==================== block 1
**Block 1: wiring heat map**

24 x 35 tiles, from white (low) to dark blue (high), scaled to the fullest tile. Values are wire area over tile area, all layers added.
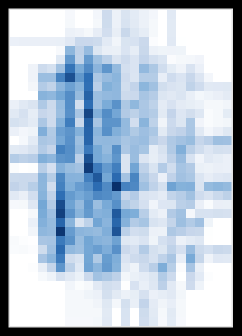

`src/rtl/hzd_unit_pkg.sv`:
```
// Shared types for the MINAv2 hazard unit: register address, 32-bit word,
// instruction hazard class and long-op scoreboard sizing.
package hzd_unit_pkg;

    typedef logic [4:0]  regaddr_t;
    typedef logic [31:0] u32_t;

    localparam int REG_W        = $bits(regaddr_t);
    localparam int NREGS        = 2 ** REG_W;
    localparam int BUSY_W       = 3;
    localparam int HZD_MAX_LONG = 7;

    typedef logic [NREGS-1:0]  pend_vec_t;
    typedef logic [BUSY_W-1:0] busy_t;

    typedef enum logic [1:0] {
        HZD_NONE = 2'd0,
        HZD_ALU  = 2'd1,
        HZD_LOAD = 2'd2,
        HZD_LONG = 2'd3
    } hzd_kind_e;

endpackage

```
`src/rtl/hzd_unit_scoreboard.sv`:
```
// Per-register pending bits and outstanding-count for long-latency ops.
// A set and a clear of the same register in one cycle leave the bit set.
module hzd_unit_scoreboard
    import hzd_unit_pkg::*;
(
    input  logic      clk,
    input  logic      rst,
    input  logic      i_set,
    input  regaddr_t  i_set_addr,
    input  logic      i_inc,
    input  logic      i_clr,
    input  regaddr_t  i_clr_addr,
    output pend_vec_t o_pending,
    output busy_t     o_busy_cnt,
    output logic      o_err
);

    pend_vec_t r_pending;
    busy_t     r_busy;
    logic      r_err;

    pend_vec_t w_pending_nxt;
    busy_t     w_busy_nxt;
    logic      w_dec;
    logic      w_bad_clr;

    always_comb begin
        // NOTE: every comb output is defaulted first so no path can infer a latch.
        w_pending_nxt = r_pending;
        w_busy_nxt    = r_busy;
        w_dec         = i_clr & (r_busy != '0);
        w_bad_clr     = i_clr & ((r_busy == '0) |
                        (~r_pending[i_clr_addr] & ~(i_set & (i_set_addr == i_clr_addr))));

        if (i_clr) w_pending_nxt[i_clr_addr] = 1'b0;
        if (i_set) w_pending_nxt[i_set_addr] = 1'b1;

        case ({i_inc, w_dec})
            2'b10:   w_busy_nxt = r_busy + 3'd1;
            2'b01:   w_busy_nxt = r_busy - 3'd1;
            default: w_busy_nxt = r_busy;
        endcase
    end

    // NOTE: the pending vector is plain flops, not a RAM, so it resets with the rest.
    always_ff @(posedge clk or posedge rst) begin
        if (rst) begin
            r_pending <= '0;
            r_busy    <= '0;
            r_err     <= 1'b0;
        end else begin
            // NOTE: non-blocking so every flop samples pre-edge values.
            r_pending <= w_pending_nxt;
            r_busy    <= w_busy_nxt;
            r_err     <= r_err | w_bad_clr;
        end
    end

    assign o_pending  = r_pending;
    assign o_busy_cnt = r_busy;
    assign o_err      = r_err;

endmodule

```
`src/rtl/hzd_unit.sv`:
```
// Hazard unit: stalls ID on load-use or on operands/destinations still owned
// by an in-flight multiply/divide, and bubbles ID/EX on stall or flush.
module hzd_unit
    import hzd_unit_pkg::*;
#(
    parameter int LONG_DEPTH = 2
) (
    input  logic      clk,
    input  logic      rst,
    input  logic      id_valid,
    input  hzd_kind_e id_kind,
    input  logic      id_rd_we,
    input  regaddr_t  id_rd_addr,
    input  logic      id_ra_used,
    input  logic      id_rb_used,
    input  regaddr_t  id_ra_addr,
    input  regaddr_t  id_rb_addr,
    input  logic      flush,
    input  logic      lu_done,
    input  regaddr_t  lu_rd_addr,
    output logic      stall,
    output logic      bubble,
    output pend_vec_t pending,
    output busy_t     busy_cnt,
    output u32_t      stall_cycles,
    output logic      err
);

    logic      r_ld_valid;
    regaddr_t  r_ld_rd;
    u32_t      r_stall_cycles;

    pend_vec_t w_pending;
    busy_t     w_busy;
    logic      w_load_use;
    logic      w_raw_long;
    logic      w_waw_long;
    logic      w_full_long;
    logic      w_stall;
    logic      w_issue;
    logic      w_long_issue;

    assign w_load_use  = id_valid & r_ld_valid &
                         ((id_ra_used & (id_ra_addr == r_ld_rd)) |
                          (id_rb_used & (id_rb_addr == r_ld_rd)));
    assign w_raw_long  = id_valid & ((id_ra_used & w_pending[id_ra_addr]) |
                                     (id_rb_used & w_pending[id_rb_addr]));
    assign w_waw_long  = id_valid & id_rd_we & w_pending[id_rd_addr];
    assign w_full_long = id_valid & (id_kind == HZD_LONG) &
                         (w_busy == BUSY_W'(LONG_DEPTH));

    assign w_stall      = ~flush & (w_load_use | w_raw_long | w_waw_long | w_full_long);
    assign w_issue      = id_valid & ~w_stall & ~flush;
    assign w_long_issue = w_issue & (id_kind == HZD_LONG);

    hzd_unit_scoreboard u_scoreboard (
        .clk        (clk),
        .rst        (rst),
        .i_set      (w_long_issue & id_rd_we),
        .i_set_addr (id_rd_addr),
        .i_inc      (w_long_issue),
        .i_clr      (lu_done),
        .i_clr_addr (lu_rd_addr),
        .o_pending  (w_pending),
        .o_busy_cnt (w_busy),
        .o_err      (err)
    );

    // A stalled or flushed load never reaches ID/EX, so it is dropped here too.
    always_ff @(posedge clk or posedge rst) begin
        if (rst) begin
            r_ld_valid     <= 1'b0;
            r_ld_rd        <= '0;
            r_stall_cycles <= '0;
        end else begin
            r_ld_valid     <= w_issue & (id_kind == HZD_LOAD) & id_rd_we;
            r_ld_rd        <= id_rd_addr;
            r_stall_cycles <= r_stall_cycles + u32_t'(w_stall);
        end
    end

    assign stall        = w_stall;
    assign bubble       = w_stall | flush;
    assign pending      = w_pending;
    assign busy_cnt     = w_busy;
    assign stall_cycles = r_stall_cycles;

endmodule

```
`config.mk`:
```
export PLATFORM = sky130hd
export DESIGN_NAME = hzd_unit
export DESIGN_NICKNAME = d
export VERILOG_FILES = /design/src/rtl/hzd_unit_pkg.sv /design/src/rtl/hzd_unit_scoreboard.sv /design/src/rtl/hzd_unit.sv
export SDC_FILE = /design/constraint.sdc
export NUM_CORES = 1
export LEC_CHECK = 0
export CAP_MARGIN = 25
export CELL_PAD_IN_SITES_DETAIL_PLACEMENT = 1
export CELL_PAD_IN_SITES_GLOBAL_PLACEMENT = 2
export CORE_AREA = 10 10 112 164
export DETAILED_ROUTE_END_ITERATION = 8
export DIE_AREA = 0 0 122 174
export GPL_TIMING_DRIVEN = 1
export PLACE_DENSITY_LB_ADDON = 0.12
export SLEW_MARGIN = 20
export SYNTH_ARGS = -nofsm -noshare
export SYNTH_HDL_FRONTEND = slang
export SYNTH_SLANG_ARGS = --single-unit
```
`constraint.sdc`:
```
create_clock -name clk -period 3.5 [get_ports clk]
set_input_delay 0.7 -clock clk [delete_from_list [all_inputs] [get_ports clk]]
set_output_delay 0.7 -clock clk [all_outputs]
set_load 0.02 [all_outputs]
```
==================== block 2
--- src/rtl/rt_pkg.sv ---
`default_nettype none
// +----------------------------------------------------------------------------+
// | Module : rt_pkg                                                            |
// | Brief  : Shared ray/triangle types, Q16.16 constants and scheduler states. |
// | Rev    : 1.0                                                               |
// +----------------------------------------------------------------------------+
package rt_pkg;

    typedef logic signed [0:2][31:0] vec3_t;
    typedef vec3_t [0:1]             ray_t;
    typedef vec3_t [0:2]             tri_t;

    localparam logic signed [31:0] Q16_ONE = 32'sh0001_0000;
    localparam logic signed [31:0] T_INF   = 32'sh7FFF_FFFF;

    typedef logic [2:0] state_t;
    localparam state_t ST_IDLE  = 3'd0;
    localparam state_t ST_FETCH = 3'd1;
    localparam state_t ST_WAIT  = 3'd2;
    localparam state_t ST_EVAL  = 3'd3;
    localparam state_t ST_CHECK = 3'd4;
    localparam state_t ST_DONE  = 3'd5;

endpackage
`default_nettype wire

--- src/rtl/closest_hit_tracker.sv ---
`default_nettype none
// +----------------------------------------------------------------------------+
// | Module : closest_hit_tracker                                               |
// | Brief  : Keeps the nearest valid hit (t, index, normal) seen for one ray.  |
// | Rev    : 1.0                                                               |
// +----------------------------------------------------------------------------+
module closest_hit_tracker
    import rt_pkg::*;
#(
    parameter int IDX_W = 16
) (
    input  logic               i_clk,
    input  logic               i_rst_n,
    input  logic               i_clear,
    input  logic               i_check,
    input  logic               i_result,
    input  logic               i_invalid,
    input  logic signed [31:0] i_t,
    input  vec3_t              i_normal,
    input  logic [IDX_W-1:0]   i_idx,
    output logic               o_hit,
    output logic [IDX_W-1:0]   o_best_idx,
    output logic signed [31:0] o_best_t,
    output vec3_t              o_best_normal,
    output logic               o_any_invalid
);

    logic               r_hit;
    logic [IDX_W-1:0]   r_best_idx;
    logic signed [31:0] r_best_t;
    vec3_t              r_best_normal;
    logic               r_any_invalid;
    logic               w_better;

    // Strict less-than: an equal t later in the list never displaces the earlier index.
    assign w_better = i_result && (i_t < r_best_t);

    always_ff @(posedge i_clk or negedge i_rst_n) begin
        if (!i_rst_n) begin
            r_hit         <= 1'b0;
            r_best_idx    <= '0;
            r_best_t      <= T_INF;
            r_best_normal <= '0;
            r_any_invalid <= 1'b0;
        end else if (i_clear) begin
            r_hit         <= 1'b0;
            r_best_idx    <= '0;
            r_best_t      <= T_INF;
            r_best_normal <= '0;
            r_any_invalid <= 1'b0;
        end else if (i_check) begin
            if (i_invalid) begin
                r_any_invalid <= 1'b1;
            end else if (w_better) begin
                r_hit         <= 1'b1;
                r_best_idx    <= i_idx;
                r_best_t      <= i_t;
                r_best_normal <= i_normal;
            end
        end
    end

    assign o_hit         = r_hit;
    assign o_best_idx    = r_best_idx;
    assign o_best_t      = r_best_t;
    assign o_best_normal = r_best_normal;
    assign o_any_invalid = r_any_invalid;

endmodule
`default_nettype wire

--- src/rtl/ray_tri_scheduler.sv ---
`default_nettype none
// +----------------------------------------------------------------------------+
// | Module : ray_tri_scheduler                                                 |
// | Brief  : Walks a triangle list for one ray through an external intersect  |
// |          datapath and returns the closest valid hit.                       |
// | Rev    : 1.0                                                               |
// +----------------------------------------------------------------------------+
module ray_tri_scheduler
    import rt_pkg::*;
#(
    parameter int IDX_W     = 16,
    parameter int MEM_LAT   = 1,
    parameter int ISECT_LAT = 0
) (
    input  logic               i_clk,
    input  logic               i_rst_n,
    input  logic               i_ray_valid,
    output logic               o_ray_ready,
    input  ray_t               i_ray,
    input  logic [IDX_W-1:0]   i_num_tris,
    output logic               o_tri_rd,
    output logic [IDX_W-1:0]   o_tri_addr,
    input  tri_t               i_tri_data,
    output ray_t               o_isect_ray,
    output tri_t               o_isect_tri,
    input  logic               i_isect_result,
    input  logic               i_isect_invalid,
    input  logic signed [31:0] i_isect_t,
    input  vec3_t              i_isect_normal,
    output logic               o_hit_valid,
    input  logic               i_hit_ready,
    output logic               o_hit,
    output logic [IDX_W-1:0]   o_hit_idx,
    output logic signed [31:0] o_hit_t,
    output vec3_t              o_hit_normal,
    output logic               o_any_invalid
);

    localparam int c_CNT_W = 8;

    state_t             r_state;
    logic [IDX_W-1:0]   r_idx;
    logic [IDX_W-1:0]   r_num_tris;
    logic [c_CNT_W-1:0] r_cnt;
    ray_t               r_isect_ray;
    tri_t               r_isect_tri;
    logic               w_accept;
    logic               w_last;

    assign w_accept = (r_state == ST_IDLE) && i_ray_valid;
    assign w_last   = (r_idx == (r_num_tris - IDX_W'(1)));

    always_ff @(posedge i_clk or negedge i_rst_n) begin
        if (!i_rst_n) begin
            r_state     <= ST_IDLE;
            r_idx       <= '0;
            r_num_tris  <= '0;
            r_cnt       <= '0;
            r_isect_ray <= '0;
            r_isect_tri <= '0;
        end else begin
            case (r_state)
                ST_IDLE: begin
                    if (i_ray_valid) begin
                        r_isect_ray <= i_ray;
                        r_num_tris  <= i_num_tris;
                        if (i_num_tris == '0) begin
                            r_state <= ST_DONE;
                        end else begin
                            r_idx   <= '0;
                            r_state <= ST_FETCH;
                        end
                    end
                end
                ST_FETCH: begin
                    r_cnt   <= c_CNT_W'(MEM_LAT - 1);
                    r_state <= ST_WAIT;
                end
                ST_WAIT: begin
                    if (r_cnt == '0) begin
                        r_isect_tri <= i_tri_data;
                        if (ISECT_LAT > 0) begin
                            r_cnt   <= c_CNT_W'((ISECT_LAT > 0) ? ISECT_LAT - 1 : 0);
                            r_state <= ST_EVAL;
                        end else begin
                            r_state <= ST_CHECK;
                        end
                    end else begin
                        r_cnt <= r_cnt - c_CNT_W'(1);
                    end
                end
                ST_EVAL: begin
                    if (r_cnt == '0) begin
                        r_state <= ST_CHECK;
                    end else begin
                        r_cnt <= r_cnt - c_CNT_W'(1);
                    end
                end
                ST_CHECK: begin
                    if (w_last) begin
                        r_state <= ST_DONE;
                    end else begin
                        r_idx   <= r_idx + IDX_W'(1);
                        r_state <= ST_FETCH;
                    end
                end
                ST_DONE: begin
                    if (i_hit_ready) begin
                        r_state <= ST_IDLE;
                    end
                end
                default: r_state <= ST_IDLE;
            endcase
        end
    end

    closest_hit_tracker #(
        .IDX_W (IDX_W)
    ) u_tracker (
        .i_clk         (i_clk),
        .i_rst_n       (i_rst_n),
        .i_clear       (w_accept),
        .i_check       (r_state == ST_CHECK),
        .i_result      (i_isect_result),
        .i_invalid     (i_isect_invalid),
        .i_t           (i_isect_t),
        .i_normal      (i_isect_normal),
        .i_idx         (r_idx),
        .o_hit         (o_hit),
        .o_best_idx    (o_hit_idx),
        .o_best_t      (o_hit_t),
        .o_best_normal (o_hit_normal),
        .o_any_invalid (o_any_invalid)
    );

    // Address only moves on entry to FETCH, so it holds the last index in every other state.
    assign o_ray_ready = (r_state == ST_IDLE);
    assign o_tri_rd    = (r_state == ST_FETCH);
    assign o_tri_addr  = r_idx;
    assign o_hit_valid = (r_state == ST_DONE);
    assign o_isect_ray = r_isect_ray;
    assign o_isect_tri = r_isect_tri;

endmodule
`default_nettype wire

--- config.mk ---
export PLATFORM = sky130hd
export DESIGN_NAME = ray_tri_scheduler
export DESIGN_NICKNAME = d
export VERILOG_FILES = /design/src/rtl/rt_pkg.sv /design/src/rtl/closest_hit_tracker.sv /design/src/rtl/ray_tri_scheduler.sv
export SDC_FILE = /design/constraint.sdc
export NUM_CORES = 1
export LEC_CHECK = 0
export CORE_AREA = 5 5 491 493
export DETAILED_ROUTE_END_ITERATION = 8
export DIE_AREA = 0 0 496 498
export PLACE_DENSITY = 0.3
export SLEW_MARGIN = 15
export SYNTH_ARGS = -nofsm -noshare
export SYNTH_HDL_FRONTEND = slang
export SYNTH_SLANG_ARGS = --single-unit
--- constraint.sdc ---
create_clock -name i_clk -period 4.05 [get_ports i_clk]
set_input_delay 1.215 -clock i_clk [delete_from_list [all_inputs] [get_ports i_clk]]
set_output_delay 1.215 -clock i_clk [all_outputs]
set_load 0.005 [all_outputs]
==================== block 3
File: src/rtl/ex_result_stage.sv
// Execute-stage result buffer: selects word/full ALU result, tags it with rd/write-enable,
// and holds it in a 2-entry skid buffer whose head doubles as a bypass source.
module ex_result_stage #(
    parameter int XLEN       = 64,
    parameter int REG_ADDR_W = 5
) (
    input  logic                  clk,
    input  logic                  rst,
    input  logic                  flush,
    input  logic                  in_valid,
    output logic                  in_ready,
    input  logic                  in_is_word,
    input  logic [XLEN-1:0]       in_result64,
    input  logic [XLEN-1:0]       in_result32,
    input  logic [REG_ADDR_W-1:0] in_rd,
    input  logic                  in_reg_write,
    input  logic [XLEN-1:0]       in_pc,
    output logic                  out_valid,
    input  logic                  out_ready,
    output logic [XLEN-1:0]       out_result,
    output logic [REG_ADDR_W-1:0] out_rd,
    output logic                  out_reg_write,
    output logic [XLEN-1:0]       out_pc,
    output logic                  fwd_valid,
    output logic [REG_ADDR_W-1:0] fwd_rd,
    output logic [XLEN-1:0]       fwd_data
);

    typedef enum logic [1:0] {
        ST_EMPTY = 2'd0,
        ST_ONE   = 2'd1,
        ST_FULL  = 2'd2
    } state_e;

    state_e state_q, state_d;

    logic [XLEN-1:0]       head_result_q, head_result_d;
    logic [REG_ADDR_W-1:0] head_rd_q, head_rd_d;
    logic                  head_we_q, head_we_d;
    logic [XLEN-1:0]       head_pc_q, head_pc_d;
    logic [XLEN-1:0]       skid_result_q, skid_result_d;
    logic [REG_ADDR_W-1:0] skid_rd_q, skid_rd_d;
    logic                  skid_we_q, skid_we_d;
    logic [XLEN-1:0]       skid_pc_q, skid_pc_d;

    logic                  accept;
    logic                  pop;
    logic [XLEN-1:0]       in_data;
    logic                  in_we;
    logic                  load_head_in;
    logic                  load_skid;
    logic                  move_skid;

    // Valid/ready: a transfer happens on a rising edge where valid & ready are both high;
    // in_ready and out_valid are pure decodes of the registered state.
    assign in_ready  = (state_q != ST_FULL);
    assign out_valid = (state_q != ST_EMPTY);
    assign accept    = in_valid & in_ready;
    assign pop       = out_valid & out_ready;

    assign in_data = in_is_word ? in_result32 : in_result64;
    assign in_we   = in_reg_write & (in_rd != '0);

    // State register.
    always_ff @(posedge clk or posedge rst) begin
        if (rst) begin
            state_q <= ST_EMPTY;
        end else begin
            state_q <= state_d;
        end
    end

    // Next-state logic; flush overrides every other event.
    always_comb begin
        state_d = state_q;
        case (state_q)
            ST_EMPTY: if (accept) state_d = ST_ONE;
            ST_ONE: begin
                if (accept && !pop) begin
                    state_d = ST_FULL;
                end else if (!accept && pop) begin
                    state_d = ST_EMPTY;
                end
            end
            ST_FULL:  if (pop) state_d = ST_ONE;
            default:  state_d = ST_EMPTY;
        endcase
        if (flush) begin
            state_d = ST_EMPTY;
        end
    end

    // Payload steering: new data lands in head when head is free or leaving, else in skid.
    always_comb begin
        load_head_in  = !flush && accept && ((state_q == ST_EMPTY) || ((state_q == ST_ONE) && pop));
        load_skid     = !flush && accept && (state_q == ST_ONE) && !pop;
        move_skid     = !flush && pop && (state_q == ST_FULL);
        head_result_d = head_result_q;
        head_rd_d     = head_rd_q;
        head_we_d     = head_we_q;
        head_pc_d     = head_pc_q;
        skid_result_d = skid_result_q;
        skid_rd_d     = skid_rd_q;
        skid_we_d     = skid_we_q;
        skid_pc_d     = skid_pc_q;
        if (load_head_in) begin
            head_result_d = in_data;
            head_rd_d     = in_rd;
            head_we_d     = in_we;
            head_pc_d     = in_pc;
        end else if (move_skid) begin
            head_result_d = skid_result_q;
            head_rd_d     = skid_rd_q;
            head_we_d     = skid_we_q;
            head_pc_d     = skid_pc_q;
        end
        if (load_skid) begin
            skid_result_d = in_data;
            skid_rd_d     = in_rd;
            skid_we_d     = in_we;
            skid_pc_d     = in_pc;
        end
    end

    always_ff @(posedge clk or posedge rst) begin
        if (rst) begin
            head_result_q <= '0;
            head_rd_q     <= '0;
            head_we_q     <= 1'b0;
            head_pc_q     <= '0;
            skid_result_q <= '0;
            skid_rd_q     <= '0;
            skid_we_q     <= 1'b0;
            skid_pc_q     <= '0;
        end else begin
            head_result_q <= head_result_d;
            head_rd_q     <= head_rd_d;
            head_we_q     <= head_we_d;
            head_pc_q     <= head_pc_d;
            skid_result_q <= skid_result_d;
            skid_rd_q     <= skid_rd_d;
            skid_we_q     <= skid_we_d;
            skid_pc_q     <= skid_pc_d;
        end
    end

    // Output decode; only the head is ever offered to the bypass network.
    always_comb begin
        out_result    = head_result_q;
        out_rd        = head_rd_q;
        out_reg_write = head_we_q;
        out_pc        = head_pc_q;
        fwd_valid     = out_valid & head_we_q;
        fwd_rd        = head_rd_q;
        fwd_data      = head_result_q;
    end

endmodule

File: config.mk
export PLATFORM = sky130hd
export DESIGN_NAME = ex_result_stage
export DESIGN_NICKNAME = d
export VERILOG_FILES = /design/src/rtl/ex_result_stage.sv
export SDC_FILE = /design/constraint.sdc
export NUM_CORES = 1
export LEC_CHECK = 0
export CAP_MARGIN = 20
export CORE_MARGIN = 4
export CORE_UTILIZATION = 51
export CTS_BUF_LIST = sky130_fd_sc_hd__clkbuf_8
export DETAILED_ROUTE_END_ITERATION = 8
export GPL_ROUTABILITY_DRIVEN = 1
export HOLD_SLACK_MARGIN = 0.1
export PLACE_DENSITY = 0.88
export SLEW_MARGIN = 0
export SYNTH_ARGS = -nofsm -noshare
export SYNTH_HDL_FRONTEND = slang
export SYNTH_SLANG_ARGS = --single-unit
File: constraint.sdc
create_clock -name clk -period 21.5 [get_ports clk]
set_clock_uncertainty 0.1 [all_clocks]
set_input_delay 2.15 -clock clk [delete_from_list [all_inputs] [get_ports clk]]
set_output_delay 2.15 -clock clk [all_outputs]
set_load 0.03 [all_outputs]
==================== block 4
--- config.mk ---
export PLATFORM = sky130hd
export DESIGN_NAME = button_gesture
export DESIGN_NICKNAME = d
export VERILOG_FILES = /design/src/rtl/button_gesture_pkg.sv /design/src/rtl/gesture_timer.sv /design/src/rtl/button_gesture.sv
export SDC_FILE = /design/constraint.sdc
export NUM_CORES = 1
export LEC_CHECK = 0
export CAP_MARGIN = 0
export CORE_AREA = 2 2 41 43
export DETAILED_ROUTE_END_ITERATION = 10
export DIE_AREA = 0 0 43 45
export PLACE_DENSITY = 0.67
export SLEW_MARGIN = 5
export SYNTH_ARGS = -nofsm -noshare
export SYNTH_HDL_FRONTEND = slang
export SYNTH_SLANG_ARGS = --single-unit
export TNS_END_PERCENT = 10
--- constraint.sdc ---
create_clock -name clk -period 1.5 [get_ports clk]
set_clock_uncertainty 0.1 [all_clocks]
set_input_delay 0.3 -clock clk [delete_from_list [all_inputs] [get_ports clk]]
set_output_delay 0.3 -clock clk [all_outputs]
set_load 0.05 [all_outputs]
--- src/rtl/button_gesture_pkg.sv ---
// Shared state encoding for the button gesture classifier.
// The debug/LED display logic decodes state_dbg with these values.
package button_gesture_pkg;

  localparam int STATE_W = 3;

  typedef enum logic [STATE_W-1:0] {
    IDLE   = 3'd0,
    PRESS1 = 3'd1,
    WAIT2  = 3'd2,
    PRESS2 = 3'd3,
    HELD   = 3'd4
  } state_e;

  function automatic int max3(
    input int a,
    input int b,
    input int c
  );
    int m;
    m = (a > b) ? a : b;
    return (m > c) ? m : c;
  endfunction

endpackage

--- src/rtl/gesture_timer.sv ---
// Tick-qualified saturating counter with synchronous clear
// and a terminal-count match against a per-state compare value.
module gesture_timer #(
  parameter int CW = 4
) (
  input  logic          clk,
  input  logic          rst,
  input  logic          tick_i,
  input  logic          clr_i,
  input  logic [CW-1:0] term_i,
  output logic          match_o
);

  logic [CW-1:0] cnt_q, cnt_d;

  always_comb begin
    cnt_d = cnt_q;
    if (clr_i) begin
      cnt_d = '0;
    end else if (tick_i && (cnt_q != '1)) begin
      cnt_d = cnt_q + 1'b1;
    end
  end

  always_ff @(posedge clk or posedge rst) begin
    if (rst) begin
      cnt_q <= '0;
    end else begin
      cnt_q <= cnt_d;
    end
  end

  assign match_o = tick_i && (cnt_q == term_i);

endmodule

--- src/rtl/button_gesture.sv ---
// Short/double/long press classifier with registered one-cycle pulses.
// Auto-repeat while held is built only with BUTTON_GESTURE_AUTOREPEAT_EN.
module button_gesture
  import button_gesture_pkg::*;
#(
  parameter int LONG_TICKS   = 8,
  parameter int GAP_TICKS    = 4,
  parameter int REPEAT_TICKS = 3
) (
  input  logic               clk,
  input  logic               rst,
  input  logic               tick,
  input  logic               btn_level,
  output logic               short_press,
  output logic               double_press,
  output logic               long_press,
  output logic               repeat_pulse,
  output logic [STATE_W-1:0] state_dbg
);

  localparam int MAXT = max3(LONG_TICKS, GAP_TICKS, REPEAT_TICKS);
  localparam int CW   = $clog2(MAXT) + 1;

  localparam logic [CW-1:0] LONG_T = CW'(LONG_TICKS - 1);
  localparam logic [CW-1:0] GAP_T  = CW'(GAP_TICKS - 1);
`ifdef BUTTON_GESTURE_AUTOREPEAT_EN
  localparam logic [CW-1:0] REP_T  = CW'(REPEAT_TICKS - 1);
`endif

  state_e        state_q, state_d;
  logic          short_q, short_d;
  logic          double_q, double_d;
  logic          long_q, long_d;
  logic          rep_q, rep_d;
  logic          rep_clr;
  logic [CW-1:0] term;
  logic          match;
  logic          clr;

  gesture_timer #(.CW(CW)) u_timer (
    .clk     (clk),
    .rst     (rst),
    .tick_i  (tick),
    .clr_i   (clr),
    .term_i  (term),
    .match_o (match)
  );

  // Button edges are tested first so they win over a coincident timeout
  always_comb begin
    state_d  = state_q;
    short_d  = 1'b0;
    double_d = 1'b0;
    long_d   = 1'b0;
    rep_d    = 1'b0;
    rep_clr  = 1'b0;
    term     = '0;
    case (state_q)
      IDLE: begin
        if (btn_level) state_d = PRESS1;
      end
      PRESS1: begin
        term = LONG_T;
        if (!btn_level) begin
          state_d = WAIT2;
        end else if (match) begin
          state_d = HELD;
          long_d  = 1'b1;
        end
      end
      WAIT2: begin
        term = GAP_T;
        if (btn_level) begin
          state_d  = PRESS2;
          double_d = 1'b1;
        end else if (match) begin
          state_d = IDLE;
          short_d = 1'b1;
        end
      end
      PRESS2: begin
        if (!btn_level) state_d = IDLE;
      end
      HELD: begin
`ifdef BUTTON_GESTURE_AUTOREPEAT_EN
        term = REP_T;
        if (!btn_level) begin
          state_d = IDLE;
        end else if (match) begin
          rep_d   = 1'b1;
          rep_clr = 1'b1;
        end
`else
        if (!btn_level) state_d = IDLE;
`endif
      end
      default: state_d = IDLE;
    endcase
  end

  assign clr = (state_d != state_q) || rep_clr;

  always_ff @(posedge clk or posedge rst) begin
    if (rst) begin
      state_q  <= IDLE;
      short_q  <= 1'b0;
      double_q <= 1'b0;
      long_q   <= 1'b0;
      rep_q    <= 1'b0;
    end else begin
      state_q  <= state_d;
      short_q  <= short_d;
      double_q <= double_d;
      long_q   <= long_d;
      rep_q    <= rep_d;
    end
  end

  assign short_press  = short_q;
  assign double_press = double_q;
  assign long_press   = long_q;
  assign state_dbg    = state_q;

`ifdef BUTTON_GESTURE_AUTOREPEAT_EN
  assign repeat_pulse = rep_q;
`else
  assign repeat_pulse = 1'b0;
`endif

endmodule
**Block 2: wiring heat map**

25 x 25 tiles, from white (low) to dark blue (high), scaled to the fullest tile. Values are wire area over tile area, all layers added.
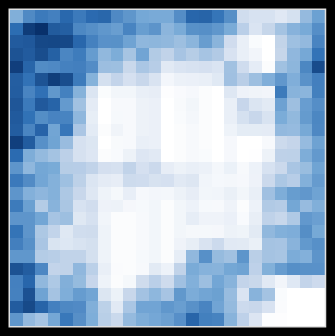
The fullest tile reaches 0.37. The emptiest ninth of the die: middle. 9.4% of the tiles are nearly empty. 29% of the tiles are over half the peak. The densest ninth of the die: top left.

==> summary.txt, block 2 <==
Seq power = 11.3 mW
Cell Int Power = 22.1 mW
antenna violations before repair = 117
Hold Startpoint = o_isect_ray[177]
Crit Path Max Fanout = 7
Worst EP arrival = 2.32 ns
Worst R2R End = o_isect_tri[98]
ys async rst share = 1.00
max cap viols = 0
cell leakage power = 21.2 nW
Worst Reg-to-Reg Cells = 8
Seq cells = 669
area delta synth->final = 74.8%
CP bufs+invs = 1
most numerous logic cells after layout = 1273 x clkdlybuf4s50_1, 780 x nand2_1, 638 x dfrtp_1
R2R Setup Slk = 0.85 ns
crit-path leading delay family = buffers and inverters
vias per cell = 3.34
status = completed
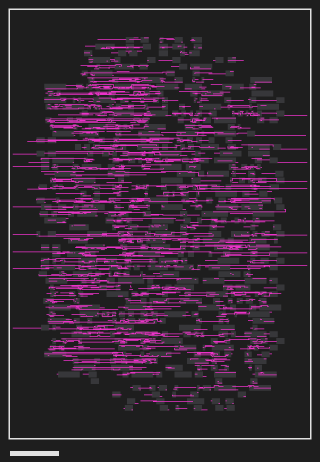
**Above:** block 1 (the metal 1 layer).
Bar = 20 µm. Cells faint in the background.
536 nets have wire on it. The wires run mostly horizontal.

Notes on 'wiring heat map' of block 1 above:
The emptiest ninth of the die: top right. The fullest tile reaches 0.62. The densest ninth of the die: middle. 12% of the tiles are over half the peak.

==> summary.txt, block 1 <==
status = completed
Distinct cells, synth = 50
ANT nets after route = 0
final setup TNS = 0 ns
Seq power = 979 µW
Inverters = 6
Die Wd = 122 µm
most numerous logic cells after layout = 83 x clkdlybuf4s50_1, 83 x buf_4, 74 x dfrtp_1
crit path launch = id_ra_addr[1]
max-slew violation count = 0
main logic family after synthesis = multiplexers
CP max stage delay = 0.49 ns
Mapped Area = 0.00455 mm²
antenna violations before repair = 0
Yosys chip area = 0.00455 mm²
Worst-path clk slew = 0.06 ns
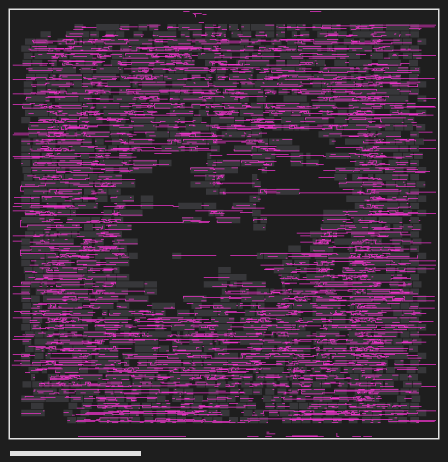
**Above:** block 3 (the metal 1 layer).
Bar = 50 µm. Cells faint in the background.
The layer holds 38% of the routed length. The layer carries 13300 µm of wire. The longest straight run is 42.3 µm.

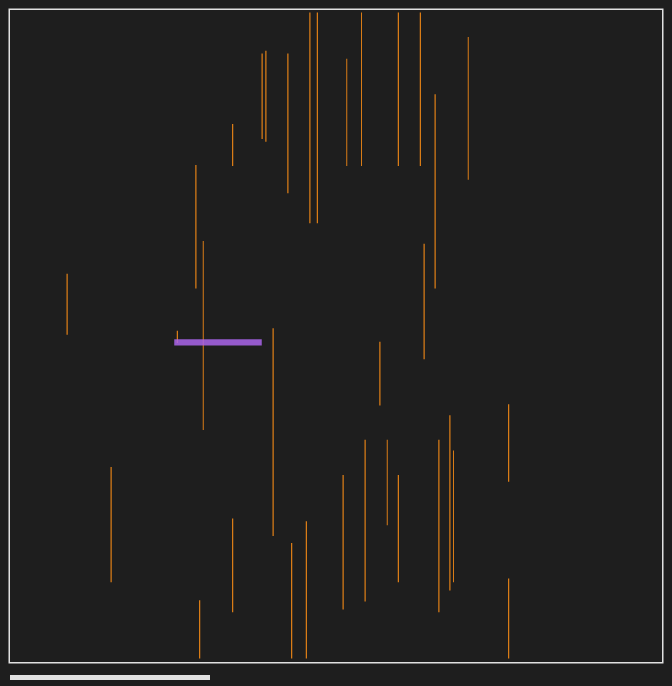
**Above:** block 3 (metal layers overlaid).
Bar = 50 µm. Two of the layers only.
Purple stands for metal 5, wire length 20.2 µm. Orange stands for metal 4, wire length 1020 µm.

==> summary.txt, block 3 <==
M1 wire length = 13300 µm
yosys aoi share = 0.132
IO buf count = 409
top cells by count = 270 x dfrtp_1, 133 x a221o_1, 130 x mux2_2
Gate power share = 0.292
Net Sw Power = 538 µW
multi-input gates = 512
largest net degree at the start of global routing = 135
Leading cell kind = sequential cells
Total Power = 1.69 mW
Crit path required time = 21.86 ns
status = completed
critical path depth = 6
row count = 56
I/O pin count = 410
crit path launch = out_ready
Seq/total area = 0.401
highest metal used = met5
first-pass GRT wire length = 53500 µm
vias in the first global route = 9641
max-slew violation count = 0
Max-slew headroom = 0.299
GP Congestion = 0.770
min cycle time layout = 5.00 ns
DRT iter0 DRCs = 540
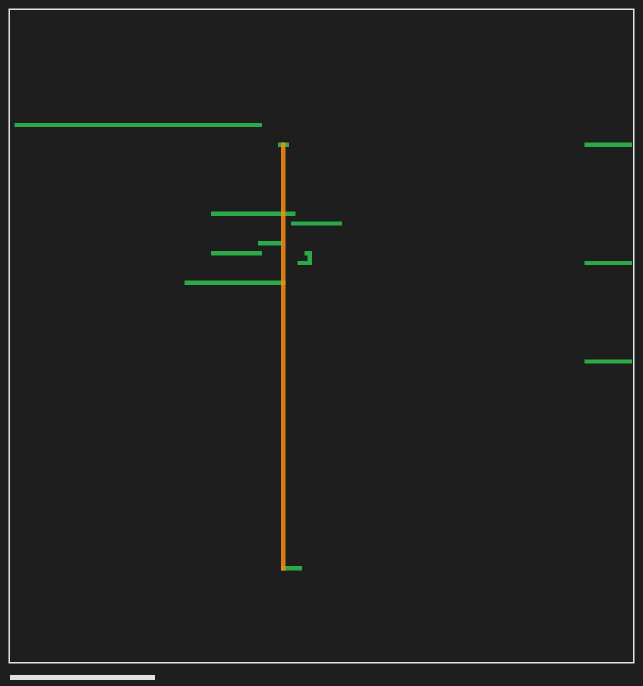
**Above:** block 4 (metal layers overlaid).
Bar = 10 µm. Two of the layers only.
Orange stands for metal 4, wire length 29.2 µm. Green stands for metal 3, wire length 48.8 µm.

==> summary.txt, block 4 <==
Flop area = 254 µm²
NonClk Buf Share = 0.259
syn nets = 69
worst setup margin = -0.0843 ns
Die Y = 45 µm
status = finished, violations left
vias per cell = 5.41
CP max stage delay = 0.46 ns
Yosys top cell area share = 0.414
Final setup viols = 6
top cells by count = 10 x dfrtp_1, 6 x nand2_1, 5 x a21oi_1, 5 x nor2_1, 4 x inv_1
ys async rst share = 1.00
routed vias = 552
failing checks = setup timing
Setup CP Type = register to register
Worst Reg-to-Reg Cells = 4

==> screenshots <==
Congestion heat map.
image #1
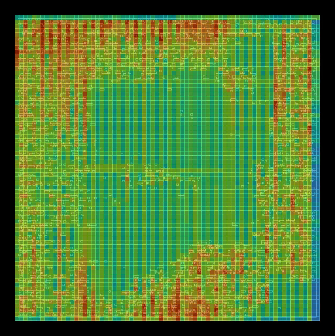
image #2
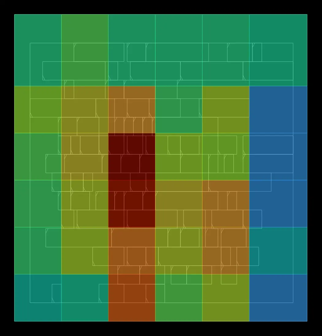
image #3
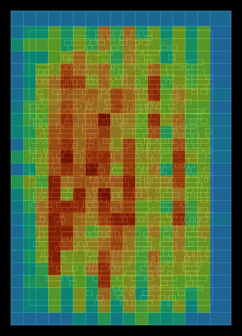
image #4
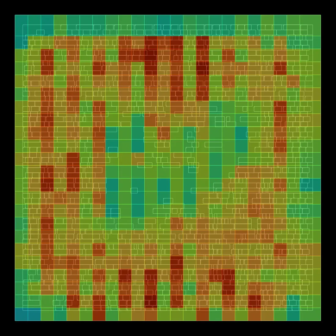
Image #4 comes from block 3.
Image #2 comes from block 4.
Image #1 comes from block 2.
Image #3 comes from block 1.
- highest track usage: image #4
- lowest utilization: image #1


==================== block 5
<file path="src/rtl/collision_scanner.sv">
// Frame-rate pair sequencer for the AABB overlap comparator: walks every pair i<j of the box table,
// presents the boxes to the comparator and accumulates a per-object hit mask and a pair-hit count.
module collision_scanner #(
    parameter int unsigned POSITION_REG_MAX = 11,
    parameter int unsigned NUM_OBJ          = 8,
    parameter int unsigned OBJ_IDX_W        = 3
) (
    input  logic                          clk,
    input  logic                          rst_n,
    input  logic                          start,
    input  logic [NUM_OBJ-1:0]            obj_active,
    output logic                          busy,
    output logic                          done,
    output logic                          obj_rd_en,
    output logic [OBJ_IDX_W-1:0]          obj_rd_idx,
    input  logic [POSITION_REG_MAX:0]     obj_rd_x1,
    input  logic [POSITION_REG_MAX:0]     obj_rd_y1,
    input  logic [POSITION_REG_MAX:0]     obj_rd_x2,
    input  logic [POSITION_REG_MAX:0]     obj_rd_y2,
    output logic [POSITION_REG_MAX:0]     box1_x1,
    output logic [POSITION_REG_MAX:0]     box1_y1,
    output logic [POSITION_REG_MAX:0]     box1_x2,
    output logic [POSITION_REG_MAX:0]     box1_y2,
    output logic [POSITION_REG_MAX:0]     box2_x1,
    output logic [POSITION_REG_MAX:0]     box2_y1,
    output logic [POSITION_REG_MAX:0]     box2_x2,
    output logic [POSITION_REG_MAX:0]     box2_y2,
    input  logic                          overlap,
    output logic [NUM_OBJ-1:0]            hit_mask,
    output logic [7:0]                    hit_count
);

    localparam int unsigned POS_W = POSITION_REG_MAX + 1;
    localparam logic [OBJ_IDX_W-1:0] LAST_J = OBJ_IDX_W'(NUM_OBJ - 1);
    localparam logic [OBJ_IDX_W-1:0] LAST_I = OBJ_IDX_W'(NUM_OBJ - 2);

    typedef struct packed {
        logic [POS_W-1:0] x1;
        logic [POS_W-1:0] y1;
        logic [POS_W-1:0] x2;
        logic [POS_W-1:0] y2;
    } box_t;

    typedef enum logic [2:0] {
        IDLE  = 3'd0,
        RD_A  = 3'd1,
        CAP_A = 3'd2,
        RD_B  = 3'd3,
        CAP_B = 3'd4,
        CMP   = 3'd5,
        FIN   = 3'd6
    } state_t;

    state_t                 state_q;
    logic                   busy_q;
    logic                   done_q;
    logic                   rd_en_q;
    logic [OBJ_IDX_W-1:0]   rd_idx_q;
    box_t                   box1_q;
    box_t                   box2_q;
    logic [NUM_OBJ-1:0]     act_q;
    logic [NUM_OBJ-1:0]     hit_mask_q;
    logic [7:0]             hit_count_q;
    logic [OBJ_IDX_W-1:0]   i_q;
    logic [OBJ_IDX_W-1:0]   j_q;

    box_t                   rd_box_c;
    logic                   pair_hit_c;

    assign rd_box_c   = {obj_rd_x1, obj_rd_y1, obj_rd_x2, obj_rd_y2};
    // Inactive objects are still compared so scan latency stays fixed; only their result is dropped.
    assign pair_hit_c = overlap & act_q[i_q] & act_q[j_q];

    // Sequencer: every output is registered alongside the state it belongs to.
    always_ff @(posedge clk or negedge rst_n) begin
        if (!rst_n) begin
            state_q     <= IDLE;
            busy_q      <= 1'b0;
            done_q      <= 1'b0;
            rd_en_q     <= 1'b0;
            rd_idx_q    <= '0;
            box1_q      <= '0;
            box2_q      <= '0;
            act_q       <= '0;
            hit_mask_q  <= '0;
            hit_count_q <= '0;
            i_q         <= '0;
            j_q         <= '0;
        end else begin
            case (state_q)
                IDLE: begin
                    if (start) begin
                        act_q       <= obj_active;
                        hit_mask_q  <= '0;
                        hit_count_q <= '0;
                        i_q         <= '0;
                        j_q         <= OBJ_IDX_W'(1);
                        busy_q      <= 1'b1;
                        rd_en_q     <= 1'b1;
                        rd_idx_q    <= '0;
                        state_q     <= RD_A;
                    end
                end
                RD_A: begin
                    rd_en_q  <= 1'b1;
                    rd_idx_q <= j_q;
                    state_q  <= CAP_A;
                end
                // The j read issued here lands in CAP_B, so the first pair of a row skips RD_B.
                CAP_A: begin
                    box1_q  <= rd_box_c;
                    rd_en_q <= 1'b0;
                    state_q <= CAP_B;
                end
                RD_B: begin
                    rd_en_q <= 1'b0;
                    state_q <= CAP_B;
                end
                CAP_B: begin
                    box2_q  <= rd_box_c;
                    state_q <= CMP;
                end
                CMP: begin
                    if (pair_hit_c) begin
                        hit_mask_q[i_q] <= 1'b1;
                        hit_mask_q[j_q] <= 1'b1;
                        if (hit_count_q != 8'hFF) begin
                            hit_count_q <= hit_count_q + 8'd1;
                        end
                    end
                    if (j_q < LAST_J) begin
                        j_q      <= j_q + OBJ_IDX_W'(1);
                        rd_en_q  <= 1'b1;
                        rd_idx_q <= j_q + OBJ_IDX_W'(1);
                        state_q  <= RD_B;
                    end else if (i_q < LAST_I) begin
                        i_q      <= i_q + OBJ_IDX_W'(1);
                        j_q      <= i_q + OBJ_IDX_W'(2);
                        rd_en_q  <= 1'b1;
                        rd_idx_q <= i_q + OBJ_IDX_W'(1);
                        state_q  <= RD_A;
                    end else begin
                        done_q  <= 1'b1;
                        state_q <= FIN;
                    end
                end
                FIN: begin
                    done_q  <= 1'b0;
                    busy_q  <= 1'b0;
                    state_q <= IDLE;
                end
                default: begin
                    done_q  <= 1'b0;
                    busy_q  <= 1'b0;
                    rd_en_q <= 1'b0;
                    state_q <= IDLE;
                end
            endcase
        end
    end

    assign busy       = busy_q;
    assign done       = done_q;
    assign obj_rd_en  = rd_en_q;
    assign obj_rd_idx = rd_idx_q;
    assign box1_x1    = box1_q.x1;
    assign box1_y1    = box1_q.y1;
    assign box1_x2    = box1_q.x2;
    assign box1_y2    = box1_q.y2;
    assign box2_x1    = box2_q.x1;
    assign box2_y1    = box2_q.y1;
    assign box2_x2    = box2_q.x2;
    assign box2_y2    = box2_q.y2;
    assign hit_mask   = hit_mask_q;
    assign hit_count  = hit_count_q;

endmodule

</file>
<file path="config.mk">
export PLATFORM = sky130hd
export DESIGN_NAME = collision_scanner
export DESIGN_NICKNAME = d
export VERILOG_FILES = /design/src/rtl/collision_scanner.sv
export SDC_FILE = /design/constraint.sdc
export NUM_CORES = 1
export LEC_CHECK = 0
export ABC_AREA = 1
export CORE_ASPECT_RATIO = 1.1
export CORE_UTILIZATION = 42
export CTS_BUF_LIST = sky130_fd_sc_hd__clkbuf_8 sky130_fd_sc_hd__clkbuf_16
export DETAILED_ROUTE_END_ITERATION = 8
export PLACE_DENSITY = 0.76
export SLEW_MARGIN = 30
export SYNTH_ARGS = -nofsm -noshare
export SYNTH_HDL_FRONTEND = slang
export SYNTH_SLANG_ARGS = --single-unit
export TNS_END_PERCENT = 50
</file>
<file path="constraint.sdc">
create_clock -name clk -period 1.4 [get_ports clk]
set_clock_uncertainty 0.05 [all_clocks]
set_input_delay 0.28 -clock clk [delete_from_list [all_inputs] [get_ports clk]]
set_output_delay 0.28 -clock clk [all_outputs]
set_load 0.02 [all_outputs]
</file>
==================== block 6
**src/rtl/ex_wb_pipe.sv**
```systemverilog
// EX stage plus EX/MEM and MEM/WB registers: forwarding, load-use stall, branch/jal redirect, counters.
// Latency: memory access 1 cycle after EX, register write 2 cycles; no backpressure, the decoder bubbles on stall/pcsrc.
module ex_wb_pipe (
   input  logic        clk,
   input  logic        rst,
   input  logic [31:0] ctrl,
   input  logic [31:0] imm,
   input  logic [31:0] ex_pc,
   input  logic [31:0] ex_rs1_data,
   input  logic [31:0] ex_rs2_data,
   input  logic [4:0]  ex_rs1,
   input  logic [4:0]  ex_rs2,
   input  logic [4:0]  ex_rd,
   input  logic [4:0]  id_rs1,
   input  logic [4:0]  id_rs2,
   input  logic [31:0] mem_rdata,
   output logic        pcsrc,
   output logic [31:0] pc_target,
   output logic        stall,
   output logic [31:0] mem_addr,
   output logic [31:0] mem_wdata,
   output logic        mem_we,
   output logic        mem_re,
   output logic        wb_we,
   output logic [4:0]  wb_rd,
   output logic [31:0] wb_data,
   output logic [31:0] retire_cnt,
   output logic [31:0] stall_cnt
);

   typedef struct packed {
      logic [31:0] result;
      logic [31:0] wdata;
      logic [4:0]  rd;
      logic        regwrite;
      logic [1:0]  regsrc;
      logic        memread;
      logic        memwrite;
      logic        valid;
   } exmem_t;

   typedef struct packed {
      logic [31:0] data;
      logic [4:0]  rd;
      logic        regwrite;
      logic        valid;
   } memwb_t;

   exmem_t      exm, exm_d;
   memwb_t      mwb, mwb_d;
   logic        exm_fwd_ok;
   logic [31:0] rs1_fwd, rs2_fwd, opa, opb, alu;

   logic unused_ctrl;
   assign unused_ctrl = &{1'b0, ctrl[31:19], ctrl[15:14], ctrl[11:10], ctrl[7:6]};

   // Loads in EX/MEM are excluded: their data is not available until MEM/WB.
   assign exm_fwd_ok = exm.regwrite && (exm.rd != 5'd0) && (exm.regsrc == 2'b00);

   always_comb begin
      rs1_fwd = ex_rs1_data;
      if (exm_fwd_ok && (exm.rd == ex_rs1))
         rs1_fwd = exm.result;
      else if (wb_we && (wb_rd == ex_rs1))
         rs1_fwd = wb_data;

      rs2_fwd = ex_rs2_data;
      if (exm_fwd_ok && (exm.rd == ex_rs2))
         rs2_fwd = exm.result;
      else if (wb_we && (wb_rd == ex_rs2))
         rs2_fwd = wb_data;
   end

   assign opa = ctrl[5] ? rs1_fwd : ex_rs1_data;
   assign opb = ctrl[4] ? imm : rs2_fwd;

   always_comb begin
      case (ctrl[3:0])
         4'b0010: alu = opa + opb;
         4'b0001: alu = opa - opb;
         default: alu = 32'd0;
      endcase
   end

   assign pcsrc     = ctrl[9] | (ctrl[8] & (opa == opb));
   assign pc_target = ex_pc + {imm[30:0], 1'b0};
   assign stall     = ctrl[13] & (ex_rd != 5'd0) & ((ex_rd == id_rs1) | (ex_rd == id_rs2));

   always_comb begin
      exm_d          = '0;
      exm_d.result   = ctrl[9] ? (ex_pc + 32'd4) : alu;
      exm_d.wdata    = rs2_fwd;
      exm_d.rd       = ex_rd;
      exm_d.regwrite = ctrl[18];
      exm_d.regsrc   = ctrl[17:16];
      exm_d.memread  = ctrl[13];
      exm_d.memwrite = ctrl[12];
      exm_d.valid    = ctrl[18] | ctrl[12] | ctrl[8] | ctrl[9];
   end

   always_comb begin
      mwb_d          = '0;
      mwb_d.data     = (exm.regsrc == 2'b01) ? mem_rdata : exm.result;
      mwb_d.rd       = exm.rd;
      mwb_d.regwrite = exm.regwrite;
      mwb_d.valid    = exm.valid;
   end

   always_ff @(posedge clk) begin
      if (!rst) begin
         exm        <= '0;
         mwb        <= '0;
         retire_cnt <= 32'd0;
         stall_cnt  <= 32'd0;
      end else begin
         exm <= exm_d;
         mwb <= mwb_d;
         if (mwb.valid)
            retire_cnt <= retire_cnt + 32'd1;
         if (stall)
            stall_cnt <= stall_cnt + 32'd1;
      end
   end

   assign mem_addr  = exm.result;
   assign mem_wdata = exm.wdata;
   assign mem_we    = exm.memwrite;
   assign mem_re    = exm.memread;
   assign wb_we     = mwb.regwrite & (mwb.rd != 5'd0);
   assign wb_rd     = mwb.rd;
   assign wb_data   = mwb.data;

endmodule

```
**config.mk**
```make
export PLATFORM = sky130hd
export DESIGN_NAME = ex_wb_pipe
export DESIGN_NICKNAME = d
export VERILOG_FILES = /design/src/rtl/ex_wb_pipe.sv
export SDC_FILE = /design/constraint.sdc
export NUM_CORES = 1
export LEC_CHECK = 0
export CORE_MARGIN = 1
export CORE_UTILIZATION = 49
export DETAILED_ROUTE_END_ITERATION = 12
export GPL_TIMING_DRIVEN = 0
export HOLD_SLACK_MARGIN = 0.02
export MAX_ROUTING_LAYER = met4
export PLACE_DENSITY = 0.83
export SLEW_MARGIN = 0
export SYNTH_ARGS = -nofsm -noshare
export SYNTH_HDL_FRONTEND = slang
export SYNTH_SLANG_ARGS = --single-unit
```
**constraint.sdc**
```tcl
create_clock -name clk -period 7.1 [get_ports clk]
set_input_delay 1.42 -clock clk [delete_from_list [all_inputs] [get_ports clk]]
set_output_delay 1.42 -clock clk [all_outputs]
set_load 0.1 [all_outputs]
```
==================== block 7
$ cat config.mk
export PLATFORM = sky130hd
export DESIGN_NAME = sdhci_cmd_arbiter
export DESIGN_NICKNAME = d
export VERILOG_FILES = /design/src/rtl/sdhci_cmd_arbiter.sv
export SDC_FILE = /design/constraint.sdc
export NUM_CORES = 1
export LEC_CHECK = 0
export CAP_MARGIN = 10
export CORE_AREA = 2 2 86 88
export CTS_CLUSTER_DIAMETER = 120
export DETAILED_ROUTE_END_ITERATION = 12
export DIE_AREA = 0 0 88 90
export GPL_TIMING_DRIVEN = 1
export MAX_ROUTING_LAYER = met4
export PLACE_DENSITY = 0.93
export SLEW_MARGIN = 20
export SYNTH_ARGS = -nofsm -noshare
export SYNTH_HDL_FRONTEND = slang
export SYNTH_SLANG_ARGS = --single-unit
export TNS_END_PERCENT = 30
$ cat constraint.sdc
create_clock -name clk_i -period 2.35 [get_ports clk_i]
set_input_delay 0.235 -clock clk_i [delete_from_list [all_inputs] [get_ports clk_i]]
set_output_delay 0.235 -clock clk_i [all_outputs]
set_load 0.02 [all_outputs]
$ cat src/rtl/sdhci_cmd_arbiter.sv
// Shares the SD command issuer between driver commands and Auto CMD12, raising error/done set-pulses.
// Optional: define SDHCI_ACMD12_ERR_GATE_EN to drop the pending command when the first command fails.

module sdhci_cmd_arbiter #(
  parameter int         ErrW    = 4,
  parameter logic [5:0] Cmd12Ix = 6'd12
) (
  input  logic            clk_i,
  input  logic            rst_i,
  input  logic            sw_rst_cmd_i,
  input  logic            drv_req_i,
  input  logic [5:0]      drv_index_i,
  input  logic [31:0]     drv_arg_i,
  input  logic [1:0]      drv_rsp_type_i,
  input  logic            acmd12_req_i,
  output logic            iss_valid_o,
  input  logic            iss_ready_i,
  output logic [5:0]      iss_index_o,
  output logic [31:0]     iss_arg_o,
  output logic [1:0]      iss_rsp_type_o,
  input  logic            iss_done_i,
  input  logic [ErrW-1:0] iss_err_i,
  output logic            cmd_inhibit_o,
  output logic [3:0]      nerr_set_o,
  output logic [7:0]      aerr_set_o,
  output logic            drv_done_o,
  output logic            acmd12_done_o
);

`ifdef SDHCI_ACMD12_ERR_GATE_EN
  localparam bit GateEn = 1'b1;
`else
  localparam bit GateEn = 1'b0;
`endif

  typedef enum logic [1:0] {IDLE, OFFER, WAIT} state_t;

  state_t      state;
  logic        cur_is_a12;
  logic        drv_pend;
  logic        a12_pend;
  logic [5:0]  drv_index_q;
  logic [31:0] drv_arg_q;
  logic [1:0]  drv_rsp_type_q;

  logic busy;
  logic drv_new;
  logic a12_new;
  logic cmd_err;

  // A request is new only if the same kind is neither pending nor owning the slot.
  assign busy    = (state != IDLE);
  assign drv_new = drv_req_i && !drv_pend && !(busy && !cur_is_a12);
  assign a12_new = acmd12_req_i && !a12_pend && !(busy && cur_is_a12);
  assign cmd_err = |iss_err_i;

  assign cmd_inhibit_o = busy | drv_pend | a12_pend;

  always_ff @(posedge clk_i) begin
    if (rst_i || sw_rst_cmd_i) begin
      state          <= IDLE;
      cur_is_a12     <= 1'b0;
      drv_pend       <= 1'b0;
      a12_pend       <= 1'b0;
      drv_index_q    <= '0;
      drv_arg_q      <= '0;
      drv_rsp_type_q <= '0;
      iss_valid_o    <= 1'b0;
      iss_index_o    <= '0;
      iss_arg_o      <= '0;
      iss_rsp_type_o <= '0;
      nerr_set_o     <= '0;
      aerr_set_o     <= '0;
      drv_done_o     <= 1'b0;
      acmd12_done_o  <= 1'b0;
    end else begin
      nerr_set_o    <= '0;
      aerr_set_o    <= '0;
      drv_done_o    <= 1'b0;
      acmd12_done_o <= 1'b0;

      if (drv_new) begin
        drv_index_q    <= drv_index_i;
        drv_arg_q      <= drv_arg_i;
        drv_rsp_type_q <= drv_rsp_type_i;
      end

      if (busy) begin
        if (drv_new) drv_pend <= 1'b1;
        if (a12_new) a12_pend <= 1'b1;
      end

      case (state)
        IDLE: begin
          // Auto CMD12 always wins; a driver request arriving alongside it waits.
          if (a12_pend || a12_new) begin
            state          <= OFFER;
            cur_is_a12     <= 1'b1;
            a12_pend       <= 1'b0;
            iss_valid_o    <= 1'b1;
            iss_index_o    <= Cmd12Ix;
            iss_arg_o      <= '0;
            iss_rsp_type_o <= 2'b11;
            if (drv_new) drv_pend <= 1'b1;
          end else if (drv_pend || drv_new) begin
            state          <= OFFER;
            cur_is_a12     <= 1'b0;
            drv_pend       <= 1'b0;
            iss_valid_o    <= 1'b1;
            iss_index_o    <= drv_new ? drv_index_i : drv_index_q;
            iss_arg_o      <= drv_new ? drv_arg_i : drv_arg_q;
            iss_rsp_type_o <= drv_new ? drv_rsp_type_i : drv_rsp_type_q;
          end
        end
        OFFER: begin
          if (iss_ready_i) begin
            state       <= WAIT;
            iss_valid_o <= 1'b0;
          end
        end
        WAIT: begin
          if (iss_done_i) begin
            state <= IDLE;
            if (cur_is_a12) begin
              aerr_set_o[4:1] <= iss_err_i[3:0];
              acmd12_done_o   <= !cmd_err;
              if (GateEn && cmd_err && (drv_pend || drv_new)) begin
                drv_pend      <= 1'b0;
                aerr_set_o[7] <= 1'b1;
              end
            end else begin
              nerr_set_o <= iss_err_i[3:0];
              drv_done_o <= !cmd_err;
              if (GateEn && cmd_err && (a12_pend || a12_new)) begin
                a12_pend      <= 1'b0;
                aerr_set_o[0] <= 1'b1;
              end
            end
          end
        end
        default: state <= IDLE;
      endcase
    end
  end

endmodule

==================== block 8
==> src/rtl/ex_branch_stage.sv <==
`default_nettype none
// ============================================================================
//  Module      : ex_branch_stage
//  Description : Execute-stage back end. Resolves conditional branches and
//                JAL/JALR from the ALU result and flags. Issues a one-cycle
//                PC redirect and drops a fixed number of wrong-path beats
//                after it. Surviving beats go to the EX/MEM interface through
//                a 2-entry skid buffer with valid/ready handshaking.
//                Optional feature: define MISALIGN_TRAP_EN to add out_trap.
//                A misaligned taken target then raises a trap instead of
//                redirecting.
//  Revision    : 1.0 - initial release
// ============================================================================
module ex_branch_stage #(
  parameter int          SQUASH_DEPTH = 2,      // wrong-path accepts to drop (1..7)
  parameter logic [31:0] RESET_PC     = 32'h0   // reset value of redirect_pc
) (
  input  logic        clk,
  input  logic        rst,
  input  logic        in_valid,
  output logic        in_ready,
  input  logic [31:0] in_pc,
  input  logic [31:0] in_imm,
  input  logic [2:0]  in_funct3,
  input  logic        in_is_branch,
  input  logic        in_is_jal,
  input  logic        in_is_jalr,
  input  logic [4:0]  in_rd,
  input  logic        in_reg_write,
  input  logic [31:0] alu_out,
  input  logic        alu_zero,
  input  logic        alu_carry,
  input  logic        alu_overflow,
  input  logic        alu_sign,
  output logic        out_valid,
  input  logic        out_ready,
  output logic [31:0] out_result,
  output logic [4:0]  out_rd,
  output logic        out_reg_write,
  output logic        redirect_valid,
  output logic [31:0] redirect_pc
`ifdef MISALIGN_TRAP_EN
  ,
  output logic        out_trap
`endif
);

  localparam logic [2:0] c_SQUASH_DEPTH = 3'(SQUASH_DEPTH);

  typedef enum logic [0:0] {
    ST_RUN    = 1'b0,
    ST_SQUASH = 1'b1
  } state_t;

  state_t      r_state;
  state_t      w_state_nxt;
  logic [2:0]  r_sq_cnt;
  logic [2:0]  w_sq_cnt_nxt;

  logic        w_accept;
  logic        w_cond;
  logic        w_taken;
  logic        w_trap;
  logic        w_drop;
  logic        w_redirect;
  logic        w_push;
  logic [31:0] w_link;
  logic [31:0] w_target;
  logic [31:0] w_beat_result;
  logic        w_beat_rw;

  logic        r_redirect_valid;
  logic [31:0] r_redirect_pc;

  logic        r_out_valid;
  logic [31:0] r_out_result;
  logic [4:0]  r_out_rd;
  logic        r_out_rw;
  logic        r_skid_valid;
  logic [31:0] r_skid_result;
  logic [4:0]  r_skid_rd;
  logic        r_skid_rw;

  // A new beat can only enter while the skid slot is free.
  assign in_ready = ~r_skid_valid;
  assign w_accept = in_valid & in_ready;

  // Branch condition from the SUB flags of rs1 - rs2.
  always_comb begin
    w_cond = 1'b0;
    case (in_funct3)
      3'b000:  w_cond = alu_zero;
      3'b001:  w_cond = ~alu_zero;
      3'b100:  w_cond = alu_sign ^ alu_overflow;
      3'b101:  w_cond = ~(alu_sign ^ alu_overflow);
      3'b110:  w_cond = alu_carry;
      3'b111:  w_cond = ~alu_carry;
      default: w_cond = 1'b0;
    endcase
  end

  assign w_taken  = in_is_jal | in_is_jalr | (in_is_branch & w_cond);
  assign w_link   = in_pc + 32'd4;
  assign w_target = in_is_jalr ? (alu_out & ~32'h1) : (in_pc + in_imm);

`ifdef MISALIGN_TRAP_EN
  assign w_trap = w_taken & (w_target[1:0] != 2'b00);
`else
  assign w_trap = 1'b0;
`endif

  // A trapping beat carries its target as the result and never writes rd.
  assign w_beat_result = w_trap ? w_target
                       : ((in_is_jal | in_is_jalr) ? w_link : alu_out);
  assign w_beat_rw     = in_reg_write & (in_rd != 5'd0) & ~w_trap;

  // Next-state logic: redirect from RUN, count dropped accepts in SQUASH.
  always_comb begin
    w_state_nxt  = r_state;
    w_sq_cnt_nxt = r_sq_cnt;
    w_drop       = 1'b0;
    w_redirect   = 1'b0;
    case (r_state)
      ST_RUN: begin
        if (w_accept & w_taken & ~w_trap) begin
          w_redirect   = 1'b1;
          w_state_nxt  = ST_SQUASH;
          w_sq_cnt_nxt = c_SQUASH_DEPTH;
        end
      end
      ST_SQUASH: begin
        if (w_accept) begin
          w_drop       = 1'b1;
          w_sq_cnt_nxt = r_sq_cnt - 3'd1;
          if (r_sq_cnt == 3'd1) begin
            w_state_nxt = ST_RUN;
          end
        end
      end
      default: begin
        w_state_nxt  = ST_RUN;
        w_sq_cnt_nxt = 3'd0;
      end
    endcase
  end

  assign w_push = w_accept & ~w_drop;

  // State register and squash counter.
  always_ff @(posedge clk) begin
    if (rst) begin
      r_state  <= ST_RUN;
      r_sq_cnt <= 3'd0;
    end else begin
      r_state  <= w_state_nxt;
      r_sq_cnt <= w_sq_cnt_nxt;
    end
  end

  // One-cycle redirect pulse; the target holds until the next redirect.
  always_ff @(posedge clk) begin
    if (rst) begin
      r_redirect_valid <= 1'b0;
      r_redirect_pc    <= RESET_PC;
    end else begin
      r_redirect_valid <= w_redirect;
      if (w_redirect) begin
        r_redirect_pc <= w_target;
      end
    end
  end

`ifdef MISALIGN_TRAP_EN
  logic r_out_trap;
  logic r_skid_trap;
`endif

  // Output register plus skid slot: the skid catches one beat while stalled.
  always_ff @(posedge clk) begin
    if (rst) begin
      r_out_valid   <= 1'b0;
      r_out_result  <= 32'd0;
      r_out_rd      <= 5'd0;
      r_out_rw      <= 1'b0;
      r_skid_valid  <= 1'b0;
      r_skid_result <= 32'd0;
      r_skid_rd     <= 5'd0;
      r_skid_rw     <= 1'b0;
`ifdef MISALIGN_TRAP_EN
      r_out_trap    <= 1'b0;
      r_skid_trap   <= 1'b0;
`endif
    end else if (~r_out_valid | out_ready) begin
      if (r_skid_valid) begin
        r_out_valid  <= 1'b1;
        r_out_result <= r_skid_result;
        r_out_rd     <= r_skid_rd;
        r_out_rw     <= r_skid_rw;
        r_skid_valid <= 1'b0;
`ifdef MISALIGN_TRAP_EN
        r_out_trap   <= r_skid_trap;
`endif
      end else if (w_push) begin
        r_out_valid  <= 1'b1;
        r_out_result <= w_beat_result;
        r_out_rd     <= in_rd;
        r_out_rw     <= w_beat_rw;
`ifdef MISALIGN_TRAP_EN
        r_out_trap   <= w_trap;
`endif
      end else begin
        r_out_valid  <= 1'b0;
      end
    end else if (w_push) begin
      r_skid_valid  <= 1'b1;
      r_skid_result <= w_beat_result;
      r_skid_rd     <= in_rd;
      r_skid_rw     <= w_beat_rw;
`ifdef MISALIGN_TRAP_EN
      r_skid_trap   <= w_trap;
`endif
    end
  end

  assign out_valid      = r_out_valid;
  assign out_result     = r_out_result;
  assign out_rd         = r_out_rd;
  assign out_reg_write  = r_out_rw;
  assign redirect_valid = r_redirect_valid;
  assign redirect_pc    = r_redirect_pc;
`ifdef MISALIGN_TRAP_EN
  assign out_trap       = r_out_trap;
`endif

endmodule
`default_nettype wire

==> config.mk <==
export PLATFORM = sky130hd
export DESIGN_NAME = ex_branch_stage
export DESIGN_NICKNAME = d
export VERILOG_FILES = /design/src/rtl/ex_branch_stage.sv
export SDC_FILE = /design/constraint.sdc
export NUM_CORES = 1
export LEC_CHECK = 0
export CORE_MARGIN = 3
export CORE_UTILIZATION = 31
export CTS_BUF_LIST = sky130_fd_sc_hd__clkbuf_2
export DETAILED_ROUTE_END_ITERATION = 6
export PLACE_DENSITY = 0.63
export SLEW_MARGIN = 25
export SYNTH_ARGS = -nofsm -noshare
export SYNTH_HDL_FRONTEND = slang
export SYNTH_SLANG_ARGS = --single-unit
==> constraint.sdc <==
create_clock -name clk -period 3 [get_ports clk]
set_clock_uncertainty 0.05 [all_clocks]
set_input_delay 0.3 -clock clk [delete_from_list [all_inputs] [get_ports clk]]
set_output_delay 0.3 -clock clk [all_outputs]
set_load 0.01 [all_outputs]
**Block 5: the metal 1 layer**

Bar = 20 µm. Cells faint in the background.
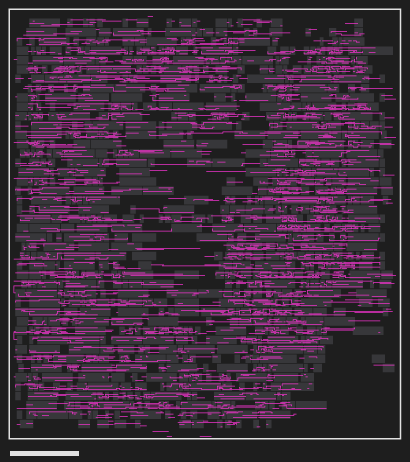
The longest straight run is 39.1 µm. 897 nets have wire on it. The layer carries 7620 µm of wire. The wires run mostly horizontal. The layer holds 40% of the routed length.

==> summary.txt, block 5 <==
HPWL after DPL = 11000 µm
Logic cell area = 0.00267 mm²
Die Y = 125 µm
Synth mux share = 0.00978
most used cell, CP = nand2_2
I/O pin count = 178
worst setup margin = -0.196 ns
failing checks = setup timing
clk sink count = 135
met3 wire len = 1360 µm
Final setup viols = 65
type of the tightest min-delay check = input pin to asynchronous set/reset pin
CTS H-tree lvls = 4
layout cells sized above 1 = 0.452
max cap viols = 0
Worst Setup EP = hit_count[6]
die area = 0.0142 mm²
Inverters = 72
Core Box Area = 0.0133 mm²
Antenna diodes = 0
Yosys top cell area share = 0.587
Yosys warning count = 0
CP max stage delay = 0.45 ns
Worst R2R End = hit_count[6]
status = finished, violations left
Min Hold Slack = 0.286 ns
Worst EP arrival = 1.86 ns
fin util = 0.719
fp_density = 0.434
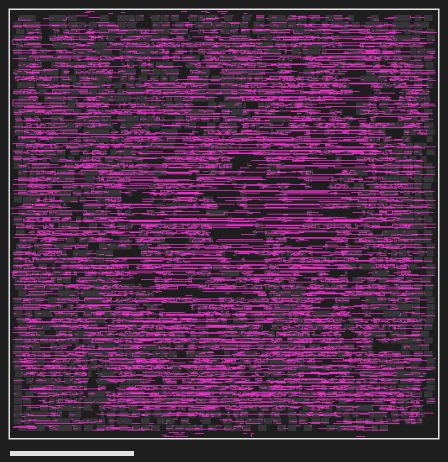
**Above:** block 6 (the metal 1 layer).
Bar = 50 µm. Cells faint in the background.
2358 nets have wire on it. The layer holds 39% of the routed length.

==> summary.txt, block 6 <==
ANT nets after route = 0
layout cells sized above 1 = 0.102
status = completed
min cycle time layout = 7.06 ns
crit-path leading delay family = buffers and inverters
max cap viols = 0
Distinct cells, synth = 81
Die Wd = 173 µm
CP startpoint kind = input pin
Final Hold Fails = 0
pre-CTS WS = -2.60 ns
hold depth = 1
Setup CP Type = input pin to output port
met3 wire len = 5640 µm
Net Sw Power = 1.69 mW
routed vias = 16.0k
I/O pin count = 421
final setup TNS = 0 ns
top cells by count = 182 x nor2_1, 180 x nand2_1, 178 x dfxtp_1
IO buf count = 399
cell count in the Yosys report = 1884
met3 usage in global routing = 0.0914
Peak VDD IR = 0.136 mV
max-slew violation count = 0
cell leakage power = 8.12 nW
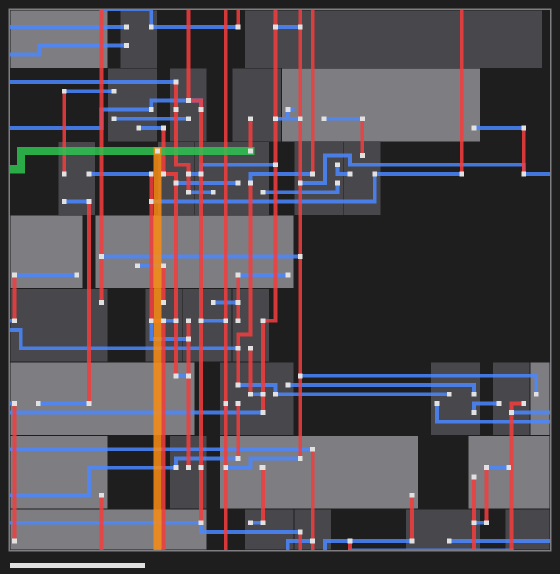
**Above:** block 8 (zoomed window).
Bar = 5 µm. Region (110, 110) to (130, 130) µm. Cells in gray, sequential cells in the stronger gray; small squares are vias.
Red stands for metal 2. Green stands for metal 3. Blue stands for metal 1. Orange stands for metal 4.
Netlist names of flops here include r_skid_result (4), out_result (1). Sequential cells in the window: 5. Most frequent: nor2_1 (7), dfxtp_1 (5). 27 logic cells have their middle in the window.

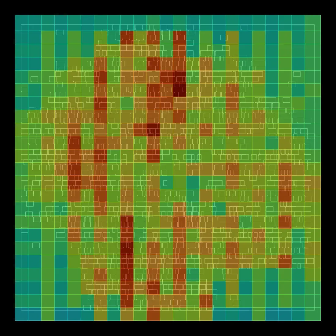
**Above:** block 8 (congestion heat map).
fin util: 0.445
routed wire length per instance: 16.4 µm

==> summary.txt, block 8 <==
status = completed
cts repair resizes = 0
Inverters = 17
highest metal used = met4
OpenROAD warnings = 28
Seq/Total Area, Yosys = 0.313
met3 wire len = 1310 µm
fp_density = 0.320
met2 global-route usage = 0.296
CP max stage delay = 0.63 ns
HPWL after DPL = 19600 µm
Min Hold Slack = 0.138 ns
metal2 WL = 11100 µm
Clk network pwr share = 0.240
main logic family after synthesis = AND-OR/OR-AND gates
Flop pwr share = 0.414
average cell area after synthesis = 7.81 µm²
biggest area cells = dfxtp_1 31%, nor2_1 6.7%, a21oi_1 6.3%, a211oi_1 6.2%, ha_1 5.8%
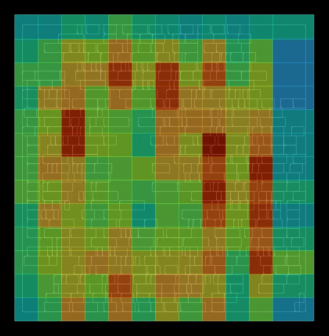
**Above:** block 7 (congestion heat map).
routed wire length per instance: 14.6 µm
All-Layer GR Usage: 0.203
met2 global-route usage: 0.335
met3 usage in global routing: 0.0514

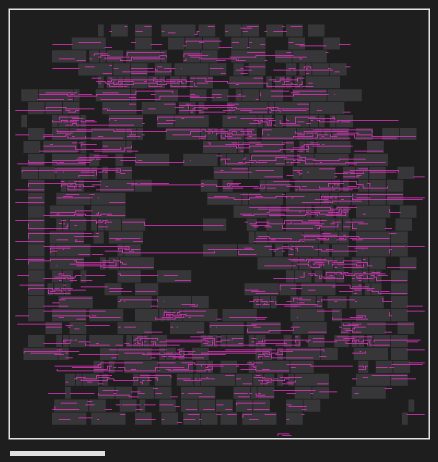
**Above:** block 7 (the metal 1 layer).
Bar = 20 µm. Cells faint in the background.
The layer carries 3300 µm of wire. The longest straight run is 19.3 µm. The layer holds 42% of the routed length. 431 nets have wire on it.

==> summary.txt, block 7 <==
status = completed
Worst Setup EP = cmd_inhibit_o
Crit path required time = 2.12 ns
cell count in the Yosys report = 332
GR Util met1 = 0.236
worst slew pin tran = 0.966 ns
yosys aoi share = 0.0964
worst hold endpoint = aerr_set_o[4]
busiest grt layer = met2
Worst EP arrival = 1.98 ns
CP bufs+invs = 1
Clock Path Buffers = 2
multi-input gates = 207
Core Box Area = 0.00702 mm²
clk sink count = 96
row count = 31
Total Wirelength = 7760 µm
routed vias = 2715
TritonRoute pass-1 iters = 4
vias per cell = 5.10
CP startpoint kind = register
Crit Path Max Fanout = 13
slowest cell on the critical path = clkdlybuf4s50_1
Net Sw Power = 741 µW
clock-cell share of area = 0.0401
hold depth = 3


==> layout pictures side by side <==
Metal layers overlaid.
panel A
Bar = 50 µm. Two of the layers only.
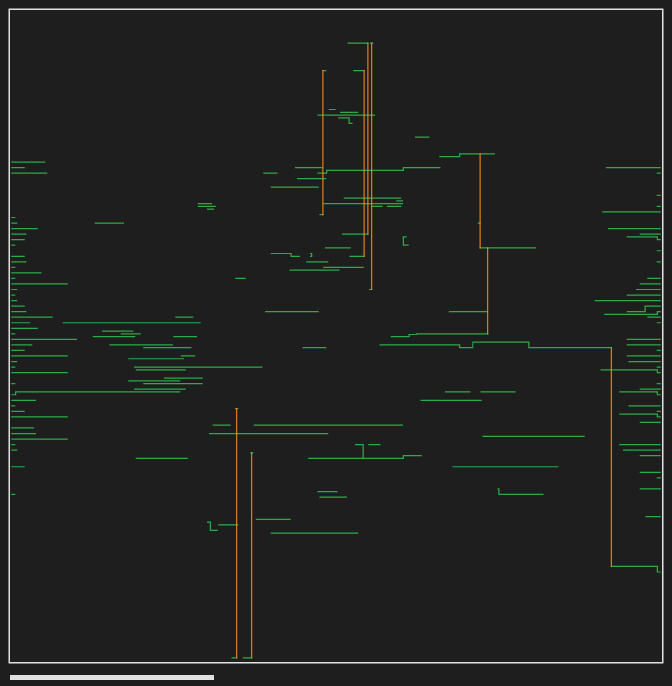
panel B
Bar = 20 µm. Two of the layers only.
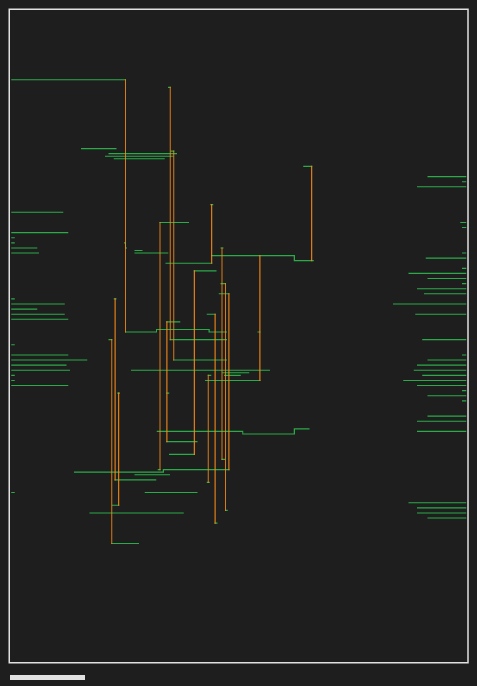
panel C
Bar = 20 µm. Two of the layers only.
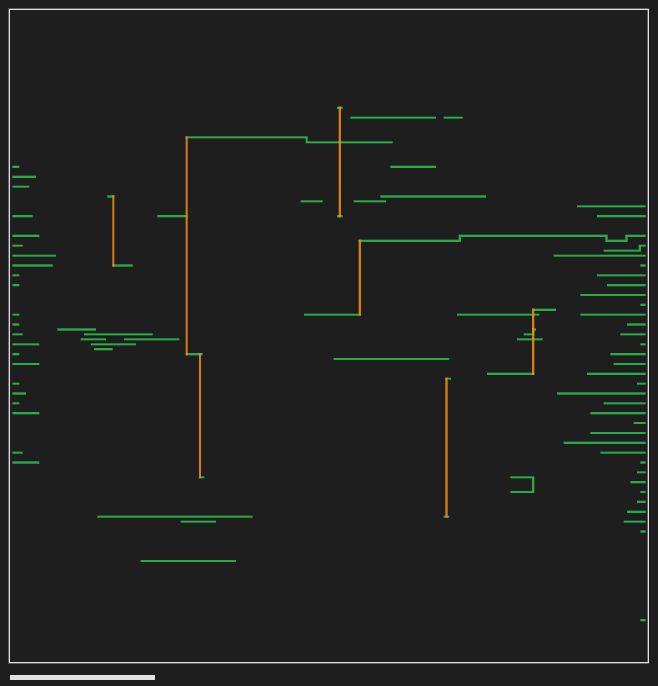
panel D
Bar = 50 µm. Two of the layers only.
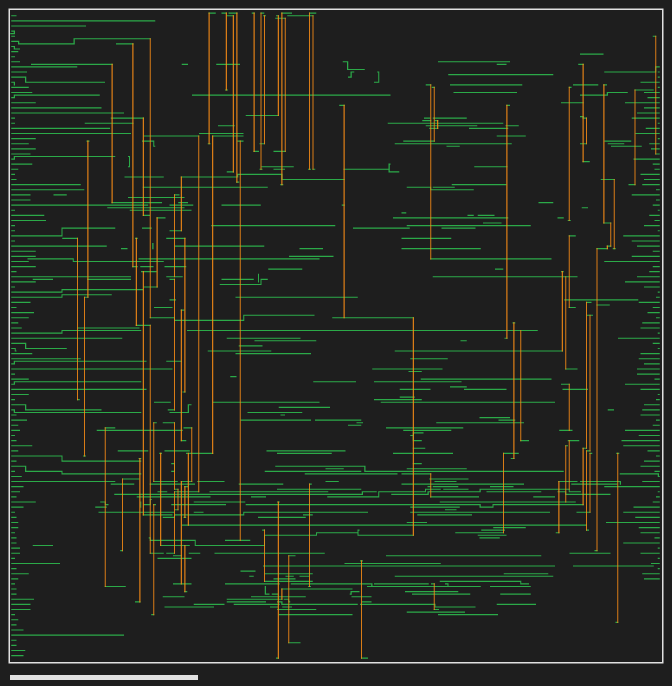
panel E
Bar = 20 µm. Two of the layers only.
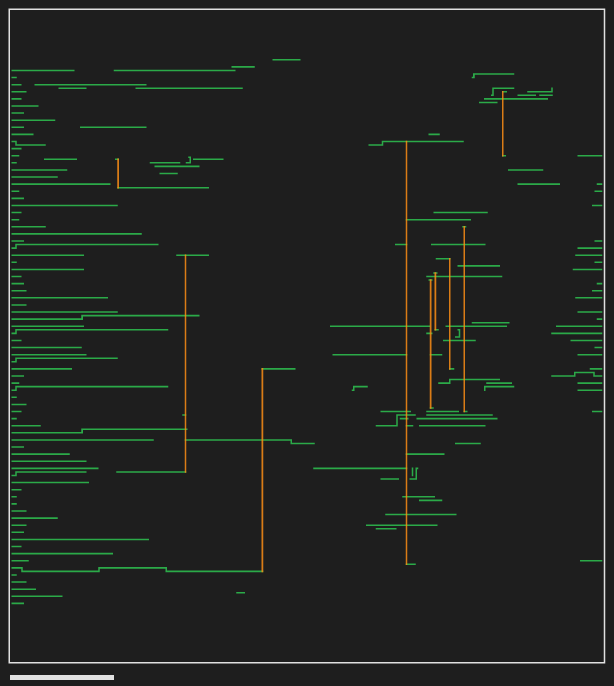
panel F
Bar = 100 µm. Two of the layers only.
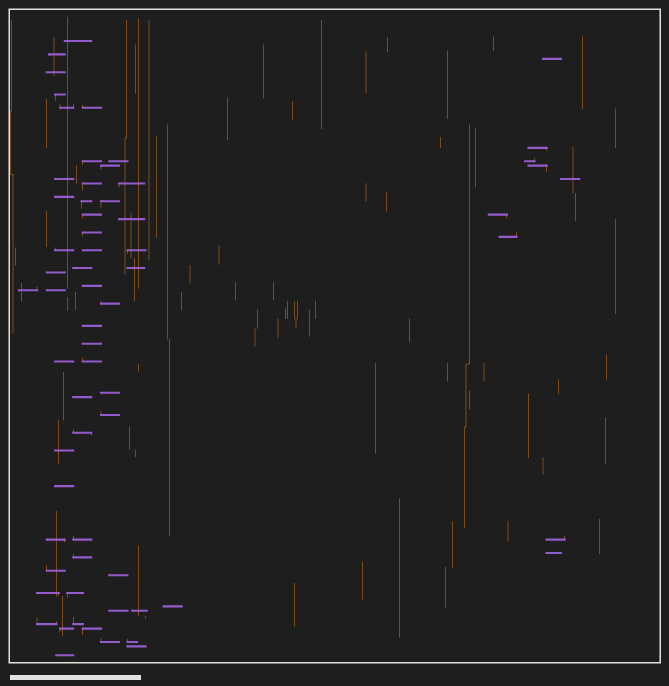
| picture | from |
|---|---|
| panel E | block 5 |
| panel B | block 1 |
| panel C | block 7 |
| panel A | block 8 |
| panel D | block 6 |
| panel F | block 2 |
- most wire: panel F
- smallest die: panel C

Key to panel E:
Green stands for metal 3, wire length 1360 µm. Orange stands for metal 4, wire length 271 µm.


## Gallery

Zoomed window.
(a)
Bar = 5 µm. Region (82, 120) to (102, 140) µm. Cells in gray, sequential cells in the stronger gray; small squares are vias.
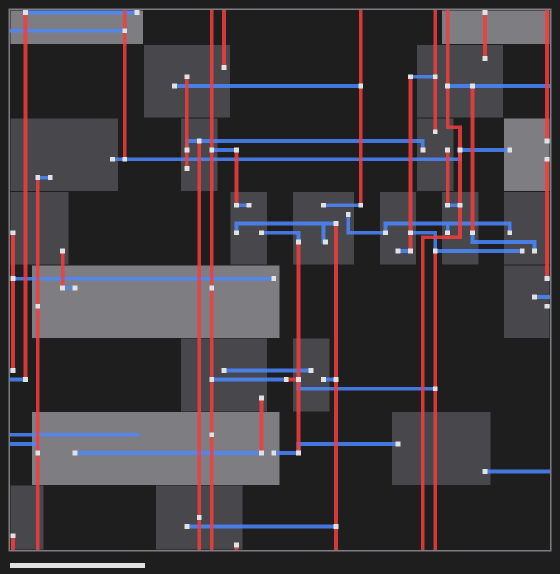
(b)
Bar = 5 µm. Region (112, 112) to (132, 132) µm. Cells in gray, sequential cells in the stronger gray; small squares are vias.
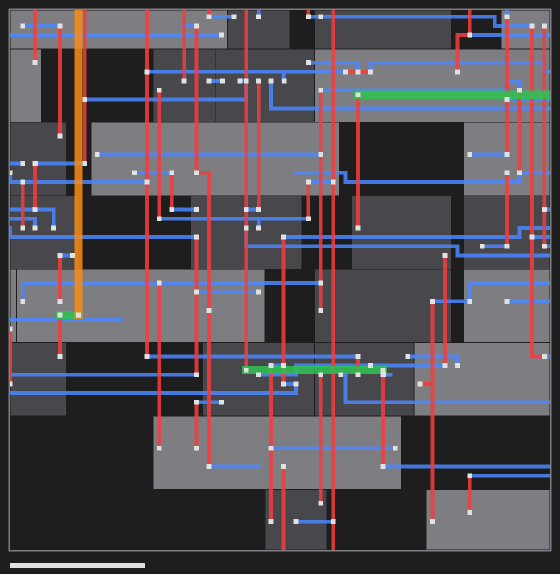
(c)
Bar = 5 µm. Region (120, 120) to (140, 140) µm. Cells in gray, sequential cells in the stronger gray; small squares are vias.
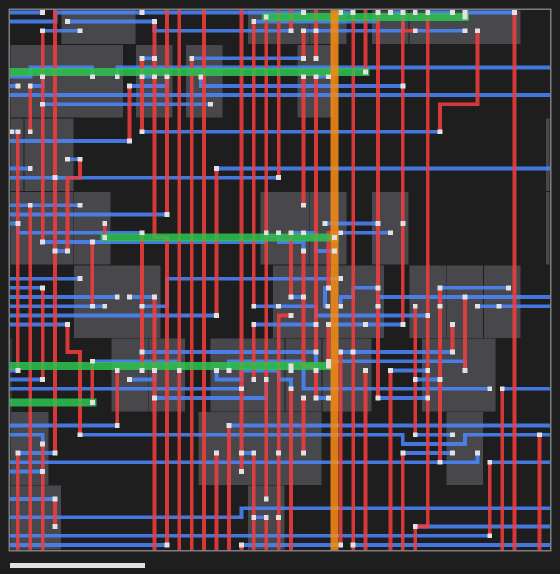
(d)
Bar = 5 µm. Region (75, 84) to (95, 104) µm. Cells in gray, sequential cells in the stronger gray; small squares are vias.
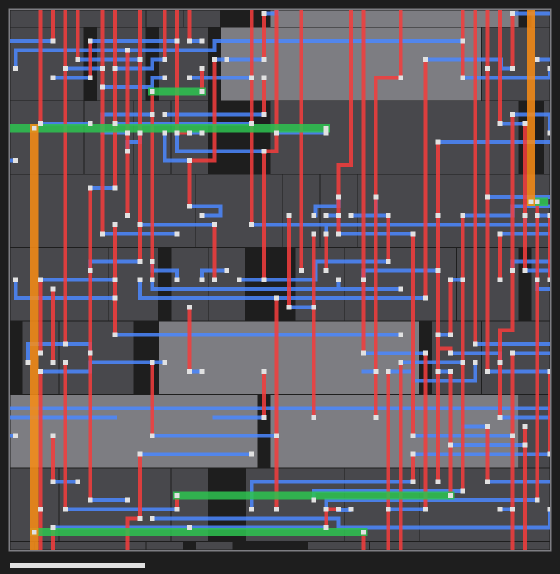
(e)
Bar = 5 µm. Region (22, 24) to (42, 44) µm. Cells in gray, sequential cells in the stronger gray; small squares are vias.
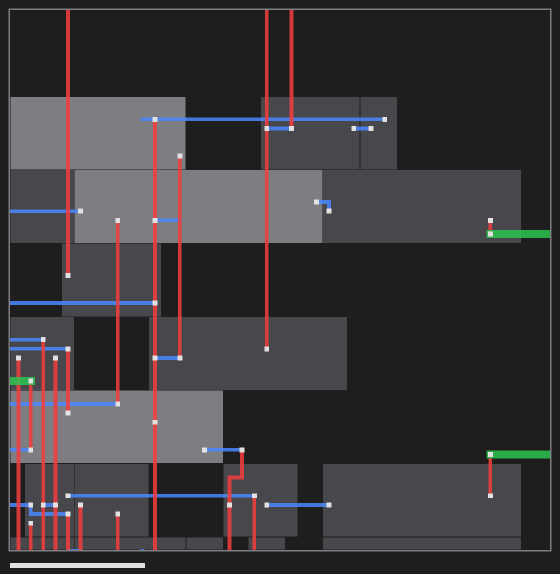
(f)
Bar = 5 µm. Region (56, 58) to (76, 78) µm. Cells in gray, sequential cells in the stronger gray; small squares are vias.
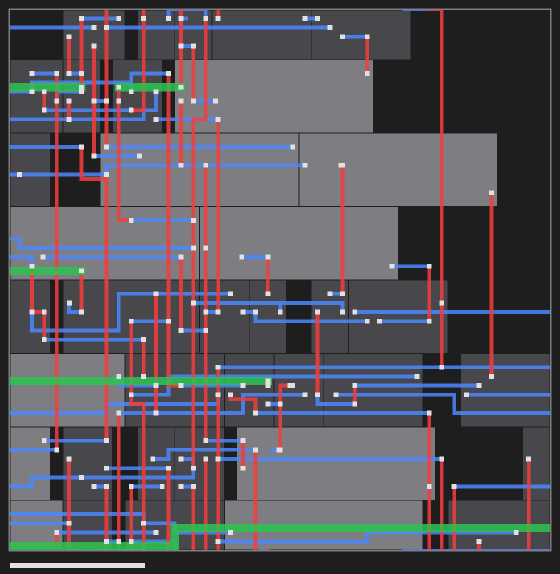
| from | picture |
|---|---|
| block 4 | (e) |
| block 6 | (c) |
| block 5 | (d) |
| block 3 | (b) |
| block 7 | (f) |
| block 1 | (a) |
Of these, smallest die: (e)

Key to (e):
Green stands for metal 3. Red stands for metal 2. Blue stands for metal 1.
Sequential cells in the window: 3. Most frequent: buf_12 (3). 13 logic cells have their middle in the window.

Power and IR drop assume default switching activity.
